# design 1

Fig. 1: design 1, logic cells by family
Scale: 4 px per um.
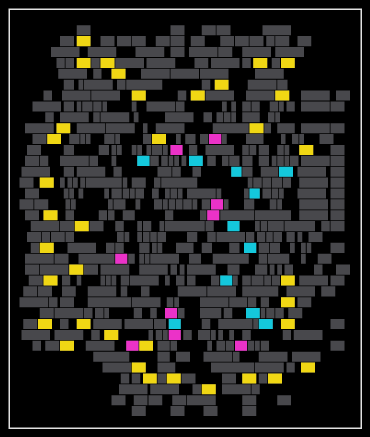
===== src/rtl/fetch_sequencer.sv =====
// Instruction fetch sequencer: assembles 16-bit instructions from two byte reads,
// presents them to decode with a valid/ready handshake, and handles branches and halt.
module fetch_sequencer #(
   parameter logic [15:0] RESET_PC  = 16'h0000,
   parameter logic [15:0] HALT_WORD = 16'hFFFF
) (
   input  logic        clk,
   input  logic        reset_n,
   input  logic        Run,
   output logic [15:0] Mem_Addr,
   output logic        Mem_Rd_En,
   input  logic [7:0]  Mem_Data,
   output logic [15:0] Instr_Out,
   output logic [15:0] Instr_PC,
   output logic        Instr_Valid,
   input  logic        Instr_Ready,
   input  logic        Branch_Taken,
   input  logic [15:0] Branch_Target,
   output logic        Halted
);

   typedef enum logic [2:0] {
      IDLE     = 3'd0,
      FETCH_HI = 3'd1,
      FETCH_LO = 3'd2,
      LATCH    = 3'd3,
      PRESENT  = 3'd4,
      HALTED   = 3'd5
   } state_t;

   state_t      state;
   state_t      state_nxt;
   logic [15:0] pc;
   logic [15:0] pc_nxt;
   logic [7:0]  hi_byte;
   logic [15:0] word_c;
   logic [15:0] br_pc_c;

   // Low byte arrives on Mem_Data during LATCH; branch targets are forced even.
   assign word_c  = {hi_byte, Mem_Data};
   assign br_pc_c = Branch_Target & 16'hFFFE;

   // Next state and next PC; a branch outside IDLE overrides everything else.
   always_comb begin
      state_nxt = state;
      pc_nxt    = pc;
      if (state == IDLE) begin
         if (Branch_Taken) pc_nxt = br_pc_c;
         if (Run) state_nxt = FETCH_HI;
      end else if (Branch_Taken) begin
         pc_nxt    = br_pc_c;
         state_nxt = FETCH_HI;
      end else begin
         case (state)
            FETCH_HI: state_nxt = FETCH_LO;
            FETCH_LO: state_nxt = LATCH;
            LATCH:    state_nxt = (word_c == HALT_WORD) ? HALTED : PRESENT;
            PRESENT: begin
               if (Instr_Ready) begin
                  pc_nxt    = pc + 16'd2;
                  state_nxt = FETCH_HI;
               end
            end
            default:  state_nxt = state;
         endcase
      end
   end

   // State, PC, byte capture and registered outputs decoded from the next state.
   always_ff @(posedge clk) begin
      if (!reset_n) begin
         state       <= IDLE;
         pc          <= RESET_PC;
         hi_byte     <= '0;
         Instr_Out   <= '0;
         Instr_PC    <= '0;
         Instr_Valid <= 1'b0;
         Halted      <= 1'b0;
         Mem_Rd_En   <= 1'b0;
         Mem_Addr    <= '0;
      end else begin
         state       <= state_nxt;
         pc          <= pc_nxt;
         Instr_Valid <= (state_nxt == PRESENT);
         Halted      <= (state_nxt == HALTED);
         Mem_Rd_En   <= (state_nxt == FETCH_HI) || (state_nxt == FETCH_LO);
         if (state_nxt == FETCH_HI)      Mem_Addr <= pc_nxt;
         else if (state_nxt == FETCH_LO) Mem_Addr <= pc_nxt + 16'd1;
         else                            Mem_Addr <= '0;
         if ((state == FETCH_LO) && !Branch_Taken) hi_byte <= Mem_Data;
         if ((state == LATCH) && (state_nxt == PRESENT)) begin
            Instr_Out <= word_c;
            Instr_PC  <= pc;
         end
      end
   end

endmodule


===== config.mk =====
export PLATFORM = sky130hd
export DESIGN_NAME = fetch_sequencer
export DESIGN_NICKNAME = d
export VERILOG_FILES = /design/src/rtl/fetch_sequencer.sv
export SDC_FILE = /design/constraint.sdc
export NUM_CORES = 1
export LEC_CHECK = 0
export ABC_CLOCK_PERIOD_IN_PS = 7300
export CAP_MARGIN = 20
export CORE_ASPECT_RATIO = 1.2
export CORE_MARGIN = 2
export CORE_UTILIZATION = 44
export CTS_BUF_LIST = sky130_fd_sc_hd__clkbuf_16
export CTS_CLUSTER_DIAMETER = 150
export DETAILED_ROUTE_END_ITERATION = 16
export GPL_TIMING_DRIVEN = 0
export PLACE_DENSITY = 0.71
export SYNTH_ARGS = -nofsm -noshare
export SYNTH_HDL_FRONTEND = slang
export SYNTH_SLANG_ARGS = --single-unit

===== constraint.sdc =====
create_clock -name clk -period 7.3 [get_ports clk]
set_input_delay 1.095 -clock clk [delete_from_list [all_inputs] [get_ports clk]]
set_output_delay 1.095 -clock clk [all_outputs]
set_load 0.05 [all_outputs]

==> results.yml <==
# generated from flow reports
routing:
  drtIter0Drc: 194
  postRouteWirelength_um: 9580
  dr.pass1.iters: 4
yosys:
  ys_seq_share_pct: 42.3
  ys.flop_type: "dfxtp_1"
  avgSynthCellArea_um2: 9.25
  ys_ff: 78
  mux_area_share_pct: 9.76
  top_logic_kind: "simple AND/OR/NAND/NOR gates"
cells_and_area:
  clkbuf_count: 9
  logic_area_um2: 2010
setup_path:
  cp_cell_sequence: "clkdlybuf4s50_1 -> buf_1 -> clkbuf_1 -> buf_1 -> a21oi_1 -> inv_1 -> ha_1 -> inv_1 -> a211oi_2 -> and4bb_1 -> nand3_1 -> or3_1 -> a21oi_1"
  critPathMaxStageDelay_ns: 0.57
  reg2reg_slack_ns: 4.48
  cpLargestDelayFamily: "buffers and inverters"
  reg2reg_to: "Mem_Addr[12]$_SDFF_PN0_"
  setup.worst_path.start: "Branch_Taken"
  critPathMaxFanout: 10
grt:
  grt_first_pass_wirelength_um: 15300
  grtUsageMet2_pct: 35.3
  busiest_layer: "met2"
pwr:
  powerDensity_nw_per_um2: 216
  comb_power_share_pct: 13.3
  switching_power_mw: 0.269
  clkPwrFrac_pct: 44.3
  switching_share_pct: 25.3
  seq_power_share_pct: 42.4
cts:
  clkSinkCount: 78
  clock_latency_ns: 0.34
  root_buffer: "clkbuf_16"
  cts_resized: 0
  ctsHoldBuffers: 0
timing:
  rsz0062_at_grt: "no"
  period_used_pct: 63.2
worst_hold_path:
  min_path_type: "flip-flop to flip-flop"
die:
  die_area_um2: 9140
  num_rows: 36
  fp_util_pct: 45.3
  die_y_um: 104
place:
  place_area_um2: 4610
flow_run:
  warning_count: 27
run_status:
  status: "finished, final reports clean"
Notes on Fig. 1 above:
colour	family	cells	most used
magenta	xor and xnor cells	9	xnor2_1
cyan	non-inverting ao/oa cells	11	o31a_1
yellow	mux cells	36	mux2i_1

worst min-delay path: cells and delay by family (launching register included):
kind,cells,cell delay [ns]
AND/OR/NAND/NOR,1,0.05
flip-flops,1,0.32
AND-OR/OR-AND,1,0.06
state kept, by name, indices dropped and copies added, names as in the netlist:
name and cells:
Mem_Addr 16, pc 16, hi_byte 8, state 3
Instr_Out 16, Instr_Valid 1, Instr_PC 16, Halted 1
Mem_Rd_En 1
metrics by stage:
stage / instances / setup WS [ns]
final: 607 / 2.69
after global placement: 590 / 2.36
after CTS: 606 / 2.69
after detailed placement: 590 / 2.36
after floorplan: 399 / 3.80
after global routing: 607 / 2.40
cell usage after synthesis, types with 9 or more instances:
cell type,n,area [um2]
dfxtp_1,78,1560
nor2b_1,42,263
nand2_1,37,139
mux2i_1,36,360
nor2_1,25,93.8
and2_1,15,93.8
clkbuf_1,14,52.6
a21oi_1,11,55.1
nand3_1,10,50.1
nand4_1,10,62.6
a21boi_0,9,67.6
kinds of logic (layout without fill, tap and decap cells):
logic type	Yosys count	in the layout
XOR/XNOR	9	9
adder cells (fa/ha/maj)	2	2
AND/OR/NAND/NOR	178	178
buffers and inverters	30	124
multiplexers	36	36
flip-flops	78	78
AND-OR/OR-AND	66	66

# design 2

Fig. 2: design 2, metal layers overlaid
Scale: 6 px per um. Only two layers are drawn.
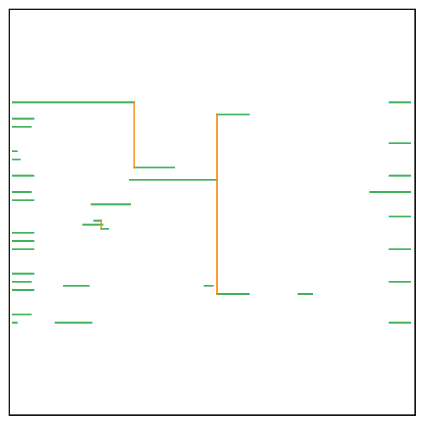
`src/rtl/serial_adder_pkg.sv`:
```
// serial_adder_pkg: shared FSM encoding and default geometry for serial_adder_n.
`default_nettype none

package serial_adder_pkg;

  typedef enum logic [1:0] {
    IDLE = 2'b00,
    RUN  = 2'b01,
    DONE = 2'b10
  } state_t;

  localparam int DEFAULT_WIDTH = 8;
  localparam int DEFAULT_DIGIT = 1;

endpackage

`default_nettype wire

```
`src/rtl/fa_digit.sv`:
```
// fa_digit: DIGIT-bit ripple of full-adder cells; cmsb is the carry into the top bit.
`default_nettype none

module fa_digit #(
  parameter int DIGIT = 1
) (
  input  logic [DIGIT-1:0] x,
  input  logic [DIGIT-1:0] y,
  input  logic             ci,
  output logic [DIGIT-1:0] sum,
  output logic             co,
  output logic             cmsb
);

  always_comb begin : ripple
    logic c;
    sum  = '0;
    c    = ci;
    cmsb = ci;
    for (int i = 0; i < DIGIT; i++) begin
      cmsb   = c;
      sum[i] = x[i] ^ y[i] ^ c;
      c      = (x[i] & y[i]) | (c & (x[i] ^ y[i]));
    end
    co = c;
  end

endmodule

`default_nettype wire

```
`src/rtl/serial_adder_n.sv`:
```
// serial_adder_n: digit-serial adder, DIGIT bits per cycle, registered result.
// Optional macro SERIAL_ADDER_SUB_EN enables subtraction through the sub port.
`default_nettype none

module serial_adder_n
  import serial_adder_pkg::*;
#(
  parameter int WIDTH = DEFAULT_WIDTH,
  parameter int DIGIT = DEFAULT_DIGIT
) (
  input  logic             clk,
  input  logic             rst_n,
  input  logic             start,
  input  logic [WIDTH-1:0] a,
  input  logic [WIDTH-1:0] b,
  input  logic             cin,
  input  logic             sub,
  output logic             busy,
  output logic             done,
  output logic [WIDTH-1:0] s,
  output logic             cout,
  output logic             ovf
);

  localparam int NDIG = WIDTH / DIGIT;
  localparam int CW   = $clog2(NDIG + 1);

  state_t           state;
  logic [WIDTH-1:0] opa;
  logic [WIDTH-1:0] opb;
  logic [WIDTH-1:0] acc;
  logic [WIDTH-1:0] acc_next;
  logic             carry;
  logic [CW-1:0]    cnt;
  logic             last;

  logic [DIGIT-1:0] dsum;
  logic             dco;
  logic             dcmsb;

  logic [WIDTH-1:0] cap_b;
  logic             cap_c;

`ifdef SERIAL_ADDER_SUB_EN
  assign cap_b = sub ? ~b : b;
  assign cap_c = sub ? 1'b1 : cin;
`else
  logic unused_sub;
  assign unused_sub = sub;
  assign cap_b      = b;
  assign cap_c      = cin;
`endif

  fa_digit #(
    .DIGIT (DIGIT)
  ) u_fa_digit (
    .x    (opa[DIGIT-1:0]),
    .y    (opb[DIGIT-1:0]),
    .ci   (carry),
    .sum  (dsum),
    .co   (dco),
    .cmsb (dcmsb)
  );

  // New digits enter at the MSB end so the sum is aligned after the last digit.
  if (DIGIT == WIDTH) begin : g_acc_full
    assign acc_next = dsum;
  end else begin : g_acc_shift
    assign acc_next = {dsum, acc[WIDTH-1:DIGIT]};
  end

  assign last = (cnt == CW'(NDIG - 1));

  always_ff @(posedge clk) begin
    if (!rst_n) begin
      state <= IDLE;
      busy  <= 1'b0;
      done  <= 1'b0;
      s     <= '0;
      cout  <= 1'b0;
      ovf   <= 1'b0;
      opa   <= '0;
      opb   <= '0;
      acc   <= '0;
      carry <= 1'b0;
      cnt   <= '0;
    end else begin
      case (state)
        IDLE, DONE: begin
          done <= 1'b0;
          if (start) begin
            opa   <= a;
            opb   <= cap_b;
            carry <= cap_c;
            acc   <= '0;
            cnt   <= '0;
            busy  <= 1'b1;
            state <= RUN;
          end else begin
            state <= IDLE;
          end
        end
        RUN: begin
          opa   <= opa >> DIGIT;
          opb   <= opb >> DIGIT;
          acc   <= acc_next;
          carry <= dco;
          cnt   <= cnt + 1'b1;
          if (last) begin
            s     <= acc_next;
            cout  <= dco;
            ovf   <= dco ^ dcmsb;
            busy  <= 1'b0;
            done  <= 1'b1;
            state <= DONE;
          end
        end
        default: begin
          busy  <= 1'b0;
          done  <= 1'b0;
          state <= IDLE;
        end
      endcase
    end
  end

endmodule

`default_nettype wire

```
`config.mk`:
```
export PLATFORM = sky130hd
export DESIGN_NAME = serial_adder_n
export DESIGN_NICKNAME = d
export VERILOG_FILES = /design/src/rtl/serial_adder_pkg.sv /design/src/rtl/fa_digit.sv /design/src/rtl/serial_adder_n.sv
export SDC_FILE = /design/constraint.sdc
export NUM_CORES = 1
export LEC_CHECK = 0
export CAP_MARGIN = 0
export CORE_MARGIN = 3
export CORE_UTILIZATION = 45
export DETAILED_ROUTE_END_ITERATION = 16
export PLACE_DENSITY = 0.77
export REMOVE_ABC_BUFFERS = 1
export SYNTH_ARGS = -nofsm -noshare
export SYNTH_HDL_FRONTEND = slang
export SYNTH_SLANG_ARGS = --single-unit
```
`constraint.sdc`:
```
create_clock -name clk -period 1.6 [get_ports clk]
set_input_delay 0.4 -clock clk [delete_from_list [all_inputs] [get_ports clk]]
set_output_delay 0.4 -clock clk [all_outputs]
set_load 0.1 [all_outputs]
```
==> results.yml <==
# generated from flow reports
timing:
  hold_viol: 0
  slew_headroom_pct: 78.5
  whs_ns: 0.468
  skew_ns: 0.00488
  fin_ws_ns: 0.150
  slew_viol_final: 0
  fmax_mhz: 690
yosys:
  synthSimpleGateAreaFrac_pct: 17.6
  netlist_instances: 193
  synth-xor-area-share_pct: 0.516
  synth_chip_area_um2: 1700
  mux_area_share_pct: 1.47
  synth_warnings: 0
  ys_ff: 42
routing:
  ant_nets: 0
  drtIter0Drc: 112
die:
  die_y_um: 67.4
  core-area_um2: 3490
  fp_util_pct: 48.5
  die_area_um2: 4540
setup_path:
  reg2reg_to: "s[4]$_SDFFE_PN0P_"
  reg2reg_slack_ns: 0.15
  r2r_start: "cnt[0]$_SDFFE_PN0P_"
  cpLargestDelayFamily: "buffers and inverters"
  critical_path_required_ns: 1.82
  crit_path_end: "carry$_SDFFE_PN0P_"
  r2r_cells: 5
  crit_arrival_ns: 1.67
  setup.worst_path.start: "start"
  cp.depth: 5
cts:
  ctsHoldBuffers: 0
  cts_made_buffers: 5
  htree_levels: 2
  clkSinkCount: 42
run_status:
  status: "finished, final reports clean"
cells_and_area:
  drive_gt1_share_pct: 15.1
  final_util_pct: 66.3
  diodes: 0
  final_area_um2: 2320
  fin_cells: 271
  logic_area_um2: 748
grt:
  antenna_found_initial: 0
  globalRoute.totalOverflow: 0
place:
  dp_slack_ns: -0.126
  place_inst: 263
worst_hold_path:
  min_path_type: "flip-flop to flip-flop"
pwr:
  clkPwrFrac_pct: 37.7
  top_power_group: "registers"
  switching_share_pct: 23.0
  power_combinational_mw: 0.277
  powerDensity_nw_per_um2: 960
  p_int_mw: 1.71
  leakage_nw: 0.837
  seq_cell_power_mw: 1.11
flow_run:
  max-cap-violations: 0
## Picture notes: Fig. 2
colour	layer	wire length
orange	M4	42.2 um
green	M3	151 um
wire per inst: 12.5 um
drt total wl: 3390 um
Global Route Usage Sum: 16.2%

## synthesized netlist by cell type (all sizes together)
library cell,number,area [um2]
dfxtp,42,841
a21oi,38,190
nand3,36,180
buf,16,92.6
a22oi,15,113
nand2,11,41.3
o21ai,10,50.1
nand2b,4,25.0
nor2,4,15.0
clkbuf,3,11.3
a211oi,1,12.5
a311oi,1,8.76
and2b,1,7.51
and3b,1,8.76
fa,1,20.0
ha,1,12.5
inv,1,3.75
mux2,1,15.0
mux2i,1,10.0
nand3b,1,7.51
nand4,1,6.26
nor2b,1,6.26
o211a,1,10.0
xnor2,1,8.76
## layout make-up
| class | instances | area share, % |
|---|---|---|
| clock inverter | 1 | 1.30 |
| timing repair buffer | 44 | 23.9 |
| multi-input combinational | 131 | 32.3 |
| inverter | 1 | 0.162 |
| sequential | 42 | 36.3 |
| tap | 46 | 2.49 |
| clock buffer | 6 | 3.57 |
## state kept, by name, summed over array words and instances (netlist names)
name and cells:
acc 7, busy 1, carry 1, cnt 4, cout 1, done 1, opa 8, opb 8
ovf 1, s 8, state 2
## metal layers
layer | GRT usage [%] | wire [um]
met2 | 27.7 | 1660
met4 | 7.59 | 42
met3 | 3.49 | 150
met1 | 19.1 | 1540
met5 | 0 | 0

# design 3

Fig. 3: design 3, the metal 1 layer
Scale: 2 px per um. Supply wires on this layer in grey.
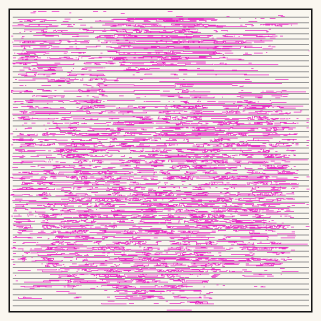
Fig. 4: design 3, metal layers overlaid
Scale: 2 px per um. Only two layers are drawn.
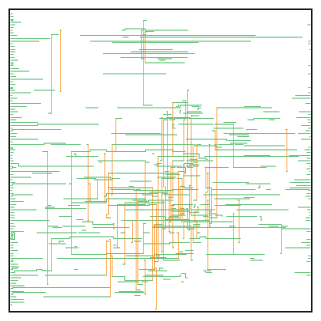
===== src/rtl/tlul_pkg.sv =====
// Minimal TL-UL type package used by the brq host adapters.
package tlul_pkg;

  typedef enum logic [2:0] {
    PutFullData    = 3'h0,
    PutPartialData = 3'h1,
    Get            = 3'h4
  } tl_a_op_e;

  typedef enum logic [2:0] {
    AccessAck     = 3'h0,
    AccessAckData = 3'h1
  } tl_d_op_e;

  localparam logic [15:0] TlAUserDefault = 16'h0000;

  typedef struct packed {
    logic        a_valid;
    tl_a_op_e    a_opcode;
    logic [2:0]  a_param;
    logic [1:0]  a_size;
    logic [7:0]  a_source;
    logic [31:0] a_address;
    logic [3:0]  a_mask;
    logic [31:0] a_data;
    logic [15:0] a_user;
    logic        d_ready;
  } tl_h2d_t;

  typedef struct packed {
    logic        d_valid;
    tl_d_op_e    d_opcode;
    logic [2:0]  d_param;
    logic [1:0]  d_size;
    logic [7:0]  d_source;
    logic        d_sink;
    logic [31:0] d_data;
    logic [15:0] d_user;
    logic        d_error;
    logic        a_ready;
  } tl_d2h_t;

endpackage


===== src/rtl/brq_tlul_host_arb.sv =====
// Multi-channel TL-UL host adapter: round-robin arbitration of NumCh core ports onto one
// TL-UL host, per-channel source IDs and in-order response delivery from a slot table.
// Optional: define BRQ_TLUL_RSP_BYPASS_EN to forward a head-slot D beat in the same cycle.
module brq_tlul_host_arb
  import tlul_pkg::*;
#(
  parameter int unsigned NumCh   = 2,
  parameter int unsigned MaxReqs = 2
) (
  input  logic                   clk_i,
  input  logic                   rst_ni,
  input  logic [NumCh-1:0]       req_i,
  output logic [NumCh-1:0]       gnt_o,
  input  logic [NumCh-1:0][31:0] addr_i,
  input  logic [NumCh-1:0]       we_i,
  input  logic [NumCh-1:0][31:0] wdata_i,
  input  logic [NumCh-1:0][3:0]  be_i,
  output logic [NumCh-1:0]       valid_o,
  output logic [NumCh-1:0][31:0] rdata_o,
  output logic [NumCh-1:0]       err_o,
  output tl_h2d_t                tl_h_o,
  input  tl_d2h_t                tl_h_i
);

  localparam int unsigned ChW   = (NumCh > 1) ? $clog2(NumCh) : 1;
  localparam int unsigned SlotW = (MaxReqs > 1) ? $clog2(MaxReqs) : 1;
  localparam int unsigned CntW  = $clog2(MaxReqs + 1);

  logic [ChW-1:0]                      rr_q, rr_d;
  logic                                lock_q, lock_d;
  logic [ChW-1:0]                      lock_ch_q, lock_ch_d;
  logic [NumCh-1:0][SlotW-1:0]         iptr_q, iptr_d, rptr_q, rptr_d;
  logic [NumCh-1:0][CntW-1:0]          cnt_q, cnt_d;
  logic [NumCh-1:0][MaxReqs-1:0]       pend_q, pend_d, done_q, done_d, serr_q, serr_d;
  logic [NumCh-1:0][MaxReqs-1:0][31:0] sdata_q, sdata_d;

  logic [NumCh-1:0] elig;
  logic             win_vld;
  logic [ChW-1:0]   win;
  logic             hs;

  logic [7:0]       d_ch_full;
  logic [ChW-1:0]   d_ch;
  logic [SlotW-1:0] d_slot;
  logic             d_hit_vld;
  logic [NumCh-1:0] byp;

  logic unused_tl;
  assign unused_tl = ^{tl_h_i.d_opcode, tl_h_i.d_param, tl_h_i.d_size, tl_h_i.d_sink,
                       tl_h_i.d_user};

  // D beat decode; out-of-range channel or slot is treated as unexpected.
  assign d_ch_full = tl_h_i.d_source >> SlotW;
  assign d_ch      = d_ch_full[ChW-1:0];
  assign d_slot    = tl_h_i.d_source[SlotW-1:0];
  assign d_hit_vld = tl_h_i.d_valid && (32'(d_ch_full) < NumCh) && (32'(d_slot) < MaxReqs);

  // Winner selection: a stalled winner stays locked, otherwise first eligible from rr.
  always_comb begin
    int unsigned idx;
    idx     = 0;
    win_vld = 1'b0;
    win     = '0;
    for (int unsigned c = 0; c < NumCh; c++) begin
      elig[c] = req_i[c] && (32'(cnt_q[c]) < MaxReqs);
    end
    if (lock_q) begin
      win_vld = 1'b1;
      win     = lock_ch_q;
    end else begin
      for (int unsigned i = 0; i < NumCh; i++) begin
        idx = (32'(rr_q) + i) % NumCh;
        if (!win_vld && elig[idx]) begin
          win_vld = 1'b1;
          win     = ChW'(idx);
        end
      end
    end
    hs    = win_vld && tl_h_i.a_ready;
    gnt_o = '0;
    if (hs) gnt_o[win] = 1'b1;
  end

  // A channel fields driven from the winning channel.
  always_comb begin
    tl_h_o           = '0;
    tl_h_o.a_valid   = win_vld;
    tl_h_o.a_opcode  = !we_i[win] ? Get : ((be_i[win] == 4'hF) ? PutFullData : PutPartialData);
    tl_h_o.a_param   = 3'd0;
    tl_h_o.a_size    = 2'd2;
    tl_h_o.a_source  = 8'({win, iptr_q[win]});
    tl_h_o.a_address = {addr_i[win][31:2], 2'b00};
    tl_h_o.a_mask    = be_i[win];
    tl_h_o.a_data    = wdata_i[win];
    tl_h_o.a_user    = TlAUserDefault;
    tl_h_o.d_ready   = 1'b1;
  end

  // Same-cycle forwarding of a D beat that lands on a not-yet-done head slot.
  always_comb begin
    byp = '0;
`ifdef BRQ_TLUL_RSP_BYPASS_EN
    for (int unsigned c = 0; c < NumCh; c++) begin
      byp[c] = d_hit_vld && (d_ch == ChW'(c)) && (d_slot == rptr_q[c]) &&
               pend_q[c][d_slot] && !done_q[c][d_slot];
    end
`endif
  end

  // Response outputs: head slot when done, or the forwarded beat.
  always_comb begin
    for (int unsigned c = 0; c < NumCh; c++) begin
      valid_o[c] = done_q[c][rptr_q[c]];
      rdata_o[c] = valid_o[c] ? sdata_q[c][rptr_q[c]] : 32'h0;
      err_o[c]   = valid_o[c] && serr_q[c][rptr_q[c]];
      if (byp[c]) begin
        valid_o[c] = 1'b1;
        rdata_o[c] = tl_h_i.d_data;
        err_o[c]   = tl_h_i.d_error;
      end
    end
  end

  // Slot table, pointers, counts, rr and lock next state.
  always_comb begin
    logic ret;
    logic iss;
    ret       = 1'b0;
    iss       = 1'b0;
    rr_d      = rr_q;
    lock_d    = win_vld && !tl_h_i.a_ready;
    lock_ch_d = win;
    iptr_d    = iptr_q;
    rptr_d    = rptr_q;
    cnt_d     = cnt_q;
    pend_d    = pend_q;
    done_d    = done_q;
    serr_d    = serr_q;
    sdata_d   = sdata_q;
    if (hs) rr_d = (32'(win) == NumCh - 1) ? '0 : win + 1'b1;
    for (int unsigned c = 0; c < NumCh; c++) begin
      ret = done_q[c][rptr_q[c]] || byp[c];
      iss = hs && (win == ChW'(c));
      if (ret) begin
        pend_d[c][rptr_q[c]] = 1'b0;
        done_d[c][rptr_q[c]] = 1'b0;
        rptr_d[c] = (32'(rptr_q[c]) == MaxReqs - 1) ? '0 : rptr_q[c] + 1'b1;
      end
      // Duplicate beats for an already-done slot are ignored.
      if (d_hit_vld && (d_ch == ChW'(c)) && pend_q[c][d_slot] && !done_q[c][d_slot] &&
          !byp[c]) begin
        done_d[c][d_slot]  = 1'b1;
        sdata_d[c][d_slot] = tl_h_i.d_data;
        serr_d[c][d_slot]  = tl_h_i.d_error;
      end
      if (iss) begin
        pend_d[c][iptr_q[c]] = 1'b1;
        iptr_d[c] = (32'(iptr_q[c]) == MaxReqs - 1) ? '0 : iptr_q[c] + 1'b1;
      end
      if (iss && !ret) cnt_d[c] = cnt_q[c] + 1'b1;
      else if (!iss && ret) cnt_d[c] = cnt_q[c] - 1'b1;
    end
  end

  // State registers.
  always_ff @(posedge clk_i or negedge rst_ni) begin
    if (!rst_ni) begin
      rr_q      <= '0;
      lock_q    <= 1'b0;
      lock_ch_q <= '0;
      iptr_q    <= '0;
      rptr_q    <= '0;
      cnt_q     <= '0;
      pend_q    <= '0;
      done_q    <= '0;
      serr_q    <= '0;
      sdata_q   <= '0;
    end else begin
      rr_q      <= rr_d;
      lock_q    <= lock_d;
      lock_ch_q <= lock_ch_d;
      iptr_q    <= iptr_d;
      rptr_q    <= rptr_d;
      cnt_q     <= cnt_d;
      pend_q    <= pend_d;
      done_q    <= done_d;
      serr_q    <= serr_d;
      sdata_q   <= sdata_d;
    end
  end

endmodule


===== config.mk =====
export PLATFORM = sky130hd
export DESIGN_NAME = brq_tlul_host_arb
export DESIGN_NICKNAME = d
export VERILOG_FILES = /design/src/rtl/tlul_pkg.sv /design/src/rtl/brq_tlul_host_arb.sv
export SDC_FILE = /design/constraint.sdc
export NUM_CORES = 1
export LEC_CHECK = 0
export ABC_AREA = 1
export ABC_CLOCK_PERIOD_IN_PS = 2000
export CAP_MARGIN = 30
export CORE_MARGIN = 1
export CORE_UTILIZATION = 38
export DETAILED_ROUTE_END_ITERATION = 12
export PLACE_DENSITY = 0.74
export SLEW_MARGIN = 20
export SYNTH_ARGS = -nofsm -noshare
export SYNTH_HDL_FRONTEND = slang
export SYNTH_SLANG_ARGS = --single-unit

===== constraint.sdc =====
create_clock -name clk_i -period 2 [get_ports clk_i]
set_input_delay 0.5 -clock clk_i [delete_from_list [all_inputs] [get_ports clk_i]]
set_output_delay 0.5 -clock clk_i [all_outputs]
set_load 0.05 [all_outputs]

==> results.yml <==
# generated from flow reports
die:
  core-area_um2: 21400
  die_area_um2: 22700
  die_y_um: 151
  ioPinCount: 382
  fp_util_pct: 39.3
place:
  hpwl_um: 22800
  place.gp.congestion: 0.825
  dp_slack_ns: -0.674
grt:
  grt_first_pass_wirelength_um: 54000
cells_and_area:
  logic_gates: 895
  area_delta_synth_final_pct: 101
  top_register: "sdata_q"
  largest_reg_flops: 128
  flop_area_um2: 3780
  nonClockBufferCount: 437
  diodes: 0
  buf_share_pct: 37.0
  fill_cells: 1249
  seq-cell-share_pct: 22.4
timing:
  fmax_mhz: 413
  fin_ws_ns: -0.422
  hold_viol: 1
  setup_viol: 145
  min_period_ns: 2.42
  skew_ns: 0.0167
  whs_ns: -0.000253
setup_path:
  setup.worst_path.start: "lock_q$_DFF_PN0_"
  reg2reg_to: "cnt_q[3]$_DFFE_PN0P_"
  cpLargestDelayFamily: "buffers and inverters"
  cp.depth: 9
  r2r_cells: 12
  worst_path_max_delay_cell: "dfrtp_1"
  cp_cell_sequence: "inv_2 -> nand2_4 -> buf_6 -> or2_4 -> nand2_4 -> inv_2 -> nand2_2 -> clkinvlp_4 -> buf_8"
  critPathLaunchType: "flip-flop"
  critPathMaxFanout: 5
yosys:
  top_area_cell: "dfrtp_1"
  synthSimpleGateAreaFrac_pct: 35.8
  ys_ff: 151
  yosys.cell_types.count: 26
  ys_seq_share_pct: 45.1
  synth_warnings: 0
pwr:
  power_clock_mw: 3.52
  switching_power_mw: 6.93
  irDropWorstVdd_mv: 1.08
  powerDensity_nw_per_um2: 995
  leakage_nw: 8.98
  seq_power_share_pct: 20.7
  p_int_mw: 9.83
  seq_cell_power_mw: 3.47
cts:
  tritoncts: "built"
  root_buffer: "clkbuf_16"
  htree_levels: 4
routing:
  ant_nets: 0
  via_per_inst: 5.30
  dr.pass1.iters: 6
  drtIter0Drc: 948
run_status:
  status: "finished, violations left"
  failed_checks: "hold timing, setup timing"
flow_run:
  warning_count: 58
## Picture notes: Fig. 3
nets with wire on the layer	1570
share of all routed wire	35%
main direction	horizontal
longest straight run	76.8 um
wire length on this layer	14000 um
drt total wl: 39900 um
met1 GRT Util: 38.4%
total number of vias: 10100

## Picture notes: Fig. 4
colour	layer	wire length
green	M3	3930 um
orange	M4	1770 um
wire per inst: 20.9 um
Global Route Usage Sum: 32.0%

Yosys cell counts:
library cell  number
nor2_1            11
buf_2             29
clkbuf_1          22
conb_1             2
xnor2_1            3
or2_2              2
dfrtp_1          151
a21oi_1            4
nand3_1           70
clkinv_1           2
nand2_1          676
inv_2              3
xor2_1             3
o21ai_1           23
nand3_2            1
buf_6              7
nor2_2             1
ha_1               2
a21oi_4            1
inv_1            118
o21ai_0           59
nor3_2             1
buf_4             38
buf_1              4
nand2_2            2
nand4_1            4
metrics by stage:
stage          area (um2)  hold WS [ns]  cells  util, %  setup TNS (ns)
4_1_cts             16000       0.00451   1895     74.8          -42.35
5_1_grt             16800        0.0240   1913     78.9          -49.82
6_report            16800     -0.000253   1913     78.9          -41.80
2_1_floorplan        9160         0.204   1268        -          -0.200
3_3_place_gp        13600         0.447   1815     63.9          -66.72
3_5_place_dp        13600         0.456   1815     63.9          -70.52
repair_timing:
action	in CTS	in global routing
gates resized	315	188
cloned	17	13
buffers inserted	31	19
pin swaps	25	48
setup endpoints to repair	145	207
routing by layer:
layer  vias up  track usage, %  wire (um)
met5         -               0          0
met4         0            13.0       1770
met3       160            7.52       3930
met2       648            54.9      20200
met1      4874            38.4      14000
li1       4466               -          -

# design 4

Fig. 5: design 4, track usage over the die
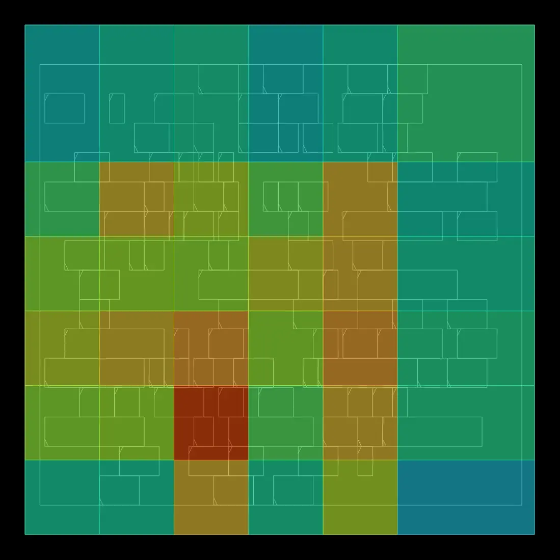
`src/rtl/k12a_sequencer.sv`:
```
// k12a_sequencer: fetch/exec sequencer with byte counter, memory wait states, skip flag,
// IRQ entry and wake-from-halt for the K12A core.
module k12a_sequencer #(
  parameter int INST_BYTES = 2,
  parameter int WAIT_WIDTH = 4,
  parameter int IDX_WIDTH = 2
) (
  input  logic                  clock,
  input  logic                  reset,
  input  logic [WAIT_WIDTH-1:0] mem_wait_states,
  input  logic                  exec_extra,
  input  logic                  exec_halt,
  input  logic                  skip_en,
  input  logic                  skip_cond,
  input  logic                  irq,
  input  logic                  irq_enable,
  input  logic                  wake,
  output logic [2:0]            state,
  output logic [IDX_WIDTH-1:0]  fetch_index,
  output logic                  mem_enable,
  output logic                  byte_store,
  output logic                  pc_advance,
  output logic                  exec_strobe,
  output logic                  exec2_strobe,
  output logic                  vector_load,
  output logic                  irq_ack,
  output logic                  skip,
  output logic                  halted
);
  localparam logic [2:0] FETCH = 3'd0;
  localparam logic [2:0] SKIP  = 3'd1;
  localparam logic [2:0] PCINC = 3'd2;
  localparam logic [2:0] EXEC  = 3'd3;
  localparam logic [2:0] EXEC2 = 3'd4;
  localparam logic [2:0] HALT  = 3'd5;
  localparam logic [2:0] IRQ   = 3'd6;
  logic [WAIT_WIDTH-1:0] wait_cnt;
  logic [2:0] state_n;
  logic skip_now, wait_done, last_byte, irq_take, done_n;
  logic [2:0] done_state;
  assign skip_now = state == FETCH && fetch_index == '0 && skip;
  assign wait_done = wait_cnt == mem_wait_states;
  assign last_byte = fetch_index == IDX_WIDTH'(INST_BYTES - 1);
  assign irq_take = irq & irq_enable;
  assign done_n = irq_take;
  assign done_state = done_n ? IRQ : FETCH;
  // memory strobes are held low while reset is asserted even though state reads FETCH
  assign mem_enable = !reset && state == FETCH && !skip_now;
  assign byte_store = mem_enable && wait_done;
  assign pc_advance = state == SKIP || state == PCINC;
  assign exec_strobe = state == EXEC;
  assign exec2_strobe = state == EXEC2;
  assign vector_load = state == IRQ;
  assign irq_ack = state == IRQ;
  assign halted = state == HALT;
  always_comb begin
    state_n = FETCH;
    case (state)
      FETCH: state_n = skip_now ? SKIP : (byte_store && last_byte) ? PCINC : FETCH;
      PCINC: state_n = EXEC;
      EXEC:  state_n = exec_halt ? HALT : exec_extra ? EXEC2 : done_state;
      EXEC2: state_n = done_state;
      HALT:  state_n = irq_take ? IRQ : wake ? FETCH : HALT;
      default: state_n = FETCH;
    endcase
  end
  always_ff @(posedge clock or posedge reset) begin
    if (reset) begin
      state <= FETCH;
      fetch_index <= '0;
      wait_cnt <= '0;
      skip <= 1'b0;
    end else begin
      state <= state_n;
      if (mem_enable) begin
        wait_cnt <= wait_done ? '0 : wait_cnt + WAIT_WIDTH'(1);
        if (wait_done) fetch_index <= last_byte ? '0 : fetch_index + IDX_WIDTH'(1);
      end
      skip <= (state == SKIP || state == IRQ) ? 1'b0 : (state == EXEC && skip_en) ? skip_cond : skip;
    end
  end
endmodule

```
`config.mk`:
```
export PLATFORM = sky130hd
export DESIGN_NAME = k12a_sequencer
export DESIGN_NICKNAME = d
export VERILOG_FILES = /design/src/rtl/k12a_sequencer.sv
export SDC_FILE = /design/constraint.sdc
export NUM_CORES = 1
export LEC_CHECK = 0
export CAP_MARGIN = 20
export CELL_PAD_IN_SITES_DETAIL_PLACEMENT = 0
export CELL_PAD_IN_SITES_GLOBAL_PLACEMENT = 1
export CORE_MARGIN = 1
export CORE_UTILIZATION = 32
export DETAILED_ROUTE_END_ITERATION = 12
export PLACE_DENSITY_LB_ADDON = 0.1
export SLEW_MARGIN = 20
export SYNTH_ARGS = -nofsm -noshare
export SYNTH_HDL_FRONTEND = slang
export SYNTH_SLANG_ARGS = --single-unit
```
`constraint.sdc`:
```
create_clock -name clock -period 4.5 [get_ports clock]
set_clock_uncertainty 0.2 [all_clocks]
set_input_delay 0.45 -clock clock [delete_from_list [all_inputs] [get_ports clock]]
set_output_delay 0.45 -clock clock [all_outputs]
set_load 0.02 [all_outputs]
```
==> results.yml <==
# generated from flow reports
run_status:
  status: "finished, final reports clean"
cts:
  root_buffer: "clkbuf_4"
  path_clk_slew_ns: 0.06
cells_and_area:
  clkbuf_count: 3
  logic_gates: 51
  lay_top_cells: "clkdlybuf4s50_1, dfrtp_1, nor2_1"
  area_delta_synth_final_pct: 45.2
  final_area_um2: 948
timing:
  whs_ns: 0.319
  worstMarginPinSlew_ns: 0.457
setup_path:
  r2r_cells: 4
  critPathMaxFanout: 12
  crit_path_end: "byte_store"
  cp_num_buf_inv: 1
  crit_arrival_ns: 2.33
  cp.depth: 4
  reg2reg_to: "wait_cnt[2]$_DFFE_PP0P_"
die:
  n_tap_cell: 25
routing:
  remaining_drc_errors: 0
  via_per_inst: 4.83
grt:
  grt_pass1_vias: 495
About Fig. 5:
wire per inst: 11.1 um
fin util: 52.1%
met2 Use GR: 20.8%

power breakdown:
part / total [mW] / internal (mW) / switching (mW)
Clock: 0.0569 / 0.0307 / 0.0263
Combinational: 0.252 / 0.128 / 0.125
Sequential: 0.172 / 0.122 / 0.0501
layer usage:
metal | routed length, um | up-vias | GRT usage [%]
met2 | 625 | 14 | 20.8
li1 | - | 296 | -
met4 | 0 | 0 | 3.43
met5 | 0 | - | 0
met1 | 645 | 270 | 18.3
met3 | 65 | 0 | 6.92
cells by family (layout without fill, tap and decap cells):
kind of cell,count (synthesis),after routing
and+or+nand+nor,28,28
muxes,1,1
buffers and inverters,8,34
AOI/OAI and AO/OA,15,15
xor gates and xnor gates,6,6
adders and majority gates,1,1
DFF,10,10
cells in the mapped netlist (all sizes together), types with 2 or more instances:
cell type,n,area share [%]
a21oi,2,1.5
o22ai,2,1.9
o21ai,3,2.3
inv,5,2.9
nand2b,4,3.8
nor2,6,3.4
nand3,4,3.1
xor2,5,7.9
nor3,3,4.0
buf,2,2.3
nand2,3,1.7
dfrtp,10,38
and2,2,2.3
a21boi,2,2.3
sequential cells by signal, indices dropped and copies added (netlist names):
register and count:
state 3, skip 1, wait_cnt 4, fetch_index 2

# design 5

Fig. 6: design 5, zoomed window
Window x 9 to 39, y 18 to 48 um. Cells in grey, sequential cells in the stronger grey; small squares are vias.
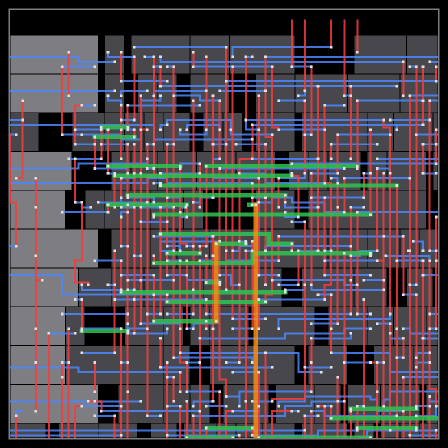
Fig. 7: design 5, metal layers overlaid
Scale: 8 px per um. Only two layers are drawn.
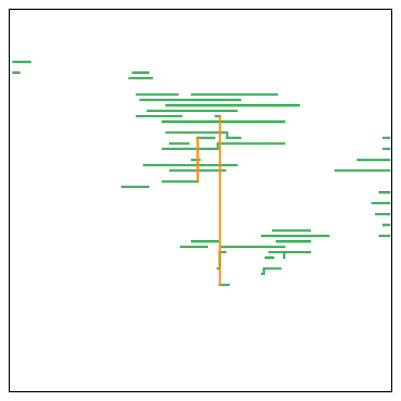
==> src/rtl/risc_ctrl_pkg.sv <==
// Shared types and constants for the multi-cycle RISC control FSM.
package risc_ctrl_pkg;

  localparam int OPC_BITS = 6;
  localparam int ALU_BITS = 2;

  typedef enum logic [2:0] {
    S_RST  = 3'd0,
    FETCH  = 3'd1,
    DECODE = 3'd2,
    EXEC   = 3'd3,
    MEM    = 3'd4,
    WB     = 3'd5,
    TRAP   = 3'd6
  } state_e;

  localparam logic [OPC_BITS-1:0] OP_R    = 6'b000000;
  localparam logic [OPC_BITS-1:0] OP_LW   = 6'b100011;
  localparam logic [OPC_BITS-1:0] OP_SW   = 6'b101011;
  localparam logic [OPC_BITS-1:0] OP_ADDI = 6'b100001;
  localparam logic [OPC_BITS-1:0] OP_BEQ  = 6'b000100;

  localparam logic [ALU_BITS-1:0] ALU_ADD  = 2'b00;
  localparam logic [ALU_BITS-1:0] ALU_ADDI = 2'b01;
  localparam logic [ALU_BITS-1:0] ALU_ADDR = 2'b10;
  localparam logic [ALU_BITS-1:0] ALU_SUB  = 2'b11;

  // Decoded view of one opcode; datapath selects are raw (ungated by state)
  typedef struct packed {
    logic legal;
    logic is_lw;
    logic is_sw;
    logic is_beq;
    logic sel2;
    logic sel3;
    logic sel4;
  } dec_t;

endpackage

==> src/rtl/risc_op_decode.sv <==
// Combinational opcode decoder: classifies the opcode and produces the
// datapath select pattern and ALU op for it.
module risc_op_decode
  import risc_ctrl_pkg::*;
#(
  parameter int OPC_W   = 6,
  parameter int ALUOP_W = 2,
  parameter bit EN_BEQ  = 1'b1
) (
  input  logic [OPC_W-1:0]   op_i,
  output dec_t               dec_o,
  output logic [ALUOP_W-1:0] alu_op_o
);

  // Opcode classification; anything unmatched stays illegal
  always_comb begin
    dec_o    = '0;
    alu_op_o = '0;
    if (op_i == OPC_W'(OP_R)) begin
      dec_o.legal = 1'b1;
      dec_o.sel2  = 1'b1;
      alu_op_o    = ALUOP_W'(ALU_ADD);
    end else if (op_i == OPC_W'(OP_ADDI)) begin
      dec_o.legal = 1'b1;
      dec_o.sel3  = 1'b1;
      alu_op_o    = ALUOP_W'(ALU_ADDI);
    end else if (op_i == OPC_W'(OP_LW)) begin
      dec_o.legal = 1'b1;
      dec_o.is_lw = 1'b1;
      dec_o.sel3  = 1'b1;
      dec_o.sel4  = 1'b1;
      alu_op_o    = ALUOP_W'(ALU_ADDR);
    end else if (op_i == OPC_W'(OP_SW)) begin
      dec_o.legal = 1'b1;
      dec_o.is_sw = 1'b1;
      dec_o.sel3  = 1'b1;
      alu_op_o    = ALUOP_W'(ALU_ADDR);
    end else if (EN_BEQ && (op_i == OPC_W'(OP_BEQ))) begin
      dec_o.legal  = 1'b1;
      dec_o.is_beq = 1'b1;
      alu_op_o     = ALUOP_W'(ALU_SUB);
    end
  end

endmodule

==> src/rtl/risc_multicycle_ctrl.sv <==
// Multi-cycle control FSM: FETCH/DECODE/EXEC/MEM/WB sequencing with
// memory handshakes, handshake timeout and illegal-opcode trap.
module risc_multicycle_ctrl
  import risc_ctrl_pkg::*;
#(
  parameter int OPC_W   = 6,
  parameter int ALUOP_W = 2,
  parameter int TIMEOUT = 15,
  parameter bit EN_BEQ  = 1'b1
) (
  input  logic               clk,
  input  logic               rst_n,
  input  logic [OPC_W-1:0]   opcode_i,
  input  logic               alu_zero_i,
  input  logic               imem_ready_i,
  input  logic               dmem_ready_i,
  input  logic               trap_clr_i,
  output logic               imem_req_o,
  output logic               ir_we_o,
  output logic               pc_we_o,
  output logic               cs_o,
  output logic               rd2_o,
  output logic               wr2_o,
  output logic               wr1_o,
  output logic               sel2_o,
  output logic               sel3_o,
  output logic               sel4_o,
  output logic               sel5_o,
  output logic               branch_o,
  output logic [ALUOP_W-1:0] alu_op_o,
  output logic               illegal_o,
  output logic               busy_o
);

  localparam int CNT_W = $clog2(TIMEOUT + 1);

  state_e             state_q;
  logic [OPC_W-1:0]   op_q;
  logic [CNT_W-1:0]   wait_cnt_q;

  logic [OPC_W-1:0]   dec_op;
  dec_t               dec;
  logic [ALUOP_W-1:0] dec_alu;
  logic               wait_hit;
  logic               dp_act;
  logic               beq_take;

  // In DECODE the live opcode is classified (it is being latched this edge);
  // everywhere else the latched op_q drives the selects.
  assign dec_op = (state_q == DECODE) ? opcode_i : op_q;

  risc_op_decode #(
    .OPC_W  (OPC_W),
    .ALUOP_W(ALUOP_W),
    .EN_BEQ (EN_BEQ)
  ) u_dec (
    .op_i    (dec_op),
    .dec_o   (dec),
    .alu_op_o(dec_alu)
  );

  // This waiting cycle is the TIMEOUT-th one: a still-low ready traps,
  // a ready arriving in this same cycle still advances normally.
  assign wait_hit = (wait_cnt_q == CNT_W'(TIMEOUT - 1));

  // State, latched opcode and handshake wait counter
  always_ff @(posedge clk or negedge rst_n) begin
    if (!rst_n) begin
      state_q    <= S_RST;
      op_q       <= '0;
      wait_cnt_q <= '0;
    end else begin
      wait_cnt_q <= '0;
      case (state_q)
        S_RST: state_q <= FETCH;
        FETCH: begin
          if (imem_ready_i)  state_q <= DECODE;
          else if (wait_hit) state_q <= TRAP;
          else               wait_cnt_q <= wait_cnt_q + CNT_W'(1);
        end
        DECODE: begin
          op_q    <= opcode_i;
          state_q <= dec.legal ? EXEC : TRAP;
        end
        EXEC: begin
          if (dec.is_lw || dec.is_sw) state_q <= MEM;
          else if (dec.is_beq)        state_q <= FETCH;
          else                        state_q <= WB;
        end
        MEM: begin
          if (dmem_ready_i)  state_q <= dec.is_lw ? WB : FETCH;
          else if (wait_hit) state_q <= TRAP;
          else               wait_cnt_q <= wait_cnt_q + CNT_W'(1);
        end
        WB:      state_q <= FETCH;
        TRAP:    if (trap_clr_i) state_q <= FETCH;
        default: state_q <= S_RST;
      endcase
    end
  end

  assign dp_act   = (state_q == EXEC) || (state_q == MEM) || (state_q == WB);
  assign beq_take = (state_q == EXEC) && dec.is_beq && alu_zero_i;

  // Moore strobes from state/op_q, plus the ready/zero qualified strobes
  always_comb begin
    imem_req_o = (state_q == FETCH);
    ir_we_o    = (state_q == FETCH) && imem_ready_i;
    pc_we_o    = ((state_q == FETCH) && imem_ready_i) || beq_take;
    sel5_o     = beq_take;
    branch_o   = (state_q == EXEC) && dec.is_beq;
    cs_o       = (state_q == MEM);
    rd2_o      = (state_q == MEM) && dec.is_lw;
    wr2_o      = (state_q == MEM) && dec.is_sw;
    wr1_o      = (state_q == WB);
    sel2_o     = dp_act && dec.sel2;
    sel3_o     = dp_act && dec.sel3;
    sel4_o     = dp_act && dec.sel4;
    alu_op_o   = dp_act ? dec_alu : '0;
    illegal_o  = (state_q == TRAP);
    busy_o     = (state_q != S_RST) && (state_q != TRAP);
  end

endmodule
==> config.mk <==
export PLATFORM = sky130hd
export DESIGN_NAME = risc_multicycle_ctrl
export DESIGN_NICKNAME = d
export VERILOG_FILES = /design/src/rtl/risc_ctrl_pkg.sv /design/src/rtl/risc_op_decode.sv /design/src/rtl/risc_multicycle_ctrl.sv
export SDC_FILE = /design/constraint.sdc
export NUM_CORES = 1
export LEC_CHECK = 0
export CORE_UTILIZATION = 46
export DETAILED_ROUTE_END_ITERATION = 12
export PLACE_DENSITY = 0.78
export SLEW_MARGIN = 25
export SYNTH_ARGS = -nofsm -noshare
export SYNTH_HDL_FRONTEND = slang
export SYNTH_SLANG_ARGS = --single-unit
==> constraint.sdc <==
create_clock -name clk -period 2.9 [get_ports clk]
set_input_delay 0.58 -clock clk [delete_from_list [all_inputs] [get_ports clk]]
set_output_delay 0.58 -clock clk [all_outputs]
set_load 0.02 [all_outputs]
==> results.yml <==
# generated from flow reports
worst_hold_path:
  hold_end: "wait_cnt_q[0]$_DFF_PN0_"
run_status:
  status: "finished, violations left"
  failed_checks: "setup timing"
die:
  num_rows: 16
cts:
  clkSinkCount: 13
  root_buffer: "clkbuf_4"
  tritoncts: "built"
place:
  place_inst: 193
setup_path:
  cp_cell_sequence: "clkdlybuf4s50_1 -> buf_4 -> nand2_1 -> or4_4 -> a21oi_4 -> buf_4 -> nand2b_1 -> a21oi_1 -> buf_4"
  critPathMaxStageDelay_ns: 0.51
  cp.depth: 9
timing:
  fin_ws_ns: -0.0589
  setup_viol: 2
  slew_viol_final: 0
pwr:
  irDropWorstVdd_mv: 0.546
  top_power_group: "combinational cells"
yosys:
  ys_ff: 13
  ys.flop_type: "dfrtp_1"
grt:
  antenna_found_initial: 0
About Fig. 6:
colour	layer
blue	M1
green	M3
red	M2
orange	M4
sequential cells in the window	5
most frequent	buf_4 (17), nand2_1 (11), nor2_1 (6)
netlist names of flops here include	op_q (3), state_q (2)
cells with their middle in the window	86

About Fig. 7:
colour	layer	wire length
green	M3	205 um
orange	M4	26.5 um
wire per inst: 14.8 um
total number of vias: 1152
drt total wl: 2990 um

-- layout make-up --
type	count	area (um2)	area share (%)
Sequential cell	13	325	21.8
Multi-Input combinational cell	95	623	41.7
Tap cell	27	33.8	2.26
Timing Repair Buffer	53	448	30.0
Clock buffer	4	26.3	1.76
Inverter	10	37.5	2.51
-- sequential cells by signal, summed over array words and instances (netlist names) --
register / cells
state_q: 3
wait_cnt_q: 4
op_q: 6
-- through the flow --
step	worst slack (ns)	cell area (um2)	power (mW)	hold slack [ns]
2_1_floorplan	0.0858	963	0.734	0.284
6_report	-0.0589	1490	1.26	0.506
3_5_place_dp	-0.480	1400	1.07	0.493
3_3_place_gp	-0.430	1400	1.04	0.477
5_1_grt	-0.113	1490	1.34	0.527
4_1_cts	-0.0217	1430	1.18	0.502
-- routing by layer --
layer  GRT usage [%]  vias to the layer above  wire [um]
met5               0                        -          0
met4            9.44                        0         26
met3            3.02                        4        204
met2            44.4                       71       1520
met1            34.3                      532       1250
li1                -                      545          -
-- repair_timing --
item / CTS / global route
setup buffers: 3 / 2
pin swaps: 1 / 6
gates cloned: 0 / 0
resized: 36 / 17
endpoints found under the setup margin: 10 / 8

# design 6

## src/rtl/tile_stimulus_probe_if.sv

```systemverilog
// Pin-level bundle between a run controller and the tile stimulus probe.
// master = controller side (start/abort, tile response); slave = the probe.
interface tile_stimulus_probe_if;
    logic        start;
    logic        abort;
    logic [7:0]  tile_uo;
    logic [7:0]  tile_ui;
    logic        busy;
    logic        done;
    logic [15:0] signature;
    logic [7:0]  vec_idx;

    modport master (
        output start, abort, tile_uo,
        input  tile_ui, busy, done, signature, vec_idx
    );

    modport slave (
        input  start, abort, tile_uo,
        output tile_ui, busy, done, signature, vec_idx
    );
endinterface

```

## src/rtl/tile_stimulus_probe.sv

```systemverilog
// Purpose: drives LFSR vectors onto a microtile's inputs and folds its outputs into a 16-bit MISR.
// Latency: done rises NUM_VECTORS*(SETTLE_CYCLES+1) edges after the edge that captures start.
// Backpressure: none; start is ignored while busy, abort wins over start and over a sample edge.
module tile_stimulus_probe #(
    parameter int unsigned SETTLE_CYCLES = 2,
    parameter int unsigned NUM_VECTORS   = 16,
    parameter logic [7:0]  SEED          = 8'hA5
) (
    input  logic                   clk,
    input  logic                   rst_n,
    tile_stimulus_probe_if.slave   bus
);

    // An all-zero seed would lock the LFSR at zero forever.
    localparam logic [7:0] SEED_EFF    = (SEED == 8'h00) ? 8'h01 : SEED;
    localparam logic [3:0] SETTLE_LAST = 4'(SETTLE_CYCLES);
    localparam logic [7:0] LAST_IDX    = 8'(NUM_VECTORS - 1);

    typedef enum logic [1:0] {
        IDLE   = 2'd0,
        SETTLE = 2'd1,
        DONE   = 2'd2
    } state_t;

    state_t      state;
    logic [3:0]  settle_cnt;
    logic [7:0]  lfsr;
    logic [7:0]  tile_ui_q;
    logic        busy_q;
    logic        done_q;
    logic [15:0] sig_q;
    logic [7:0]  vec_idx_q;

    logic [7:0]  lfsr_next;
    logic [15:0] misr_next;

    assign lfsr_next = {lfsr[6:0], lfsr[7] ^ lfsr[5] ^ lfsr[4] ^ lfsr[3]};
    assign misr_next = {sig_q[14:0], sig_q[15] ^ sig_q[14] ^ sig_q[12] ^ sig_q[3]}
                       ^ {8'h00, bus.tile_uo};

    always_ff @(posedge clk or negedge rst_n) begin
        if (!rst_n) begin
            state      <= IDLE;
            settle_cnt <= '0;
            lfsr       <= SEED_EFF;
            tile_ui_q  <= '0;
            busy_q     <= 1'b0;
            done_q     <= 1'b0;
            sig_q      <= '0;
            vec_idx_q  <= '0;
        end else if (bus.abort) begin
            // Signature and index are left intact so a partial run can be inspected.
            state     <= IDLE;
            busy_q    <= 1'b0;
            done_q    <= 1'b0;
            tile_ui_q <= '0;
        end else begin
            case (state)
                IDLE, DONE: begin
                    if (bus.start) begin
                        state      <= SETTLE;
                        lfsr       <= SEED_EFF;
                        tile_ui_q  <= SEED_EFF;
                        sig_q      <= '0;
                        vec_idx_q  <= '0;
                        settle_cnt <= '0;
                        busy_q     <= 1'b1;
                        done_q     <= 1'b0;
                    end
                end
                SETTLE: begin
                    if (settle_cnt != SETTLE_LAST) begin
                        settle_cnt <= settle_cnt + 4'd1;
                    end else begin
                        sig_q <= misr_next;
                        if (vec_idx_q == LAST_IDX) begin
                            state  <= DONE;
                            busy_q <= 1'b0;
                            done_q <= 1'b1;
                        end else begin
                            lfsr       <= lfsr_next;
                            tile_ui_q  <= lfsr_next;
                            vec_idx_q  <= vec_idx_q + 8'd1;
                            settle_cnt <= '0;
                        end
                    end
                end
                default: begin
                    state  <= IDLE;
                    busy_q <= 1'b0;
                    done_q <= 1'b0;
                end
            endcase
        end
    end

    assign bus.tile_ui   = tile_ui_q;
    assign bus.busy      = busy_q;
    assign bus.done      = done_q;
    assign bus.signature = sig_q;
    assign bus.vec_idx   = vec_idx_q;

endmodule

```

## src/flat_wrapper.sv

```systemverilog
// flat-port wrapper written by rule: the top's interface ports become plain ports
module tile_stimulus_probe_flat 
#(
    parameter int unsigned SETTLE_CYCLES = 2,
    parameter int unsigned NUM_VECTORS   = 16,
    parameter logic [7:0]  SEED          = 8'hA5
)
  (clk, rst_n, bus_start, bus_abort, bus_tile_uo, bus_tile_ui, bus_busy, bus_done, bus_signature, bus_vec_idx);
  tile_stimulus_probe_if bus_i ();
  input  logic clk;
  input  logic rst_n;
  input wire logic [$bits(bus_i.start)-1:0] bus_start;
  input wire logic [$bits(bus_i.abort)-1:0] bus_abort;
  input wire logic [$bits(bus_i.tile_uo)-1:0] bus_tile_uo;
  output wire logic [$bits(bus_i.tile_ui)-1:0] bus_tile_ui;
  output wire logic [$bits(bus_i.busy)-1:0] bus_busy;
  output wire logic [$bits(bus_i.done)-1:0] bus_done;
  output wire logic [$bits(bus_i.signature)-1:0] bus_signature;
  output wire logic [$bits(bus_i.vec_idx)-1:0] bus_vec_idx;
  assign bus_i.start = bus_start;
  assign bus_i.abort = bus_abort;
  assign bus_i.tile_uo = bus_tile_uo;
  assign bus_tile_ui = bus_i.tile_ui;
  assign bus_busy = bus_i.busy;
  assign bus_done = bus_i.done;
  assign bus_signature = bus_i.signature;
  assign bus_vec_idx = bus_i.vec_idx;
  tile_stimulus_probe #(.SETTLE_CYCLES(SETTLE_CYCLES), .NUM_VECTORS(NUM_VECTORS), .SEED(SEED)) u_core (.clk(clk), .rst_n(rst_n), .bus(bus_i));
endmodule
```

## config.mk

```make
export PLATFORM = sky130hd
export DESIGN_NAME = tile_stimulus_probe_flat
export DESIGN_NICKNAME = d
export VERILOG_FILES = /design/src/rtl/tile_stimulus_probe_if.sv /design/src/rtl/tile_stimulus_probe.sv /design/src/flat_wrapper.sv
export SDC_FILE = /design/constraint.sdc
export NUM_CORES = 1
export LEC_CHECK = 0
export CELL_PAD_IN_SITES_DETAIL_PLACEMENT = 1
export CELL_PAD_IN_SITES_GLOBAL_PLACEMENT = 1
export CORE_MARGIN = 2
export CORE_UTILIZATION = 40
export CTS_BUF_LIST = sky130_fd_sc_hd__clkbuf_8
export CTS_CLUSTER_SIZE = 30
export DETAILED_ROUTE_END_ITERATION = 8
export PLACE_DENSITY = 0.84
export SYNTH_ARGS = -nofsm -noshare
export SYNTH_HDL_FRONTEND = slang
export SYNTH_SLANG_ARGS = --single-unit
```

## constraint.sdc

```tcl
create_clock -name clk -period 2.1 [get_ports clk]
set_input_delay 0.21 -clock clk [delete_from_list [all_inputs] [get_ports clk]]
set_output_delay 0.21 -clock clk [all_outputs]
set_load 0.05 [all_outputs]
```

Fig. 8: design 6, the metal 1 layer
Scale: 4 px per um. Supply wires on this layer in grey.
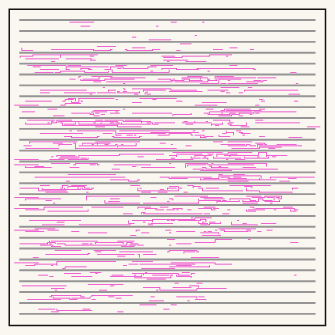
nets with wire on the layer	220
longest straight run	25.3 um
main direction	horizontal
share of all routed wire	49%
drt total wl: 5080 um
met1 GRT Util: 25.4%
total number of vias: 1672

==> results.yml <==
# generated from flow reports
yosys:
  ys_seq_share_pct: 54.1
  synthSimpleGateAreaFrac_pct: 13.5
  ys_cells: 185
  synth-async-reset-ratio_pct: 100
  top_cell: "dfrtp_1"
timing:
  rsz0062_at_grt: "no"
  skew_ns: 0.00377
  hold_viol: 12
  whs_ns: -0.00656
  fin_tns_setup_ns: 0
setup_path:
  r2r_start: "u_core.bus.vec_idx[4]$_DFFE_PN0P_"
  crit_type: "flip-flop to flip-flop"
  crit_path_end_kind: "flip-flop"
  cp_num_buf_inv: 0
  worst_path_max_delay_cell: "a21oi_1"
cts:
  path_clk_slew_ns: 0.08
  tritoncts: "built"
  cts_setup_buffers: 0
  clock_latency_ns: 0.29
place:
  place_inst: 303
cells_and_area:
  buf_share_pct: 17.7
  area_delta_synth_final_pct: 28.2
  inverters: 4
  flops: 48
  nNetsFinal: 253
routing:
  dr.pass1.iters: 4
  ant_nets: 0
  wl_per_cell_um: 16.3
die:
  die_area_um2: 6190
  num_rows: 27
grt:
  gr-usage-all-layers_pct: 18.1
pwr:
  top_power_group: "registers"
  seq_cell_power_mw: 1.10
  power_combinational_mw: 0.513
run_status:
  failed_checks: "hold timing"
  status: "finished, violations left"
-- how the worst max path moves through the flow --
stage / to
3_5_place_dp: u_core.bus.vec_idx[5]$_DFFE_PN0P_
4_1_cts: u_core.bus.tile_ui[3]$_DFFE_PN0P_
2_1_floorplan: u_core.bus.vec_idx[5]$_DFFE_PN0P_
3_3_place_gp: u_core.bus.tile_ui[6]$_DFFE_PN0P_
6_report: u_core.bus.tile_ui[3]$_DFFE_PN0P_
5_1_grt: u_core.bus.tile_ui[3]$_DFFE_PN0P_
-- routing by layer --
layer	wire length, um	vias to the layer above	GRT usage, %
met5	0	-	0
met4	78	0	6.49
met3	222	8	4.94
met2	2300	34	26.8
met1	2480	843	25.4
li1	-	787	-
-- cell usage in the layout, fill, tap and decap left out, drive strengths merged, types with 3 or more instances in the layout --
cell            n
nand3           5
or4             3
a21oi          10
a22o           25
o31ai           3
nor3            5
clkbuf          6
buf             9
mux2i           3
dfrtp          44
nor2           13
nand2           8
a211oi          3
xor2            8
dfstp           4
xnor2           8
inv             6
o2bb2ai         4
clkdlybuf4s50  44
ha              3

# design 7

<file path="src/rtl/d8_text_arbiter_if.sv">
// Bus bundle between the d8 CPU store path, the text scanner
// and the single-port text RAM, as seen by the arbiter.
interface d8_text_arbiter_if;
    logic        cpu_req;
    logic        cpu_we;
    logic [11:0] cpu_a;
    logic [7:0]  cpu_dw;
    logic        cpu_ack;
    logic [7:0]  cpu_dr;
    logic        cpu_rvalid;

    logic        vid_req;
    logic [11:0] vid_a;
    logic        vid_ack;
    logic [7:0]  vid_dr;
    logic        vid_rvalid;

    logic [11:0] mem_a;
    logic [7:0]  mem_dw;
    logic        mem_we;
    logic [7:0]  mem_dr;

    modport slave (
        input  cpu_req, cpu_we, cpu_a, cpu_dw,
        input  vid_req, vid_a,
        input  mem_dr,
        output cpu_ack, cpu_dr, cpu_rvalid,
        output vid_ack, vid_dr, vid_rvalid,
        output mem_a, mem_dw, mem_we
    );

    modport master (
        output cpu_req, cpu_we, cpu_a, cpu_dw,
        output vid_req, vid_a,
        output mem_dr,
        input  cpu_ack, cpu_dr, cpu_rvalid,
        input  vid_ack, vid_dr, vid_rvalid,
        input  mem_a, mem_dw, mem_we
    );
endinterface

</file>
<file path="src/rtl/d8_text_arbiter.sv">
// Text RAM arbiter: CPU fixed priority, video anti-starvation,
// registered memory command, 2-cycle in-order read return.
module d8_text_arbiter #(
    parameter int MAX_WAIT = 4
) (
    input  logic              sys_clk,
    input  logic              sys_rst,
    d8_text_arbiter_if.slave  bus
);

    localparam int WW = $clog2(MAX_WAIT + 1);

    logic [WW-1:0] vid_wait;
    logic          vid_force;
    logic          cpu_go;
    logic          vid_go;
    logic          p0_v;
    logic          p0_vid;
    logic          p1_v;
    logic          p1_vid;

    // Video overrides the CPU only once it has waited MAX_WAIT edges.
    assign vid_force   = bus.vid_req && (vid_wait == WW'(MAX_WAIT));
    assign bus.cpu_ack = bus.cpu_req && !vid_force;
    assign bus.vid_ack = bus.vid_req && (vid_force || !bus.cpu_req);

    assign cpu_go = bus.cpu_req && bus.cpu_ack;
    assign vid_go = bus.vid_req && bus.vid_ack;

    always_ff @(posedge sys_clk or posedge sys_rst) begin
        if (sys_rst) begin
            bus.mem_a  <= '0;
            bus.mem_dw <= '0;
            bus.mem_we <= 1'b0;
        end else begin
            bus.mem_we <= cpu_go && bus.cpu_we;
            if (cpu_go) begin
                bus.mem_a <= bus.cpu_a;
                if (bus.cpu_we)
                    bus.mem_dw <= bus.cpu_dw;
            end else if (vid_go) begin
                bus.mem_a <= bus.vid_a;
            end
        end
    end

    always_ff @(posedge sys_clk or posedge sys_rst) begin
        if (sys_rst) begin
            vid_wait <= '0;
        end else if (!bus.vid_req || vid_go) begin
            vid_wait <= '0;
        end else if (vid_wait != WW'(MAX_WAIT)) begin
            vid_wait <= vid_wait + WW'(1);
        end
    end

    // Stage 0 tracks the RAM address cycle, stage 1 the RAM data cycle.
    always_ff @(posedge sys_clk or posedge sys_rst) begin
        if (sys_rst) begin
            p0_v   <= 1'b0;
            p0_vid <= 1'b0;
            p1_v   <= 1'b0;
            p1_vid <= 1'b0;
        end else begin
            p0_v   <= (cpu_go && !bus.cpu_we) || vid_go;
            p0_vid <= vid_go;
            p1_v   <= p0_v;
            p1_vid <= p0_vid;
        end
    end

    always_ff @(posedge sys_clk or posedge sys_rst) begin
        if (sys_rst) begin
            bus.cpu_dr     <= '0;
            bus.cpu_rvalid <= 1'b0;
            bus.vid_dr     <= '0;
            bus.vid_rvalid <= 1'b0;
        end else begin
            bus.cpu_rvalid <= p1_v && !p1_vid;
            bus.vid_rvalid <= p1_v && p1_vid;
            if (p1_v) begin
                if (p1_vid)
                    bus.vid_dr <= bus.mem_dr;
                else
                    bus.cpu_dr <= bus.mem_dr;
            end
        end
    end

endmodule
</file>
<file path="src/flat_wrapper.sv">
// flat-port wrapper written by rule: the top's interface ports become plain ports
module d8_text_arbiter_flat 
#(
    parameter int MAX_WAIT = 4
)
  (sys_clk, sys_rst, bus_cpu_req, bus_cpu_we, bus_cpu_a, bus_cpu_dw, bus_vid_req, bus_vid_a, bus_mem_dr, bus_cpu_ack, bus_cpu_dr, bus_cpu_rvalid, bus_vid_ack, bus_vid_dr, bus_vid_rvalid, bus_mem_a, bus_mem_dw, bus_mem_we);
  d8_text_arbiter_if bus_i ();
  input  logic sys_clk;
  input  logic sys_rst;
  input wire logic [$bits(bus_i.cpu_req)-1:0] bus_cpu_req;
  input wire logic [$bits(bus_i.cpu_we)-1:0] bus_cpu_we;
  input wire logic [$bits(bus_i.cpu_a)-1:0] bus_cpu_a;
  input wire logic [$bits(bus_i.cpu_dw)-1:0] bus_cpu_dw;
  input wire logic [$bits(bus_i.vid_req)-1:0] bus_vid_req;
  input wire logic [$bits(bus_i.vid_a)-1:0] bus_vid_a;
  input wire logic [$bits(bus_i.mem_dr)-1:0] bus_mem_dr;
  output wire logic [$bits(bus_i.cpu_ack)-1:0] bus_cpu_ack;
  output wire logic [$bits(bus_i.cpu_dr)-1:0] bus_cpu_dr;
  output wire logic [$bits(bus_i.cpu_rvalid)-1:0] bus_cpu_rvalid;
  output wire logic [$bits(bus_i.vid_ack)-1:0] bus_vid_ack;
  output wire logic [$bits(bus_i.vid_dr)-1:0] bus_vid_dr;
  output wire logic [$bits(bus_i.vid_rvalid)-1:0] bus_vid_rvalid;
  output wire logic [$bits(bus_i.mem_a)-1:0] bus_mem_a;
  output wire logic [$bits(bus_i.mem_dw)-1:0] bus_mem_dw;
  output wire logic [$bits(bus_i.mem_we)-1:0] bus_mem_we;
  assign bus_i.cpu_req = bus_cpu_req;
  assign bus_i.cpu_we = bus_cpu_we;
  assign bus_i.cpu_a = bus_cpu_a;
  assign bus_i.cpu_dw = bus_cpu_dw;
  assign bus_i.vid_req = bus_vid_req;
  assign bus_i.vid_a = bus_vid_a;
  assign bus_i.mem_dr = bus_mem_dr;
  assign bus_cpu_ack = bus_i.cpu_ack;
  assign bus_cpu_dr = bus_i.cpu_dr;
  assign bus_cpu_rvalid = bus_i.cpu_rvalid;
  assign bus_vid_ack = bus_i.vid_ack;
  assign bus_vid_dr = bus_i.vid_dr;
  assign bus_vid_rvalid = bus_i.vid_rvalid;
  assign bus_mem_a = bus_i.mem_a;
  assign bus_mem_dw = bus_i.mem_dw;
  assign bus_mem_we = bus_i.mem_we;
  d8_text_arbiter #(.MAX_WAIT(MAX_WAIT)) u_core (.sys_clk(sys_clk), .sys_rst(sys_rst), .bus(bus_i));
endmodule
</file>
<file path="config.mk">
export PLATFORM = sky130hd
export DESIGN_NAME = d8_text_arbiter_flat
export DESIGN_NICKNAME = d
export VERILOG_FILES = /design/src/rtl/d8_text_arbiter_if.sv /design/src/rtl/d8_text_arbiter.sv /design/src/flat_wrapper.sv
export SDC_FILE = /design/constraint.sdc
export NUM_CORES = 1
export LEC_CHECK = 0
export CORE_MARGIN = 2
export CORE_UTILIZATION = 41
export CTS_BUF_LIST = sky130_fd_sc_hd__clkbuf_16
export DETAILED_ROUTE_END_ITERATION = 7
export GPL_TIMING_DRIVEN = 0
export PLACE_DENSITY = 0.91
export SYNTH_ARGS = -nofsm -noshare
export SYNTH_HDL_FRONTEND = slang
export SYNTH_SLANG_ARGS = --single-unit
</file>
<file path="constraint.sdc">
create_clock -name sys_clk -period 1.7 [get_ports sys_clk]
set_input_delay 0.51 -clock sys_clk [delete_from_list [all_inputs] [get_ports sys_clk]]
set_output_delay 0.51 -clock sys_clk [all_outputs]
set_load 0.01 [all_outputs]
</file>
Fig. 9: design 7, logic cells by family
Scale: 6 px per um.
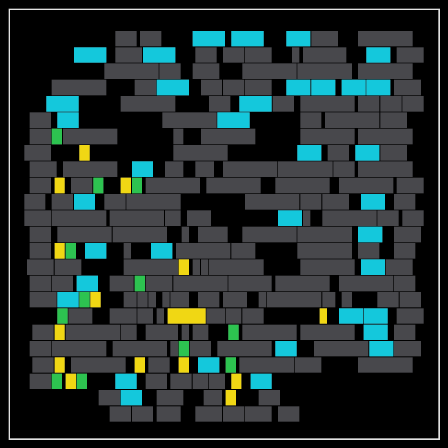
colour	family	cells	most used
green	aoi and oai cells	12	o21ai_0
cyan	mux cells	36	mux2_2
yellow	nand cells	15	nand3_1

Fig. 10: design 7, metal layers overlaid
Scale: 4 px per um. Only two layers are drawn.
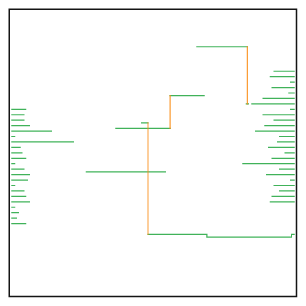
colour	layer	wire length
green	M3	306 um
orange	M4	50.3 um
drt total wl: 4360 um
wire per inst: 15.3 um
total number of vias: 1405

==> results.yml <==
# generated from flow reports
run_status:
  status: "finished, violations left"
  failed_checks: "setup timing"
yosys:
  ys_sh_aoi_pct: 3.22
  synth-async-reset-ratio_pct: 100
  ys_cells: 132
  syn_area_um2: 1860
  mux_area_share_pct: 22.6
  adder_share_pct: 1.34
  avgSynthCellArea_um2: 14.1
  synth_chip_area_um2: 1860
  netlist_instances: 132
cells_and_area:
  drive_gt1_share_pct: 22.3
  nNetsFinal: 279
  nonClockBufferCount: 100
  flops: 46
  inverters: 4
  fill_cells: 307
die:
  die_area_um2: 5100
  ioPinCount: 86
  num_rows: 24
  core-area_um2: 4350
  die_y_um: 71.4
setup_path:
  critPathLaunchType: "flip-flop"
  critical_path_required_ns: 1.19
  reg2reg_slack_ns: 0
  crit_type: "flip-flop to output port"
  reg2reg_to: "u_core.bus.mem_dw[3]$_DFFE_PP0P_"
  crit_path_end: "bus_vid_ack"
  r2r_start: "u_core.vid_wait[1]$_DFFE_PP0P_"
  crit_arrival_ns: 1.42
pwr:
  powerDensity_nw_per_um2: 930
timing:
  whs_ns: 0.354
  period_used_pct: 113
  setup_viol: 2
  min_period_ns: 1.93
  hold_viol: 0
  slew_viol_final: 0
  slew_headroom_pct: 68.8
  fin_ws_ns: -0.229
grt:
  gr-usage-all-layers_pct: 17.6
  busiest_layer: "met2"
  use_met3_pct: 6.05
  grt_first_pass_wirelength_um: 6950
routing:
  remaining_drc_errors: 0
flow_run:
  warning_count: 29
cts:
  cts_made_buffers: 5
  clkSinkCount: 46
  clock_latency_ns: 0.28
  tritoncts: "built"
worst_hold_path:
  hold-path-cell-count: 0
  min_path_type: "flip-flop to flip-flop"
place:
  place_inst: 269
  hpwl_um: 3130
[registers in the layout, summed over array words and instances (netlist names)]
name                   count
u_core.bus.mem_a          12
u_core.bus.cpu_dr          8
u_core.bus.mem_dw          8
u_core.bus.vid_dr          8
u_core.vid_wait            3
u_core.bus.cpu_rvalid      1
u_core.bus.mem_we          1
u_core.bus.vid_rvalid      1
u_core.p0_v                1
u_core.p0_vid              1
u_core.p1_v                1
u_core.p1_vid              1
[cells in the mapped netlist (2+ instances only)]
| library cell | number |
|---|---|
| mux2_2 | 16 |
| mux2i_1 | 12 |
| o21ai_0 | 12 |
| dfrtp_1 | 46 |
| mux2_4 | 8 |
| nor2_1 | 4 |
| inv_1 | 4 |
| buf_6 | 2 |
| nand3_1 | 13 |
| clkbuf_1 | 2 |
| nor2b_1 | 2 |
| buf_2 | 3 |
| ha_1 | 2 |
[where the power goes]
group	switching [mW]	total [mW]	internal, mW
logic	0.247	0.680	0.432
clock network	0.358	0.888	0.530
registers	0.0657	1.30	1.23
[critical path: stages, from the launching register on]
cell,delay [ns]
dfrtp_1,0.38
inv_1,0.06
ha_2,0.18
nand3_4,0.07
and2_4,0.19
nor2b_4,0.14
buf_6,0.12

# design 8

Fig. 11: design 8, zoomed window
Window x 22 to 52, y 41 to 71 um. Cells in grey, sequential cells in the stronger grey; small squares are vias.
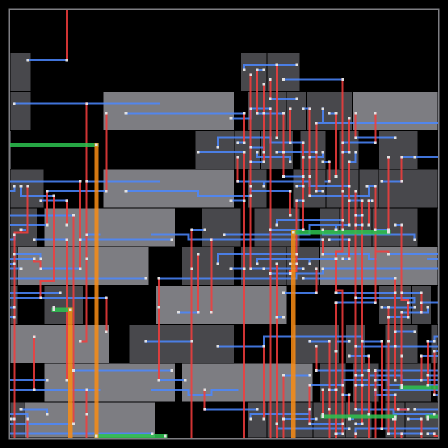
Fig. 12: design 8, logic cells by family
Scale: 6 px per um.
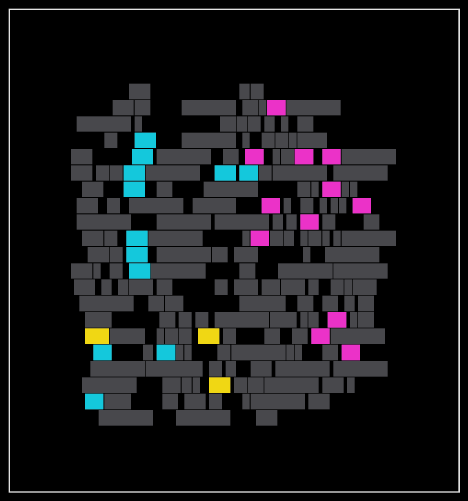
--- src/rtl/fifo_uart_tx_pkg.sv ---
// Shared UART definitions: FSM state encodings, frame constants and the default bit period.
package uart_defs;

  localparam int unsigned UART_DATA_BITS            = 8;
  localparam logic        UART_IDLE_LEVEL           = 1'b1;
  localparam int unsigned UART_DEFAULT_CLKS_PER_BIT = 868;  // 100 MHz / 115200 baud

  typedef enum logic [2:0] {
    ST_IDLE  = 3'd0,
    ST_FETCH = 3'd1,
    ST_LOAD  = 3'd2,
    ST_START = 3'd3,
    ST_DATA  = 3'd4,
    ST_STOP  = 3'd5
  } state_t;

endpackage

--- src/rtl/fifo_uart_tx_baud_counter.sv ---
// 16-bit bit-period counter: counts 0..CLKS_PER_BIT-1, flags the last cycle of each bit.
module baud_counter
  import uart_defs::*;
#(
  parameter int unsigned CLKS_PER_BIT = UART_DEFAULT_CLKS_PER_BIT
) (
  input  logic clock,
  input  logic reset,
  input  logic restart,
  output logic bit_end
);

  localparam logic [15:0] LAST_COUNT = 16'(CLKS_PER_BIT - 1);

  logic [15:0] count_q;
  logic [15:0] count_d;

  // The caller asserts restart on bit_end too, so the count wraps to 0 on every bit boundary.
  always_comb begin
    count_d = count_q + 16'd1;
    if (restart) begin
      count_d = '0;
    end
  end

  always_ff @(posedge clock or posedge reset) begin
    if (reset) begin
      count_q <= '0;
    end else begin
      count_q <= count_d;
    end
  end

  assign bit_end = (count_q == LAST_COUNT);

endmodule

--- src/rtl/fifo_uart_tx.sv ---
// Drains an upstream FIFO onto an 8N1 UART line, LSB first. CLKS_PER_BIT must be within 2..65535.
module fifo_uart_tx
  import uart_defs::*;
#(
  parameter int unsigned CLKS_PER_BIT = UART_DEFAULT_CLKS_PER_BIT
) (
  input  logic       clock,
  input  logic       reset,
  input  logic       enable,
  input  logic [7:0] fifo_data,
  input  logic       fifo_empty,
  output logic       fifo_pop,
  output logic       tx,
  output logic       busy,
  output logic       tx_done
);

  localparam logic [2:0] LAST_BIT = 3'(UART_DATA_BITS - 1);

  state_t     state_q, state_d;
  logic [7:0] shift_q, shift_d;
  logic [2:0] bit_idx_q, bit_idx_d;
  logic       tx_q, tx_d;
  logic       busy_q, busy_d;
  logic       pop_q, pop_d;
  logic       done_q, done_d;
  logic       bit_end;
  logic       restart;

  // Counter is held at 0 outside the timed states so START always begins a full bit.
  assign restart = bit_end || (state_q == ST_IDLE) || (state_q == ST_FETCH) || (state_q == ST_LOAD);

  baud_counter #(.CLKS_PER_BIT(CLKS_PER_BIT)) u_baud (
    .clock   (clock),
    .reset   (reset),
    .restart (restart),
    .bit_end (bit_end)
  );

  always_comb begin
    state_d   = state_q;
    shift_d   = shift_q;
    bit_idx_d = bit_idx_q;
    case (state_q)
      ST_IDLE:  if (enable && !fifo_empty) state_d = ST_FETCH;
      ST_FETCH: state_d = ST_LOAD;
      ST_LOAD: begin
        shift_d = fifo_data;
        state_d = ST_START;
      end
      ST_START: begin
        if (bit_end) begin
          bit_idx_d = '0;
          state_d   = ST_DATA;
        end
      end
      ST_DATA: begin
        if (bit_end) begin
          shift_d = {1'b0, shift_q[7:1]};
          if (bit_idx_q == LAST_BIT) begin
            state_d = ST_STOP;
          end else begin
            bit_idx_d = bit_idx_q + 3'd1;
          end
        end
      end
      ST_STOP:  if (bit_end) state_d = ST_IDLE;
      default:  state_d = ST_IDLE;
    endcase
  end

  // Outputs are registered decodes of the current state: pins lag the state by one cycle,
  // uniformly, so they stay mutually aligned and free of input-to-output paths.
  // fifo_pop is a single-cycle strobe; the byte was captured in LOAD, so the FIFO may advance freely.
  always_comb begin
    tx_d   = UART_IDLE_LEVEL;
    busy_d = (state_q != ST_IDLE);
    pop_d  = (state_q == ST_LOAD);
    done_d = (state_q == ST_STOP) && bit_end;
    case (state_q)
      ST_START: tx_d = 1'b0;
      ST_DATA:  tx_d = shift_q[0];
      default:  tx_d = UART_IDLE_LEVEL;
    endcase
  end

  always_ff @(posedge clock or posedge reset) begin
    if (reset) begin
      state_q   <= ST_IDLE;
      shift_q   <= '0;
      bit_idx_q <= '0;
      tx_q      <= UART_IDLE_LEVEL;
      busy_q    <= 1'b0;
      pop_q     <= 1'b0;
      done_q    <= 1'b0;
    end else begin
      state_q   <= state_d;
      shift_q   <= shift_d;
      bit_idx_q <= bit_idx_d;
      tx_q      <= tx_d;
      busy_q    <= busy_d;
      pop_q     <= pop_d;
      done_q    <= done_d;
    end
  end

  assign tx       = tx_q;
  assign busy     = busy_q;
  assign fifo_pop = pop_q;
  assign tx_done  = done_q;

endmodule

--- config.mk ---
export PLATFORM = sky130hd
export DESIGN_NAME = fifo_uart_tx
export DESIGN_NICKNAME = d
export VERILOG_FILES = /design/src/rtl/fifo_uart_tx_pkg.sv /design/src/rtl/fifo_uart_tx_baud_counter.sv /design/src/rtl/fifo_uart_tx.sv
export SDC_FILE = /design/constraint.sdc
export NUM_CORES = 1
export LEC_CHECK = 0
export CAP_MARGIN = 10
export CORE_ASPECT_RATIO = 1.1
export CORE_MARGIN = 10
export CORE_UTILIZATION = 50
export CTS_CLUSTER_SIZE = 30
export DETAILED_ROUTE_END_ITERATION = 6
export PLACE_DENSITY = 0.73
export SLEW_MARGIN = 10
export SYNTH_ARGS = -nofsm -noshare
export SYNTH_HDL_FRONTEND = slang
export SYNTH_SLANG_ARGS = --single-unit
export TNS_END_PERCENT = 30
--- constraint.sdc ---
create_clock -name clock -period 2.1 [get_ports clock]
set_input_delay 0.42 -clock clock [delete_from_list [all_inputs] [get_ports clock]]
set_output_delay 0.42 -clock clock [all_outputs]
set_load 0.01 [all_outputs]
==> results.yml <==
# generated from flow reports
yosys:
  synth-xor-area-share_pct: 6.38
  ys_ff: 34
  synth_warnings: 0
  top_cells_by_area: "dfrtp_1, xnor2_1, a221o_1, nor2_1, and2_1"
  ys_sh_aoi_pct: 9.57
  syn_nets: 167
die:
  ioPinCount: 16
  num_rows: 21
place:
  io_buffers: 15
  dp_slack_ns: 0.0354
  hpwl_um: 2330
  place_inst: 209
timing:
  fin_tns_setup_ns: 0
  whs_ns: 0.471
  min_period_ns: 2.02
  fin_ws_ns: 0.0836
  fmax_mhz: 496
  slew_headroom_pct: 71.9
  period_used_pct: 96.0
cells_and_area:
  diodes: 0
  lay_top_cells: "dfrtp_1, nor2_1, clkdlybuf4s50_1"
  final_area_um2: 2010
  final_util_pct: 64.8
  fill_cells: 261
  drive_gt1_share_pct: 18.4
routing:
  remaining_drc_errors: 0
  wl_per_cell_um: 14.3
setup_path:
  critPathLaunchType: "flip-flop"
  setup.worst_path.start: "u_baud.count_q[7]$_DFF_PP0_"
  r2r_start: "u_baud.count_q[7]$_DFF_PP0_"
cts:
  clock_latency_ns: 0.33
  cts_setup_buffers: 0
pwr:
  p_total_mw: 1.09
  leakage_nw: 0.888
run_status:
  status: "finished, final reports clean"
grt:
  gr-usage-all-layers_pct: 12.2
flow_run:
  warning_count: 26
## Picture notes: Fig. 11
colour	layer
red	M2
green	M3
blue	M1
orange	M4
netlist names of flops here include	u_baud.count_q (6), shift_q (5)
most frequent	dfrtp_1 (11), xnor2_1 (6), nor2_1 (6)
sequential cells in the window	11
cells with their middle in the window	54

## Picture notes: Fig. 12
colour	family	cells	most used
cyan	non-inverting ao/oa cells	12	a221o_1
yellow	mux cells	3	mux2i_1
magenta	xor and xnor cells	12	xnor2_1

## power breakdown
part	switching, mW	total [mW]	internal, mW
clock network	0.215	0.377	0.162
registers	0.00515	0.667	0.662
logic	0.0161	0.0412	0.0251
total	0.236	1.09	0.849
## per-layer routing
| metal | global-route usage (%) | wire length, um | up-vias |
|---|---|---|---|
| met2 | 19.7 | 1550 | 18 |
| met3 | 3.20 | 102 | 8 |
| met5 | 0 | 0 | - |
| li1 | - | - | 613 |
| met4 | 6.82 | 69 | 0 |
| met1 | 14.3 | 1410 | 579 |
## layout make-up
type	count	area (um2)	area share, %
clock buffers	7	55.1	2.74
clock inverters	1	5.00	0.249
inverters	4	15.0	0.747
multi-input cells	110	772	38.4
flip-flops and latches	34	852	42.4
well taps	34	42.5	2.12
repair buffers	29	268	13.3
## flip-flops by register name, summed over array words and instances (netlist names)
register and flops:
tx_done 1, tx 1, busy 1, state_q 3
u_baud.count_q 16, bit_idx_q 3, fifo_pop 1, shift_q 8
## critical path, cell delays in order (launching register included)
cell	delay [ns]
dfrtp_1	0.39
or4_4	0.57
or4_4	0.62
nand2_2	0.13
buf_4	0.14
a21oi_1	0.04

# design 9

Fig. 13: design 9, the metal 1 layer
Scale: 1.5 px per um. Supply wires on this layer in grey.
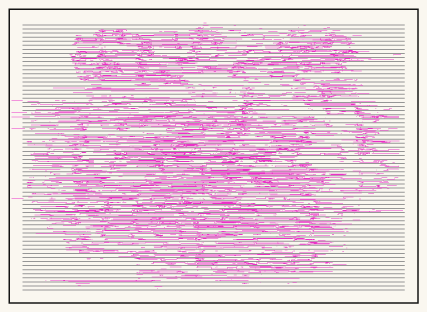
Fig. 14: design 9, logic cells by family
Scale: 1.5 px per um.
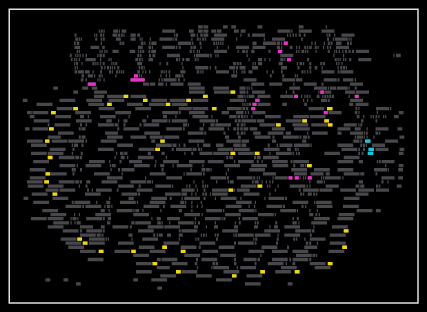
Fig. 15: design 9, metal layers overlaid
Scale: 1.5 px per um. Only two layers are drawn.
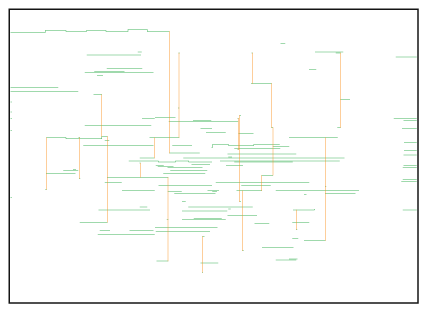
File: src/rtl/adc_scan_streamer.sv
// Scans enabled ADC channels into a sample FIFO and streams every sample over a
// byte UART as A5 / {0,ch,msb} / lsb frames. Define CHECKSUM_EN to append an XOR byte.
module adc_scan_streamer #(
  parameter int NUM_CH    = 8,
  parameter int DEPTH     = 16,
  parameter int BURST_LEN = 64
) (
  input  logic              clk,
  input  logic              rst,
  input  logic              start,
  input  logic              stop,
  input  logic              mode,
  input  logic [NUM_CH-1:0] ch_mask,
  output logic              adc_start,
  output logic [2:0]        adc_addr,
  input  logic              adc_done,
  input  logic [11:0]       adc_data,
  output logic              uart_en,
  output logic [7:0]        uart_data,
  input  logic              uart_done,
  output logic              busy,
  output logic              overflow
);
  localparam int AW = $clog2(DEPTH);
  localparam logic [AW:0] FULL_LVL = (AW+1)'(DEPTH);
`ifdef CHECKSUM_EN
  localparam logic [1:0] LAST_BYTE = 2'd3;
`else
  localparam logic [1:0] LAST_BYTE = 2'd2;
`endif

  typedef enum logic [1:0] {S_IDLE, S_REQ, S_WAIT, S_NEXT} scan_state_t;
  typedef enum logic [1:0] {P_IDLE, P_LOAD, P_SEND, P_WAIT} pack_state_t;

  scan_state_t       s_q, s_d;
  pack_state_t       p_q, p_d;
  logic              mode_q, mode_d;
  logic [NUM_CH-1:0] mask_q, mask_d;
  logic [2:0]        ch_q, ch_d;
  logic [15:0]       cnt_q, cnt_d;
  logic              stop_q, stop_d;
  logic              ovf_q, ovf_d;

  logic [14:0]       mem_q [DEPTH];
  logic [AW-1:0]     wr_q, rd_q;
  logic [AW:0]       lvl_q;
  logic              push, pop, wr_en, drop, full, empty;

  logic [14:0]       smp_q, smp_d;
  logic [1:0]        idx_q, idx_d;
  logic [7:0]        tx_q, tx_d;

  function automatic logic [2:0] first_en(input logic [NUM_CH-1:0] m);
    logic [2:0] r;
    r = '0;
    for (int i = NUM_CH-1; i >= 0; i--) if (m[i]) r = 3'(i);
    return r;
  endfunction

  // Next enabled channel strictly after c, ascending with wrap; c itself if it is the only one.
  function automatic logic [2:0] next_en(input logic [NUM_CH-1:0] m, input logic [2:0] c);
    logic [2:0] r;
    logic       found;
    int         j;
    r = c;
    found = 1'b0;
    for (int i = 1; i <= NUM_CH; i++) begin
      j = (int'(c) + i) % NUM_CH;
      if (!found && m[j]) begin
        r = 3'(j);
        found = 1'b1;
      end
    end
    return r;
  endfunction

  function automatic logic [7:0] frame_byte(input logic [14:0] s, input logic [1:0] idx);
    logic [7:0] b;
    case (idx)
      2'd0:    b = 8'hA5;
      2'd1:    b = {1'b0, s[14:12], s[11:8]};
`ifdef CHECKSUM_EN
      2'd2:    b = s[7:0];
      default: b = 8'hA5 ^ {1'b0, s[14:12], s[11:8]} ^ s[7:0];
`else
      default: b = s[7:0];
`endif
    endcase
    return b;
  endfunction

  assign full  = (lvl_q == FULL_LVL);
  assign empty = (lvl_q == '0);
  assign push  = (s_q == S_WAIT) && adc_done;
  assign pop   = (p_q == P_LOAD) && !empty;
  // A push into a full FIFO still lands when the packer frees a slot the same cycle.
  assign wr_en = push && (!full || pop);
  assign drop  = push && full && !pop;

  always_comb begin
    s_d       = s_q;
    mode_d    = mode_q;
    mask_d    = mask_q;
    ch_d      = ch_q;
    cnt_d     = cnt_q;
    stop_d    = stop_q;
    ovf_d     = ovf_q | drop;
    adc_start = 1'b0;
    if (s_q != S_IDLE && stop) stop_d = 1'b1;
    case (s_q)
      S_IDLE: if (start && |ch_mask) begin
        mode_d = mode;
        mask_d = ch_mask;
        cnt_d  = '0;
        stop_d = 1'b0;
        ovf_d  = 1'b0;
        ch_d   = first_en(ch_mask);
        s_d    = S_REQ;
      end
      S_REQ: begin
        adc_start = 1'b1;
        s_d       = S_WAIT;
      end
      S_WAIT: if (adc_done) begin
        cnt_d = cnt_q + 16'd1;
        s_d   = S_NEXT;
      end
      S_NEXT: begin
        if ((!mode_q && cnt_q == 16'(BURST_LEN)) || (mode_q && (stop_q || stop))) begin
          s_d = S_IDLE;
        end else begin
          ch_d = next_en(mask_q, ch_q);
          s_d  = S_REQ;
        end
      end
      default: s_d = S_IDLE;
    endcase
  end

  always_comb begin
    p_d     = p_q;
    smp_d   = smp_q;
    idx_d   = idx_q;
    tx_d    = tx_q;
    uart_en = 1'b0;
    case (p_q)
      P_IDLE: if (!empty) p_d = P_LOAD;
      P_LOAD: begin
        if (!empty) begin
          smp_d = mem_q[rd_q];
          idx_d = 2'd0;
          tx_d  = frame_byte(mem_q[rd_q], 2'd0);
          p_d   = P_SEND;
        end else begin
          p_d = P_IDLE;
        end
      end
      P_SEND: begin
        uart_en = 1'b1;
        p_d     = P_WAIT;
      end
      P_WAIT: if (uart_done) begin
        if (idx_q == LAST_BYTE) begin
          p_d = empty ? P_IDLE : P_LOAD;
        end else begin
          idx_d = idx_q + 2'd1;
          tx_d  = frame_byte(smp_q, idx_q + 2'd1);
          p_d   = P_SEND;
        end
      end
      default: p_d = P_IDLE;
    endcase
  end

  always_ff @(posedge clk or posedge rst) begin
    if (rst) begin
      s_q    <= S_IDLE;
      p_q    <= P_IDLE;
      mode_q <= 1'b0;
      mask_q <= '0;
      ch_q   <= '0;
      cnt_q  <= '0;
      stop_q <= 1'b0;
      ovf_q  <= 1'b0;
      wr_q   <= '0;
      rd_q   <= '0;
      lvl_q  <= '0;
      idx_q  <= '0;
      tx_q   <= '0;
    end else begin
      s_q    <= s_d;
      p_q    <= p_d;
      mode_q <= mode_d;
      mask_q <= mask_d;
      ch_q   <= ch_d;
      cnt_q  <= cnt_d;
      stop_q <= stop_d;
      ovf_q  <= ovf_d;
      idx_q  <= idx_d;
      tx_q   <= tx_d;
      if (wr_en) wr_q <= wr_q + 1'b1;
      if (pop)   rd_q <= rd_q + 1'b1;
      case ({wr_en, pop})
        2'b10:   lvl_q <= lvl_q + 1'b1;
        2'b01:   lvl_q <= lvl_q - 1'b1;
        default: lvl_q <= lvl_q;
      endcase
    end
  end

  // Sample storage carries no reset; occupancy is tracked by the pointers above.
  always_ff @(posedge clk) begin
    if (wr_en) mem_q[wr_q] <= {ch_q, adc_data};
    smp_q <= smp_d;
  end

  assign adc_addr  = ch_q;
  assign uart_data = tx_q;
  assign overflow  = ovf_q;
  assign busy      = (s_q != S_IDLE) || !empty || (p_q != P_IDLE);

endmodule

File: config.mk
export PLATFORM = sky130hd
export DESIGN_NAME = adc_scan_streamer
export DESIGN_NICKNAME = d
export VERILOG_FILES = /design/src/rtl/adc_scan_streamer.sv
export SDC_FILE = /design/constraint.sdc
export NUM_CORES = 1
export LEC_CHECK = 0
export ABC_AREA = 1
export CORE_ASPECT_RATIO = 0.7
export CORE_MARGIN = 8
export CORE_UTILIZATION = 30
export CTS_CLUSTER_DIAMETER = 60
export CTS_CLUSTER_SIZE = 24
export DETAILED_ROUTE_END_ITERATION = 12
export GPL_TIMING_DRIVEN = 0
export MAX_ROUTING_LAYER = met4
export PLACE_DENSITY_LB_ADDON = 0.08
export SLEW_MARGIN = 0
export SYNTH_ARGS = -nofsm -noshare
export SYNTH_HDL_FRONTEND = slang
export SYNTH_SLANG_ARGS = --single-unit
export TNS_END_PERCENT = 10
File: constraint.sdc
create_clock -name clk -period 5.63 [get_ports clk]
set_input_delay 1.126 -clock clk [delete_from_list [all_inputs] [get_ports clk]]
set_output_delay 1.126 -clock clk [all_outputs]
set_load 0.1 [all_outputs]
==> results.yml <==
# generated from flow reports
pwr:
  irDropWorstVdd_mv: 0.239
  switching_power_mw: 3.78
  p_int_mw: 4.90
grt:
  grt_use_met1_pct: 24.6
  globalRoute.totalOverflow: 0
  antenna_found_initial: 2
  grt_pass1_vias: 8763
  use_met3_pct: 2.26
yosys:
  netlist_instances: 1146
  synth_warnings: 0
  adder_share_pct: 1.88
  edf_count: 255
  synth-async-reset-ratio_pct: 18.3
  syn_nets: 1193
  ys_cells: 1146
  yosys.cell_types.count: 51
  syn_area_um2: 13700
  synth-xor-area-share_pct: 1.21
  synthSimpleGateAreaFrac_pct: 13.9
  top_cells_by_area: "edfxtp_1, dfrtp_1, nand2_1, nor2_1, o21ai_0"
cells_and_area:
  flops: 312
  final_util_pct: 35.9
  drive_gt1_share_pct: 11.7
  lay_top_cells: "edfxtp_1, nand2_1, nor2_1"
  logic_area_um2: 4210
worst_hold_path:
  hold-path-cell-count: 2
routing:
  ant_nets: 0
  vias: 9170
  drtIter0Drc: 786
  dr.pass1.iters: 5
die:
  fp_util_pct: 30.4
  num_rows: 65
timing:
  fin_tns_setup_ns: 0
  whs_ns: 0.487
  slew_headroom_pct: 33.3
  slew_viol_final: 0
  skew_ns: 0.0186
setup_path:
  reg2reg_slack_ns: 2.24
  setup.worst_path.start: "lvl_q[1]$_DFFE_PP0P_"
  cp.depth: 5
  crit_arrival_ns: 3.24
  worst_path_max_delay_cell: "clkdlybuf4s50_1"
  critPathMaxStageDelay_ns: 1.00
  crit_path_end: "busy"
cts:
  cts_resized: 0
  htree_levels: 1
  path_clk_slew_ns: 0.08
  cts_setup_buffers: 0
run_status:
  status: "finished, final reports clean"
Notes on Fig. 13 above:
nets with wire on the layer	1211
share of all routed wire	55%
longest straight run	95.2 um

Notes on Fig. 14 above:
colour	family	cells	most used
cyan	non-inverting ao/oa cells	3	o221a_2
yellow	mux cells	42	mux2i_1
magenta	xor and xnor cells	16	xor2_1

Notes on Fig. 15 above:
colour	layer	wire length
orange	M4	729 um
green	M3	2190 um

-- power by group through the flow --
stage	logic [mW]	registers, mW	clock network [mW]
after floorplan	2.18	3.25	0
after global placement	3.59	3.09	0
after detailed placement	3.62	3.09	0
after CTS	3.64	3.04	2.07
after global routing	3.98	3.07	2.15
final	3.63	3.03	2.02
-- worst reg2reg max path, stage by stage (launching register included) --
cell and delay, ns:
dfrtp_1 0.93, buf_6 0.26, inv_8 0.08, ha_1 0.41
inv_2 0.15, nand3_1 0.15, nand2_1 0.11, nand2_2 0.06
nand2_4 0.12, nand3_4 0.11, nor2_8 0.12, nand4_1 0.24
nand3_2 0.14, nor2_2 0.08, nor2_4 0.16, nand2_1 0.07
nand2_1 0.06, nand2_1 0.05
-- registers in the layout, indices dropped and copies added (netlist names) --
register and count:
cnt_q 16, p_q 2, mode_q 1, lvl_q 5
stop_q 1, wr_q 4, overflow 1, uart_data 8
smp_q 15, mem_q 240, idx_q 2, s_q 2
rd_q 4, mask_q 8, adc_addr 3
-- metal layers --
metal	share of wire, %	up-vias
met5	0	-
met4	1.8	0
met2	38	206
met1	55	4567
met3	5.5	48
li1	-	4349

# design 10

Fig. 16: design 10, the metal 1 layer
Scale: 4 px per um. Supply wires on this layer in grey.
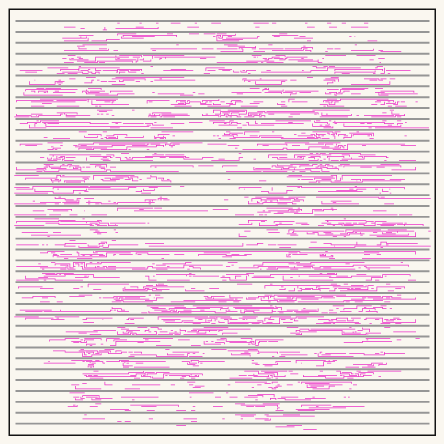
Fig. 17: design 10, zoomed window
Window x 38 to 68, y 59 to 89 um. Cells in grey, sequential cells in the stronger grey; small squares are vias.
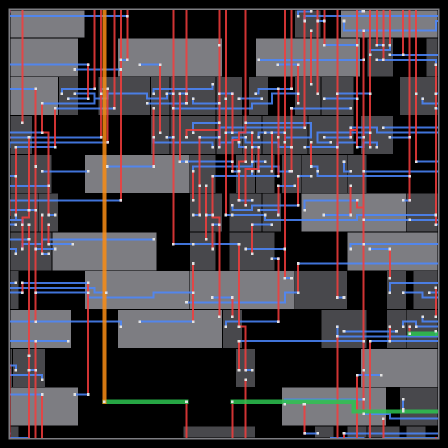
--- src/rtl/pipe_hazard_sched_pkg.sv ---
`default_nettype none
// ============================================================================
//  Module      : pipe_ctrl_pkg
//  Description : Shared definitions for the pipeline stall/flush scheduler:
//                FSM state encoding and default widths.
//  Revision    : 1.0 - initial release
// ============================================================================
package pipe_ctrl_pkg;

    localparam int DEFAULT_CNT_W  = 32;
    localparam int DEFAULT_REG_AW = 5;

    // Encoding is visible on state_o, so the values are fixed explicitly.
    typedef enum logic [1:0] {
        S_IDLE    = 2'd0,
        S_RUN     = 2'd1,
        S_MEMWAIT = 2'd2
    } state_t;

endpackage
`default_nettype wire

--- src/rtl/pipe_hazard_sched_if.sv ---
`default_nettype none
// ============================================================================
//  Module      : pipe_hazard_sched_if
//  Description : Bundle between the pipeline datapath and the stall/flush
//                scheduler.
//                master : datapath side (drives hazard/status inputs)
//                slave  : scheduler side (drives control + counters + state)
//  Revision    : 1.0 - initial release
// ============================================================================
interface pipe_hazard_sched_if
    import pipe_ctrl_pkg::*;
#(
    parameter int CNT_W  = DEFAULT_CNT_W,
    parameter int REG_AW = DEFAULT_REG_AW
);
    logic              start_i;
    logic [REG_AW-1:0] id_rs1_i;
    logic [REG_AW-1:0] id_rs2_i;
    logic              id_use_rs1_i;
    logic              id_use_rs2_i;
    logic [REG_AW-1:0] ex_rd_i;
    logic              ex_memrd_i;
    logic              mem_pcsrc_i;
    logic              dmem_busy_i;

    logic              pc_we_o;
    logic              if_id_we_o;
    logic              if_id_flush_o;
    logic              id_ex_bubble_o;
    logic              ex_mem_flush_o;
    logic              pipe_freeze_o;
    logic              stall_o;
    logic              flush_o;
    logic [CNT_W-1:0]  stall_cnt_o;
    logic [CNT_W-1:0]  flush_cnt_o;
    logic [CNT_W-1:0]  freeze_cnt_o;
    logic [1:0]        state_o;

    modport master (
        output start_i, id_rs1_i, id_rs2_i, id_use_rs1_i, id_use_rs2_i,
               ex_rd_i, ex_memrd_i, mem_pcsrc_i, dmem_busy_i,
        input  pc_we_o, if_id_we_o, if_id_flush_o, id_ex_bubble_o,
               ex_mem_flush_o, pipe_freeze_o, stall_o, flush_o,
               stall_cnt_o, flush_cnt_o, freeze_cnt_o, state_o
    );

    modport slave (
        input  start_i, id_rs1_i, id_rs2_i, id_use_rs1_i, id_use_rs2_i,
               ex_rd_i, ex_memrd_i, mem_pcsrc_i, dmem_busy_i,
        output pc_we_o, if_id_we_o, if_id_flush_o, id_ex_bubble_o,
               ex_mem_flush_o, pipe_freeze_o, stall_o, flush_o,
               stall_cnt_o, flush_cnt_o, freeze_cnt_o, state_o
    );

endinterface
`default_nettype wire

--- src/rtl/pipe_hazard_sched_load_use_detect.sv ---
`default_nettype none
// ============================================================================
//  Module      : load_use_detect
//  Description : Combinational load-use hazard compare between the load in
//                ID/EX and the source registers of the instruction in IF/ID.
//  Ports       : id_rs1_i/id_rs2_i + use flags (ID sources), ex_rd_i and
//                ex_memrd_i (load in EX), hazard_o (stall required).
//  Revision    : 1.0 - initial release
// ============================================================================
module load_use_detect #(
    parameter int REG_AW = 5
) (
    input  wire logic [REG_AW-1:0] id_rs1_i,
    input  wire logic [REG_AW-1:0] id_rs2_i,
    input  wire logic              id_use_rs1_i,
    input  wire logic              id_use_rs2_i,
    input  wire logic [REG_AW-1:0] ex_rd_i,
    input  wire logic              ex_memrd_i,
    output logic                   hazard_o
);
    logic w_rs1_hit;
    logic w_rs2_hit;

    assign w_rs1_hit = id_use_rs1_i && (ex_rd_i == id_rs1_i);
    assign w_rs2_hit = id_use_rs2_i && (ex_rd_i == id_rs2_i);

    // x0 is hard-wired zero, so a load targeting it never produces a value.
    assign hazard_o = ex_memrd_i && (ex_rd_i != '0) && (w_rs1_hit || w_rs2_hit);

endmodule
`default_nettype wire

--- src/rtl/pipe_hazard_sched.sv ---
`default_nettype none
// ============================================================================
//  Module      : pipe_hazard_sched
//  Description : Central stall/flush scheduler for the 5-stage pipeline.
//                Per-cycle priority: memory freeze > branch flush >
//                load-use stall > normal advance. Keeps saturating
//                stall / flush / freeze event counters.
//  Ports       : clk_i, rst_i (sync, active high), bus (slave modport:
//                hazard/status inputs, pipeline controls, counters, state).
//  Revision    : 1.0 - initial release
// ============================================================================
module pipe_hazard_sched
    import pipe_ctrl_pkg::*;
#(
    parameter int CNT_W  = DEFAULT_CNT_W,
    parameter int REG_AW = DEFAULT_REG_AW
) (
    input  wire logic          clk_i,
    input  wire logic          rst_i,
    pipe_hazard_sched_if.slave bus
);
    localparam logic [CNT_W-1:0] C_CNT_MAX = '1;
    localparam logic [CNT_W-1:0] C_CNT_ONE = {{(CNT_W-1){1'b0}}, 1'b1};

    state_t           r_state;
    state_t           w_state_nxt;
    logic             w_hazard;
    logic             w_inc_stall;
    logic             w_inc_flush;
    logic             w_inc_freeze;
    logic [CNT_W-1:0] r_stall_cnt;
    logic [CNT_W-1:0] r_flush_cnt;
    logic [CNT_W-1:0] r_freeze_cnt;

    logic w_pc_we, w_if_id_we, w_if_id_flush, w_id_ex_bubble;
    logic w_ex_mem_flush, w_pipe_freeze, w_stall, w_flush;

    load_use_detect #(.REG_AW(REG_AW)) u_lud (
        .id_rs1_i     (bus.id_rs1_i),
        .id_rs2_i     (bus.id_rs2_i),
        .id_use_rs1_i (bus.id_use_rs1_i),
        .id_use_rs2_i (bus.id_use_rs2_i),
        .ex_rd_i      (bus.ex_rd_i),
        .ex_memrd_i   (bus.ex_memrd_i),
        .hazard_o     (w_hazard)
    );

    always_ff @(posedge clk_i) begin
        if (rst_i) begin
            r_state <= S_IDLE;
        end else begin
            r_state <= w_state_nxt;
        end
    end

    // Defaults describe the idle/frozen pipeline; only an active, enabled
    // cycle releases the pipeline registers.
    always_comb begin
        w_state_nxt    = r_state;
        w_pc_we        = 1'b0;
        w_if_id_we     = 1'b0;
        w_if_id_flush  = 1'b0;
        w_id_ex_bubble = 1'b0;
        w_ex_mem_flush = 1'b0;
        w_pipe_freeze  = 1'b1;
        w_stall        = 1'b0;
        w_flush        = 1'b0;
        w_inc_stall    = 1'b0;
        w_inc_flush    = 1'b0;
        w_inc_freeze   = 1'b0;

        if (rst_i) begin
            w_state_nxt = S_IDLE;
        end else if (!bus.start_i) begin
            // Disabling the core leaves the pipeline frozen as-is.
            w_state_nxt = S_IDLE;
        end else begin
            case (r_state)
                S_IDLE: begin
                    w_state_nxt = S_RUN;
                end
                S_RUN, S_MEMWAIT: begin
                    if (bus.dmem_busy_i) begin
                        // A taken branch in EX/MEM is held here and flushed
                        // on the first cycle memory is ready again.
                        w_state_nxt  = S_MEMWAIT;
                        w_inc_freeze = 1'b1;
                    end else begin
                        w_state_nxt   = S_RUN;
                        w_pipe_freeze = 1'b0;
                        if (bus.mem_pcsrc_i) begin
                            // Redirect squashes the load-use victim too.
                            w_pc_we        = 1'b1;
                            w_if_id_we     = 1'b1;
                            w_if_id_flush  = 1'b1;
                            w_id_ex_bubble = 1'b1;
                            w_ex_mem_flush = 1'b1;
                            w_flush        = 1'b1;
                            w_inc_flush    = 1'b1;
                        end else if (w_hazard) begin
                            w_id_ex_bubble = 1'b1;
                            w_stall        = 1'b1;
                            w_inc_stall    = 1'b1;
                        end else begin
                            w_pc_we    = 1'b1;
                            w_if_id_we = 1'b1;
                        end
                    end
                end
                default: begin
                    w_state_nxt = S_IDLE;
                end
            endcase
        end
    end

    always_ff @(posedge clk_i) begin
        if (rst_i) begin
            r_stall_cnt  <= '0;
            r_flush_cnt  <= '0;
            r_freeze_cnt <= '0;
        end else begin
            if (w_inc_stall && (r_stall_cnt != C_CNT_MAX)) begin
                r_stall_cnt <= r_stall_cnt + C_CNT_ONE;
            end
            if (w_inc_flush && (r_flush_cnt != C_CNT_MAX)) begin
                r_flush_cnt <= r_flush_cnt + C_CNT_ONE;
            end
            if (w_inc_freeze && (r_freeze_cnt != C_CNT_MAX)) begin
                r_freeze_cnt <= r_freeze_cnt + C_CNT_ONE;
            end
        end
    end

    assign bus.pc_we_o        = w_pc_we;
    assign bus.if_id_we_o     = w_if_id_we;
    assign bus.if_id_flush_o  = w_if_id_flush;
    assign bus.id_ex_bubble_o = w_id_ex_bubble;
    assign bus.ex_mem_flush_o = w_ex_mem_flush;
    assign bus.pipe_freeze_o  = w_pipe_freeze;
    assign bus.stall_o        = w_stall;
    assign bus.flush_o        = w_flush;
    assign bus.stall_cnt_o    = r_stall_cnt;
    assign bus.flush_cnt_o    = r_flush_cnt;
    assign bus.freeze_cnt_o   = r_freeze_cnt;
    assign bus.state_o        = r_state;

endmodule
`default_nettype wire

--- src/flat_wrapper.sv ---
// flat-port wrapper written by rule: the top's interface ports become plain ports
module pipe_hazard_sched_flat import pipe_ctrl_pkg::*;
#(
    parameter int CNT_W  = DEFAULT_CNT_W,
    parameter int REG_AW = DEFAULT_REG_AW
)
  (clk_i, rst_i, bus_start_i, bus_id_rs1_i, bus_id_rs2_i, bus_id_use_rs1_i, bus_id_use_rs2_i, bus_ex_rd_i, bus_ex_memrd_i, bus_mem_pcsrc_i, bus_dmem_busy_i, bus_pc_we_o, bus_if_id_we_o, bus_if_id_flush_o, bus_id_ex_bubble_o, bus_ex_mem_flush_o, bus_pipe_freeze_o, bus_stall_o, bus_flush_o, bus_stall_cnt_o, bus_flush_cnt_o, bus_freeze_cnt_o, bus_state_o);
  pipe_hazard_sched_if #(.CNT_W(CNT_W), .REG_AW(REG_AW)) bus_i ();
  input  wire logic clk_i;
  input  wire logic rst_i;
  input wire logic [$bits(bus_i.start_i)-1:0] bus_start_i;
  input wire logic [$bits(bus_i.id_rs1_i)-1:0] bus_id_rs1_i;
  input wire logic [$bits(bus_i.id_rs2_i)-1:0] bus_id_rs2_i;
  input wire logic [$bits(bus_i.id_use_rs1_i)-1:0] bus_id_use_rs1_i;
  input wire logic [$bits(bus_i.id_use_rs2_i)-1:0] bus_id_use_rs2_i;
  input wire logic [$bits(bus_i.ex_rd_i)-1:0] bus_ex_rd_i;
  input wire logic [$bits(bus_i.ex_memrd_i)-1:0] bus_ex_memrd_i;
  input wire logic [$bits(bus_i.mem_pcsrc_i)-1:0] bus_mem_pcsrc_i;
  input wire logic [$bits(bus_i.dmem_busy_i)-1:0] bus_dmem_busy_i;
  output wire logic [$bits(bus_i.pc_we_o)-1:0] bus_pc_we_o;
  output wire logic [$bits(bus_i.if_id_we_o)-1:0] bus_if_id_we_o;
  output wire logic [$bits(bus_i.if_id_flush_o)-1:0] bus_if_id_flush_o;
  output wire logic [$bits(bus_i.id_ex_bubble_o)-1:0] bus_id_ex_bubble_o;
  output wire logic [$bits(bus_i.ex_mem_flush_o)-1:0] bus_ex_mem_flush_o;
  output wire logic [$bits(bus_i.pipe_freeze_o)-1:0] bus_pipe_freeze_o;
  output wire logic [$bits(bus_i.stall_o)-1:0] bus_stall_o;
  output wire logic [$bits(bus_i.flush_o)-1:0] bus_flush_o;
  output wire logic [$bits(bus_i.stall_cnt_o)-1:0] bus_stall_cnt_o;
  output wire logic [$bits(bus_i.flush_cnt_o)-1:0] bus_flush_cnt_o;
  output wire logic [$bits(bus_i.freeze_cnt_o)-1:0] bus_freeze_cnt_o;
  output wire logic [$bits(bus_i.state_o)-1:0] bus_state_o;
  assign bus_i.start_i = bus_start_i;
  assign bus_i.id_rs1_i = bus_id_rs1_i;
  assign bus_i.id_rs2_i = bus_id_rs2_i;
  assign bus_i.id_use_rs1_i = bus_id_use_rs1_i;
  assign bus_i.id_use_rs2_i = bus_id_use_rs2_i;
  assign bus_i.ex_rd_i = bus_ex_rd_i;
  assign bus_i.ex_memrd_i = bus_ex_memrd_i;
  assign bus_i.mem_pcsrc_i = bus_mem_pcsrc_i;
  assign bus_i.dmem_busy_i = bus_dmem_busy_i;
  assign bus_pc_we_o = bus_i.pc_we_o;
  assign bus_if_id_we_o = bus_i.if_id_we_o;
  assign bus_if_id_flush_o = bus_i.if_id_flush_o;
  assign bus_id_ex_bubble_o = bus_i.id_ex_bubble_o;
  assign bus_ex_mem_flush_o = bus_i.ex_mem_flush_o;
  assign bus_pipe_freeze_o = bus_i.pipe_freeze_o;
  assign bus_stall_o = bus_i.stall_o;
  assign bus_flush_o = bus_i.flush_o;
  assign bus_stall_cnt_o = bus_i.stall_cnt_o;
  assign bus_flush_cnt_o = bus_i.flush_cnt_o;
  assign bus_freeze_cnt_o = bus_i.freeze_cnt_o;
  assign bus_state_o = bus_i.state_o;
  pipe_hazard_sched #(.CNT_W(CNT_W), .REG_AW(REG_AW)) u_core (.clk_i(clk_i), .rst_i(rst_i), .bus(bus_i));
endmodule
--- config.mk ---
export PLATFORM = sky130hd
export DESIGN_NAME = pipe_hazard_sched_flat
export DESIGN_NICKNAME = d
export VERILOG_FILES = /design/src/rtl/pipe_hazard_sched_pkg.sv /design/src/rtl/pipe_hazard_sched_if.sv /design/src/rtl/pipe_hazard_sched_load_use_detect.sv /design/src/rtl/pipe_hazard_sched.sv /design/src/flat_wrapper.sv
export SDC_FILE = /design/constraint.sdc
export NUM_CORES = 1
export LEC_CHECK = 0
export CAP_MARGIN = 10
export CORE_UTILIZATION = 45
export CTS_CLUSTER_DIAMETER = 60
export DETAILED_ROUTE_END_ITERATION = 8
export PLACE_DENSITY = 0.73
export SYNTH_ARGS = -nofsm -noshare
export SYNTH_HDL_FRONTEND = slang
export SYNTH_SLANG_ARGS = --single-unit
--- constraint.sdc ---
create_clock -name clk_i -period 5.45 [get_ports clk_i]
set_input_delay 1.09 -clock clk_i [delete_from_list [all_inputs] [get_ports clk_i]]
set_output_delay 1.09 -clock clk_i [all_outputs]
set_load 0.01 [all_outputs]
==> results.yml <==
# generated from flow reports
cells_and_area:
  drive_gt1_share_pct: 3.65
  dominant_cells: "combinational gates"
  final_util_pct: 61.5
  final_area_um2: 6410
  comb-cell-share_pct: 42.8
  buf_share_pct: 20.1
  inverters: 19
  clkbuf_count: 10
  flops: 98
cts:
  htree_levels: 3
  cts_max_path_buffers: 2
  path_clk_slew_ns: 0.09
  cts_setup_buffers: 0
  cts_resized: 0
  tritoncts: "built"
  root_buffer: "clkbuf_8"
  ctsHoldBuffers: 0
die:
  core-area_um2: 10400
  num_rows: 37
  die_w_um: 106
  n_tap_cell: 136
  die_area_um2: 11300
setup_path:
  worst_path_max_delay_cell: "clkdlybuf4s50_1"
  crit_arrival_ns: 3.49
  reg2reg_slack_ns: 2.58
  cp_cell_sequence: "clkdlybuf4s50_1 -> or4_1 -> o21ai_1 -> nor2b_1 -> a21oi_1 -> clkdlybuf4s50_1"
  critPathLaunchType: "input pin"
  crit_type: "input pin to output port"
  crit_path_end: "bus_pc_we_o"
  critical_path_required_ns: 4.36
routing:
  drtIter0Drc: 244
  wl_met3_um: 607
  topRoutingLayerUsed: "met4"
  wl_met2_um: 5950
  vias: 4769
  via_per_inst: 5.62
  ant_nets: 0
grt:
  grt_use_met1_pct: 29.9
  gr-usage-all-layers_pct: 22.8
  grt_first_pass_wirelength_um: 20900
  grt_pass1_vias: 4386
  use_met3_pct: 3.99
  grtUsageMet2_pct: 37.2
pwr:
  seq_cell_power_mw: 0.718
  power_clock_mw: 0.429
  clkPwrFrac_pct: 35.7
  top_power_group: "registers"
  comb_power_share_pct: 4.5
  power_combinational_mw: 0.0545
  p_total_mw: 1.20
yosys:
  top_logic_kind: "simple AND/OR/NAND/NOR gates"
  ys_cells: 589
  syn_area_um2: 4880
  edf_count: 0
  top_cells_by_count: "dfxtp_1, nor2_1, nand2_1"
  top_cell: "dfxtp_1"
  synth_chip_area_um2: 4880
  mux_area_share_pct: 0.641
timing:
  slew_viol_final: 0
  worstMarginPinSlew_ns: 1.10
  slew_headroom_pct: 26.0
  whs_ns: 0.510
flow_run:
  max-cap-violations: 0
  warning_count: 27
place:
  dp_slack_ns: 0.906
  place_inst: 834
  io_buffers: 128
worst_hold_path:
  hold_end: "u_core.bus.stall_cnt_o[16]$_SDFFE_PP0P_"
  min_path_type: "flip-flop to flip-flop"
run_status:
  status: "finished, final reports clean"
## Picture notes: Fig. 16
longest straight run	51.1 um
main direction	horizontal
nets with wire on the layer	655
share of all routed wire	46%

## Picture notes: Fig. 17
colour	layer
orange	M4
red	M2
blue	M1
green	M3
most frequent	dfxtp_1 (16), nor2_1 (9), xnor2_1 (5)
sequential cells in the window	16
netlist names of flops here include	u_core.bus.flush_cnt_o (10), u_core.bus.freeze_cnt_o (5)
cells with their middle in the window	61

cells by family (layout without fill, tap and decap cells):
group           Yosys count  after routing
simple gates            291            291
compound gates           84             84
flops                    98             98
mux                       3              3
buf+inv                  40            164
xor+xnor                 68             68
fa+ha+maj                 5              5
sequential cells by signal, summed over array words and instances, names as in the netlist:
signal	cells
u_core.bus.freeze_cnt_o	32
u_core.bus.stall_cnt_o	32
u_core.bus.flush_cnt_o	32
u_core.bus.state_o	2
critical path: cells and delay by family:
family          cells  cell delay (ns)
simple gates        2             0.72
buf+inv             2             1.05
compound gates      2             0.63
cells in the final DEF, fill, tap and decap left out, drive strengths merged, types with 10 or more instances in the layout:
| cell | instances |
|---|---|
| and4 | 11 |
| inv | 18 |
| xnor2 | 29 |
| nand4 | 36 |
| nand2 | 49 |
| a21oi | 34 |
| or3 | 25 |
| clkdlybuf4s50 | 127 |
| nor2 | 75 |
| clkbuf | 10 |
| xor2 | 39 |
| dfxtp | 98 |
| nand3 | 40 |
| or4 | 15 |
| o21ai | 24 |
| and2 | 10 |

# design 11

### config.mk
export PLATFORM = sky130hd
export DESIGN_NAME = ic_test_sequencer
export DESIGN_NICKNAME = d
export VERILOG_FILES = /design/src/rtl/ic_tester_pkg.sv /design/src/rtl/ic_expected_lut.sv /design/src/rtl/ic_test_sequencer.sv
export SDC_FILE = /design/constraint.sdc
export NUM_CORES = 1
export LEC_CHECK = 0
export CAP_MARGIN = 20
export CELL_PAD_IN_SITES_DETAIL_PLACEMENT = 1
export CELL_PAD_IN_SITES_GLOBAL_PLACEMENT = 1
export CORE_ASPECT_RATIO = 0.5
export CORE_MARGIN = 1
export CORE_UTILIZATION = 39
export DETAILED_ROUTE_END_ITERATION = 8
export GPL_TIMING_DRIVEN = 0
export PLACE_DENSITY_LB_ADDON = 0.1
export SYNTH_ARGS = -nofsm -noshare
export SYNTH_HDL_FRONTEND = slang
export SYNTH_SLANG_ARGS = --single-unit
### constraint.sdc
create_clock -name clk -period 2.37 [get_ports clk]
set_clock_uncertainty 0.15 [all_clocks]
set_input_delay 0.474 -clock clk [delete_from_list [all_inputs] [get_ports clk]]
set_output_delay 0.474 -clock clk [all_outputs]
set_load 0.02 [all_outputs]
### src/rtl/ic_tester_pkg.sv
// Shared definitions for the logic IC tester: IC codes, expected truth tables, sequencer states.
// Truth-table bit v is the gate output for input {a,b} = v.
package ic_tester_pkg;

    localparam logic [2:0] IC_7400    = 3'd0;
    localparam logic [2:0] IC_7402    = 3'd1;
    localparam logic [2:0] IC_7404    = 3'd2;
    localparam logic [2:0] IC_7408    = 3'd3;
    localparam logic [2:0] IC_7432    = 3'd4;
    localparam logic [2:0] IC_7486    = 3'd5;
    localparam logic [2:0] IC_74266   = 3'd6;
    localparam logic [2:0] IC_INVALID = 3'd7;

    localparam logic [3:0] EXP_NAND = 4'b0111;
    localparam logic [3:0] EXP_NOR  = 4'b0001;
    localparam logic [3:0] EXP_NOT  = 4'b0011;
    localparam logic [3:0] EXP_AND  = 4'b1000;
    localparam logic [3:0] EXP_OR   = 4'b1110;
    localparam logic [3:0] EXP_XOR  = 4'b0110;
    localparam logic [3:0] EXP_XNOR = 4'b1001;

    typedef enum logic [1:0] {
        ST_IDLE   = 2'd0,
        ST_SETTLE = 2'd1,
        ST_EVAL   = 2'd2,
        ST_DONE   = 2'd3
    } state_t;

endpackage

### src/rtl/ic_expected_lut.sv
// Maps an IC code to its expected 4-bit truth table; valid is low for unsupported codes.
module ic_expected_lut
    import ic_tester_pkg::*;
(
    input  logic [2:0] ic_sel,
    output logic [3:0] expected,
    output logic       valid
);

    always_comb begin
        expected = 4'b0000;
        valid    = 1'b1;
        case (ic_sel)
            IC_7400:  expected = EXP_NAND;
            IC_7402:  expected = EXP_NOR;
            IC_7404:  expected = EXP_NOT;
            IC_7408:  expected = EXP_AND;
            IC_7432:  expected = EXP_OR;
            IC_7486:  expected = EXP_XOR;
            IC_74266: expected = EXP_XNOR;
            default:  valid    = 1'b0;
        endcase
    end

endmodule

### src/rtl/ic_test_sequencer.sv
// Applies the four a/b vectors to the IC under test, captures every gate output after a
// settle time, and grades each gate against the expected truth table.
module ic_test_sequencer
    import ic_tester_pkg::*;
#(
    parameter int NUM_GATES     = 4,
    parameter int SETTLE_CYCLES = 4
) (
    input  logic                   clk,
    input  logic                   rst_n,
    input  logic                   start,
    input  logic [2:0]             ic_sel,
    input  logic [NUM_GATES-1:0]   gate_out,
    output logic                   a,
    output logic                   b,
    output logic                   busy,
    output logic                   done,
    output logic                   pass,
    output logic                   fail,
    output logic                   err_ic,
    output logic [NUM_GATES-1:0]   gate_fail,
    output logic [4*NUM_GATES-1:0] obs
);

    localparam int CNT_W = (SETTLE_CYCLES > 1) ? $clog2(SETTLE_CYCLES) : 1;
    localparam logic [CNT_W-1:0] CNT_LAST = CNT_W'(SETTLE_CYCLES - 1);

    state_t             r_state;
    state_t             w_state_next;
    logic [2:0]         r_sel;
    logic [1:0]         r_vec;
    logic [CNT_W-1:0]   r_cnt;
    logic               r_a;
    logic               r_b;
    logic               r_pass;
    logic               r_fail;
    logic               r_err_ic;

    logic               w_accept;
    logic               w_capture;
    logic [3:0]         w_expected;
    logic               w_valid;
    logic [NUM_GATES-1:0] w_mismatch;

    assign w_accept  = (r_state == ST_IDLE) && start;
    assign w_capture = (r_state == ST_SETTLE) && (r_cnt == CNT_LAST);

    ic_expected_lut u_lut (
        .ic_sel   (r_sel),
        .expected (w_expected),
        .valid    (w_valid)
    );

    always_ff @(posedge clk or negedge rst_n) begin
        if (!rst_n) begin
            r_state <= ST_IDLE;
        end else begin
            r_state <= w_state_next;
        end
    end

    // An invalid code skips the vectors and goes straight to grading, which flags it.
    always_comb begin
        w_state_next = r_state;
        case (r_state)
            ST_IDLE:   if (start) w_state_next = (ic_sel == IC_INVALID) ? ST_EVAL : ST_SETTLE;
            ST_SETTLE: if (w_capture && (r_vec == 2'd3)) w_state_next = ST_EVAL;
            ST_EVAL:   w_state_next = ST_DONE;
            ST_DONE:   w_state_next = ST_IDLE;
            default:   w_state_next = ST_IDLE;
        endcase
    end

    always_ff @(posedge clk or negedge rst_n) begin
        if (!rst_n) begin
            r_sel    <= 3'd0;
            r_vec    <= 2'd0;
            r_cnt    <= '0;
            r_a      <= 1'b0;
            r_b      <= 1'b0;
            r_pass   <= 1'b0;
            r_fail   <= 1'b0;
            r_err_ic <= 1'b0;
        end else if (w_accept) begin
            r_sel    <= ic_sel;
            r_vec    <= 2'd0;
            r_cnt    <= '0;
            r_a      <= 1'b0;
            r_b      <= 1'b0;
            r_pass   <= 1'b0;
            r_fail   <= 1'b0;
            r_err_ic <= 1'b0;
        end else if (r_state == ST_SETTLE) begin
            if (w_capture) begin
                r_cnt <= '0;
                if (r_vec != 2'd3) begin
                    r_vec        <= r_vec + 2'd1;
                    {r_a, r_b}   <= r_vec + 2'd1;
                end else begin
                    {r_a, r_b}   <= 2'b00;
                end
            end else begin
                r_cnt <= r_cnt + 1'b1;
            end
        end else if (r_state == ST_EVAL) begin
            r_pass   <= w_valid && (w_mismatch == '0);
            r_fail   <= !(w_valid && (w_mismatch == '0));
            r_err_ic <= !w_valid;
        end
    end

    for (genvar gi = 0; gi < NUM_GATES; gi++) begin : g_gate
        logic [3:0] r_obs_nib;
        logic       r_gate_fail;

        always_ff @(posedge clk or negedge rst_n) begin
            if (!rst_n) begin
                r_obs_nib   <= 4'b0000;
                r_gate_fail <= 1'b0;
            end else if (w_accept) begin
                r_obs_nib   <= 4'b0000;
                r_gate_fail <= 1'b0;
            end else if (w_capture) begin
                r_obs_nib[r_vec] <= gate_out[gi];
            end else if (r_state == ST_EVAL) begin
                r_gate_fail <= w_valid && w_mismatch[gi];
            end
        end

        assign w_mismatch[gi]     = (r_obs_nib != w_expected);
        assign obs[4*gi +: 4]     = r_obs_nib;
        assign gate_fail[gi]      = r_gate_fail;
    end

    assign a      = r_a;
    assign b      = r_b;
    assign busy   = (r_state == ST_SETTLE) || (r_state == ST_EVAL);
    assign done   = (r_state == ST_DONE);
    assign pass   = r_pass;
    assign fail   = r_fail;
    assign err_ic = r_err_ic;

endmodule
Fig. 18: design 11, the metal 1 layer
Scale: 4 px per um. Supply wires on this layer in grey.
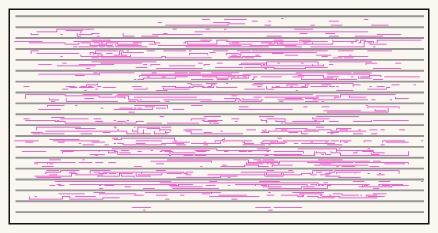
nets with wire on the layer	254
main direction	horizontal
share of all routed wire	54%
longest straight run	48.8 um
wire length on this layer	3080 um

==> results.yml <==
# generated from flow reports
routing:
  remaining_drc_errors: 0
timing:
  setup_viol: 0
  period_used_pct: 95.5
  worstMarginPinSlew_ns: 0.781
yosys:
  synth-async-reset-ratio_pct: 100
  ys_ff: 34
  ys_sh_aoi_pct: 16.0
  top_cell: "nand2_1"
pwr:
  power_combinational_mw: 1.60
  power_clock_mw: 0.466
  seq_power_share_pct: 30.9
grt:
  grt_max_degree: 35
setup_path:
  critical_path_required_ns: 2.41
cells_and_area:
  flops: 34
  drive_gt1_share_pct: 10.9
run_status:
  status: "finished, final reports clean"
Fig. 19: design 11, logic cells by family
Scale: 6 px per um.
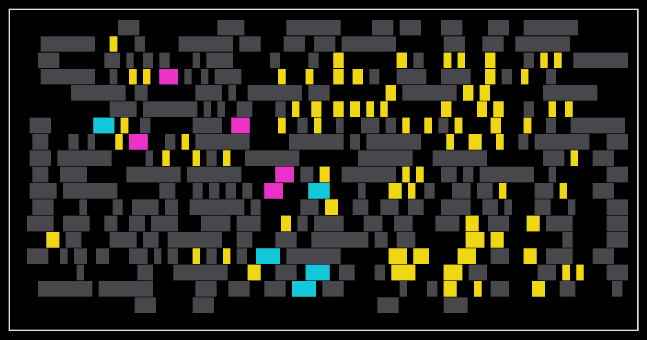
colour	family	cells	most used
magenta	xor and xnor cells	5	xnor2_1
yellow	nand cells	75	nand2_1
cyan	mux cells	5	mux2_2
fraction of area in multi-input gates: 42.6%
Final Non-Filler Cells: 344
Top cell excl fill/tap: nand2_1

[worst paths after layout]
path / to / slack (ns) / cells after the start
max: fail$_DFFE_PN0P_ / 0.11 / 6
min: g_gate[3].r_obs_nib[1]$_DFFE_PN0P_ / 0.10 / 1
max reg2reg: fail$_DFFE_PN0P_ / 0.11 / 6
min reg2reg: err_ic$_DFFE_PN0P_ / 0.35 / 2
max in group asynchronous: r_sel[0]$_DFFE_PN0P_ / 1.43 / 1
min in group clk: err_ic$_DFFE_PN0P_ / 0.35 / 2
[worst register-to-register path: cells and delay by family (launching register included)]
family | cells | cell delay [ns]
AND-OR/OR-AND | 3 | 0.49
buffers and inverters | 1 | 0.17
AND/OR/NAND/NOR | 2 | 0.92
flip-flops | 1 | 0.44
[per-stage QoR]
step	worst slack, ns	cell area, um2	instances	hold slack [ns]	setup TNS, ns
3_3_place_gp	-0.177	2500	336	0.319	-7.53
4_1_cts	0.00994	2590	344	0.140	0
2_1_floorplan	0.242	2050	230	0.0284	0
6_report	0.106	2610	344	0.100	0
3_5_place_dp	-0.185	2490	336	0.334	-2.75
5_1_grt	0.0123	2610	344	0.171	0


==> screenshots <==
Track usage over the die.
shot_01.png
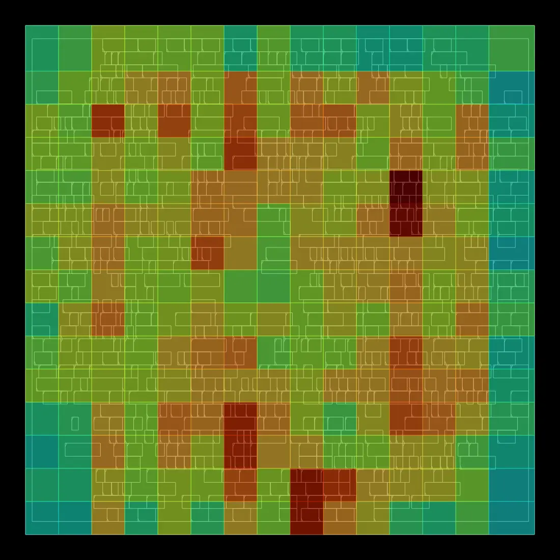
shot_02.png
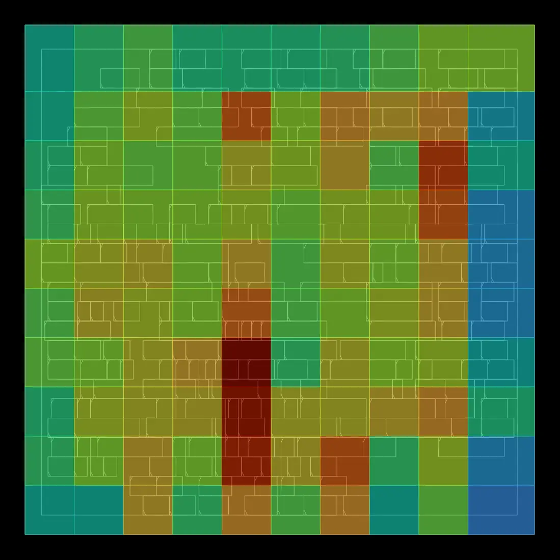
shot_03.png
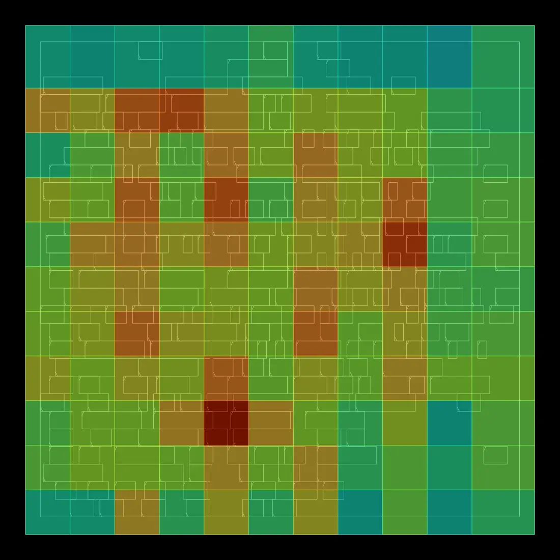
shot_04.png
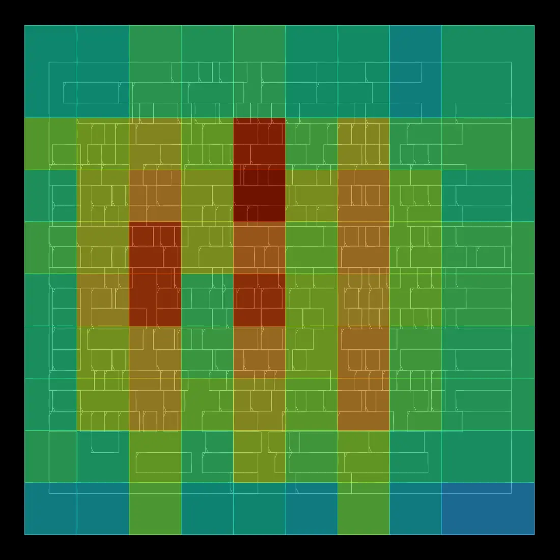
shot_05.png
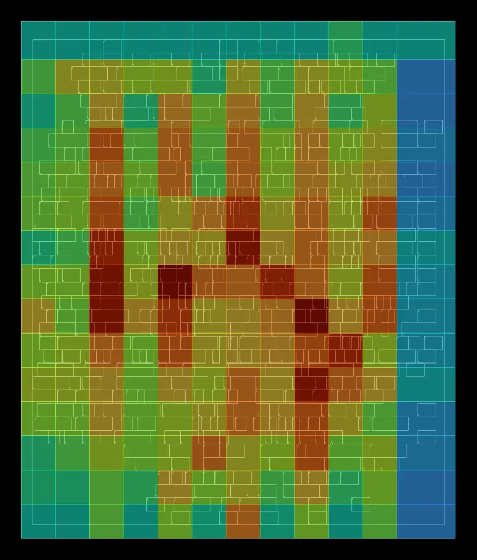
shot_06.png
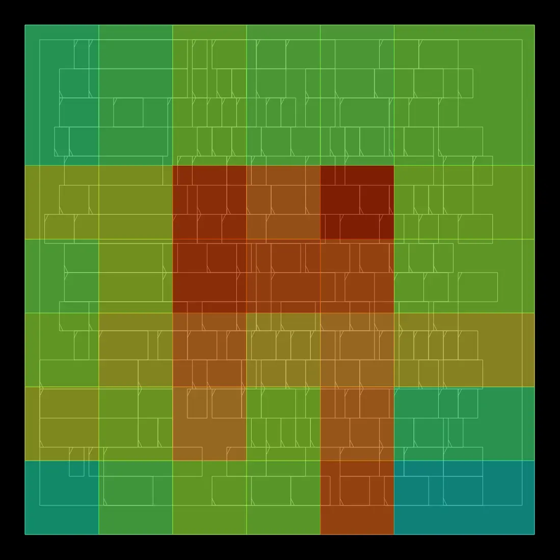
shot_01.png is design 10.
shot_04.png is design 2.
shot_03.png is design 6.
shot_05.png is design 1.
shot_06.png is design 5.
shot_02.png is design 7.


==> screenshots <==
Zoomed window.
Plate I
Window x 19 to 49, y 32 to 62 um. Cells in grey, sequential cells in the stronger grey; small squares are vias.
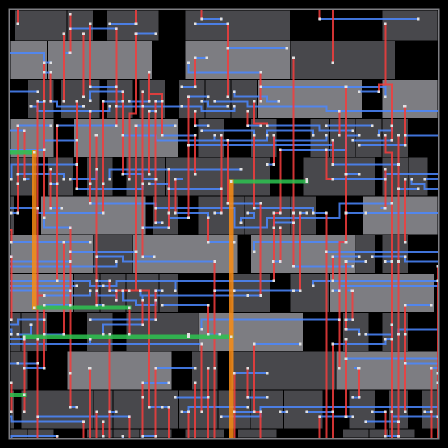
Plate II
Window x 121 to 151, y 121 to 151 um. Cells in grey, sequential cells in the stronger grey; small squares are vias.
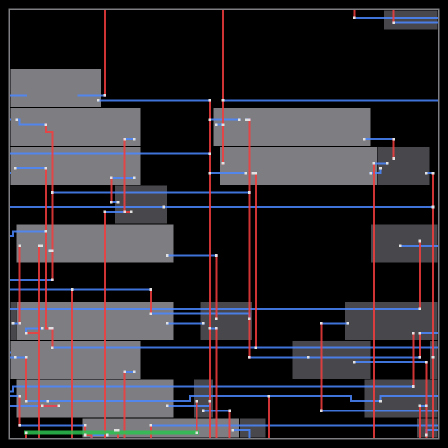
Plate III
Window x 9 to 39, y 17 to 47 um. Cells in grey, sequential cells in the stronger grey; small squares are vias.
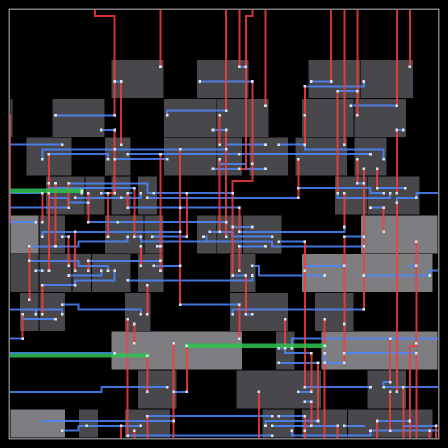
Plate IV
Window x 29 to 59, y 58 to 88 um. Cells in grey, sequential cells in the stronger grey; small squares are vias.
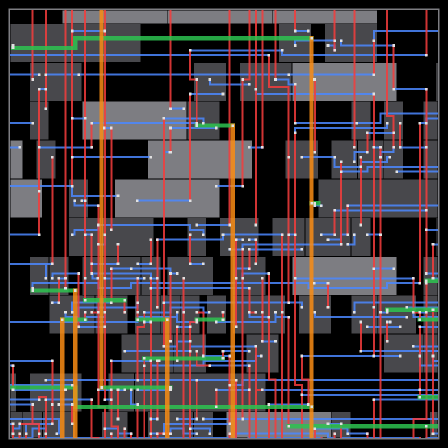
Plate V
Window x 60 to 90, y 90 to 120 um. Cells in grey, sequential cells in the stronger grey; small squares are vias.
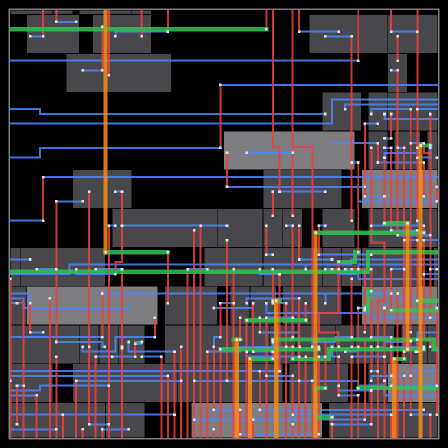
Plate VI
Window x 21 to 51, y 35 to 65 um. Cells in grey, sequential cells in the stronger grey; small squares are vias.
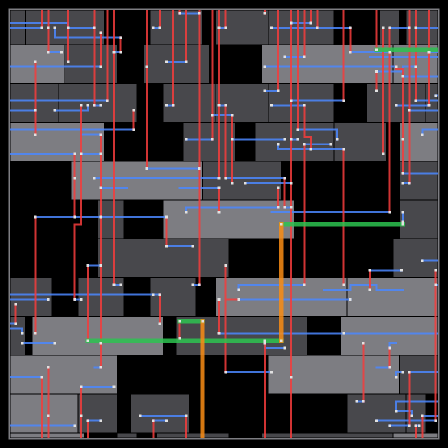
Plate III -> design 4
Plate VI -> design 7
Plate IV -> design 1
Plate V -> design 3
Plate II -> design 9
Plate I -> design 2

Power is estimated from default activity; no workload was simulated.
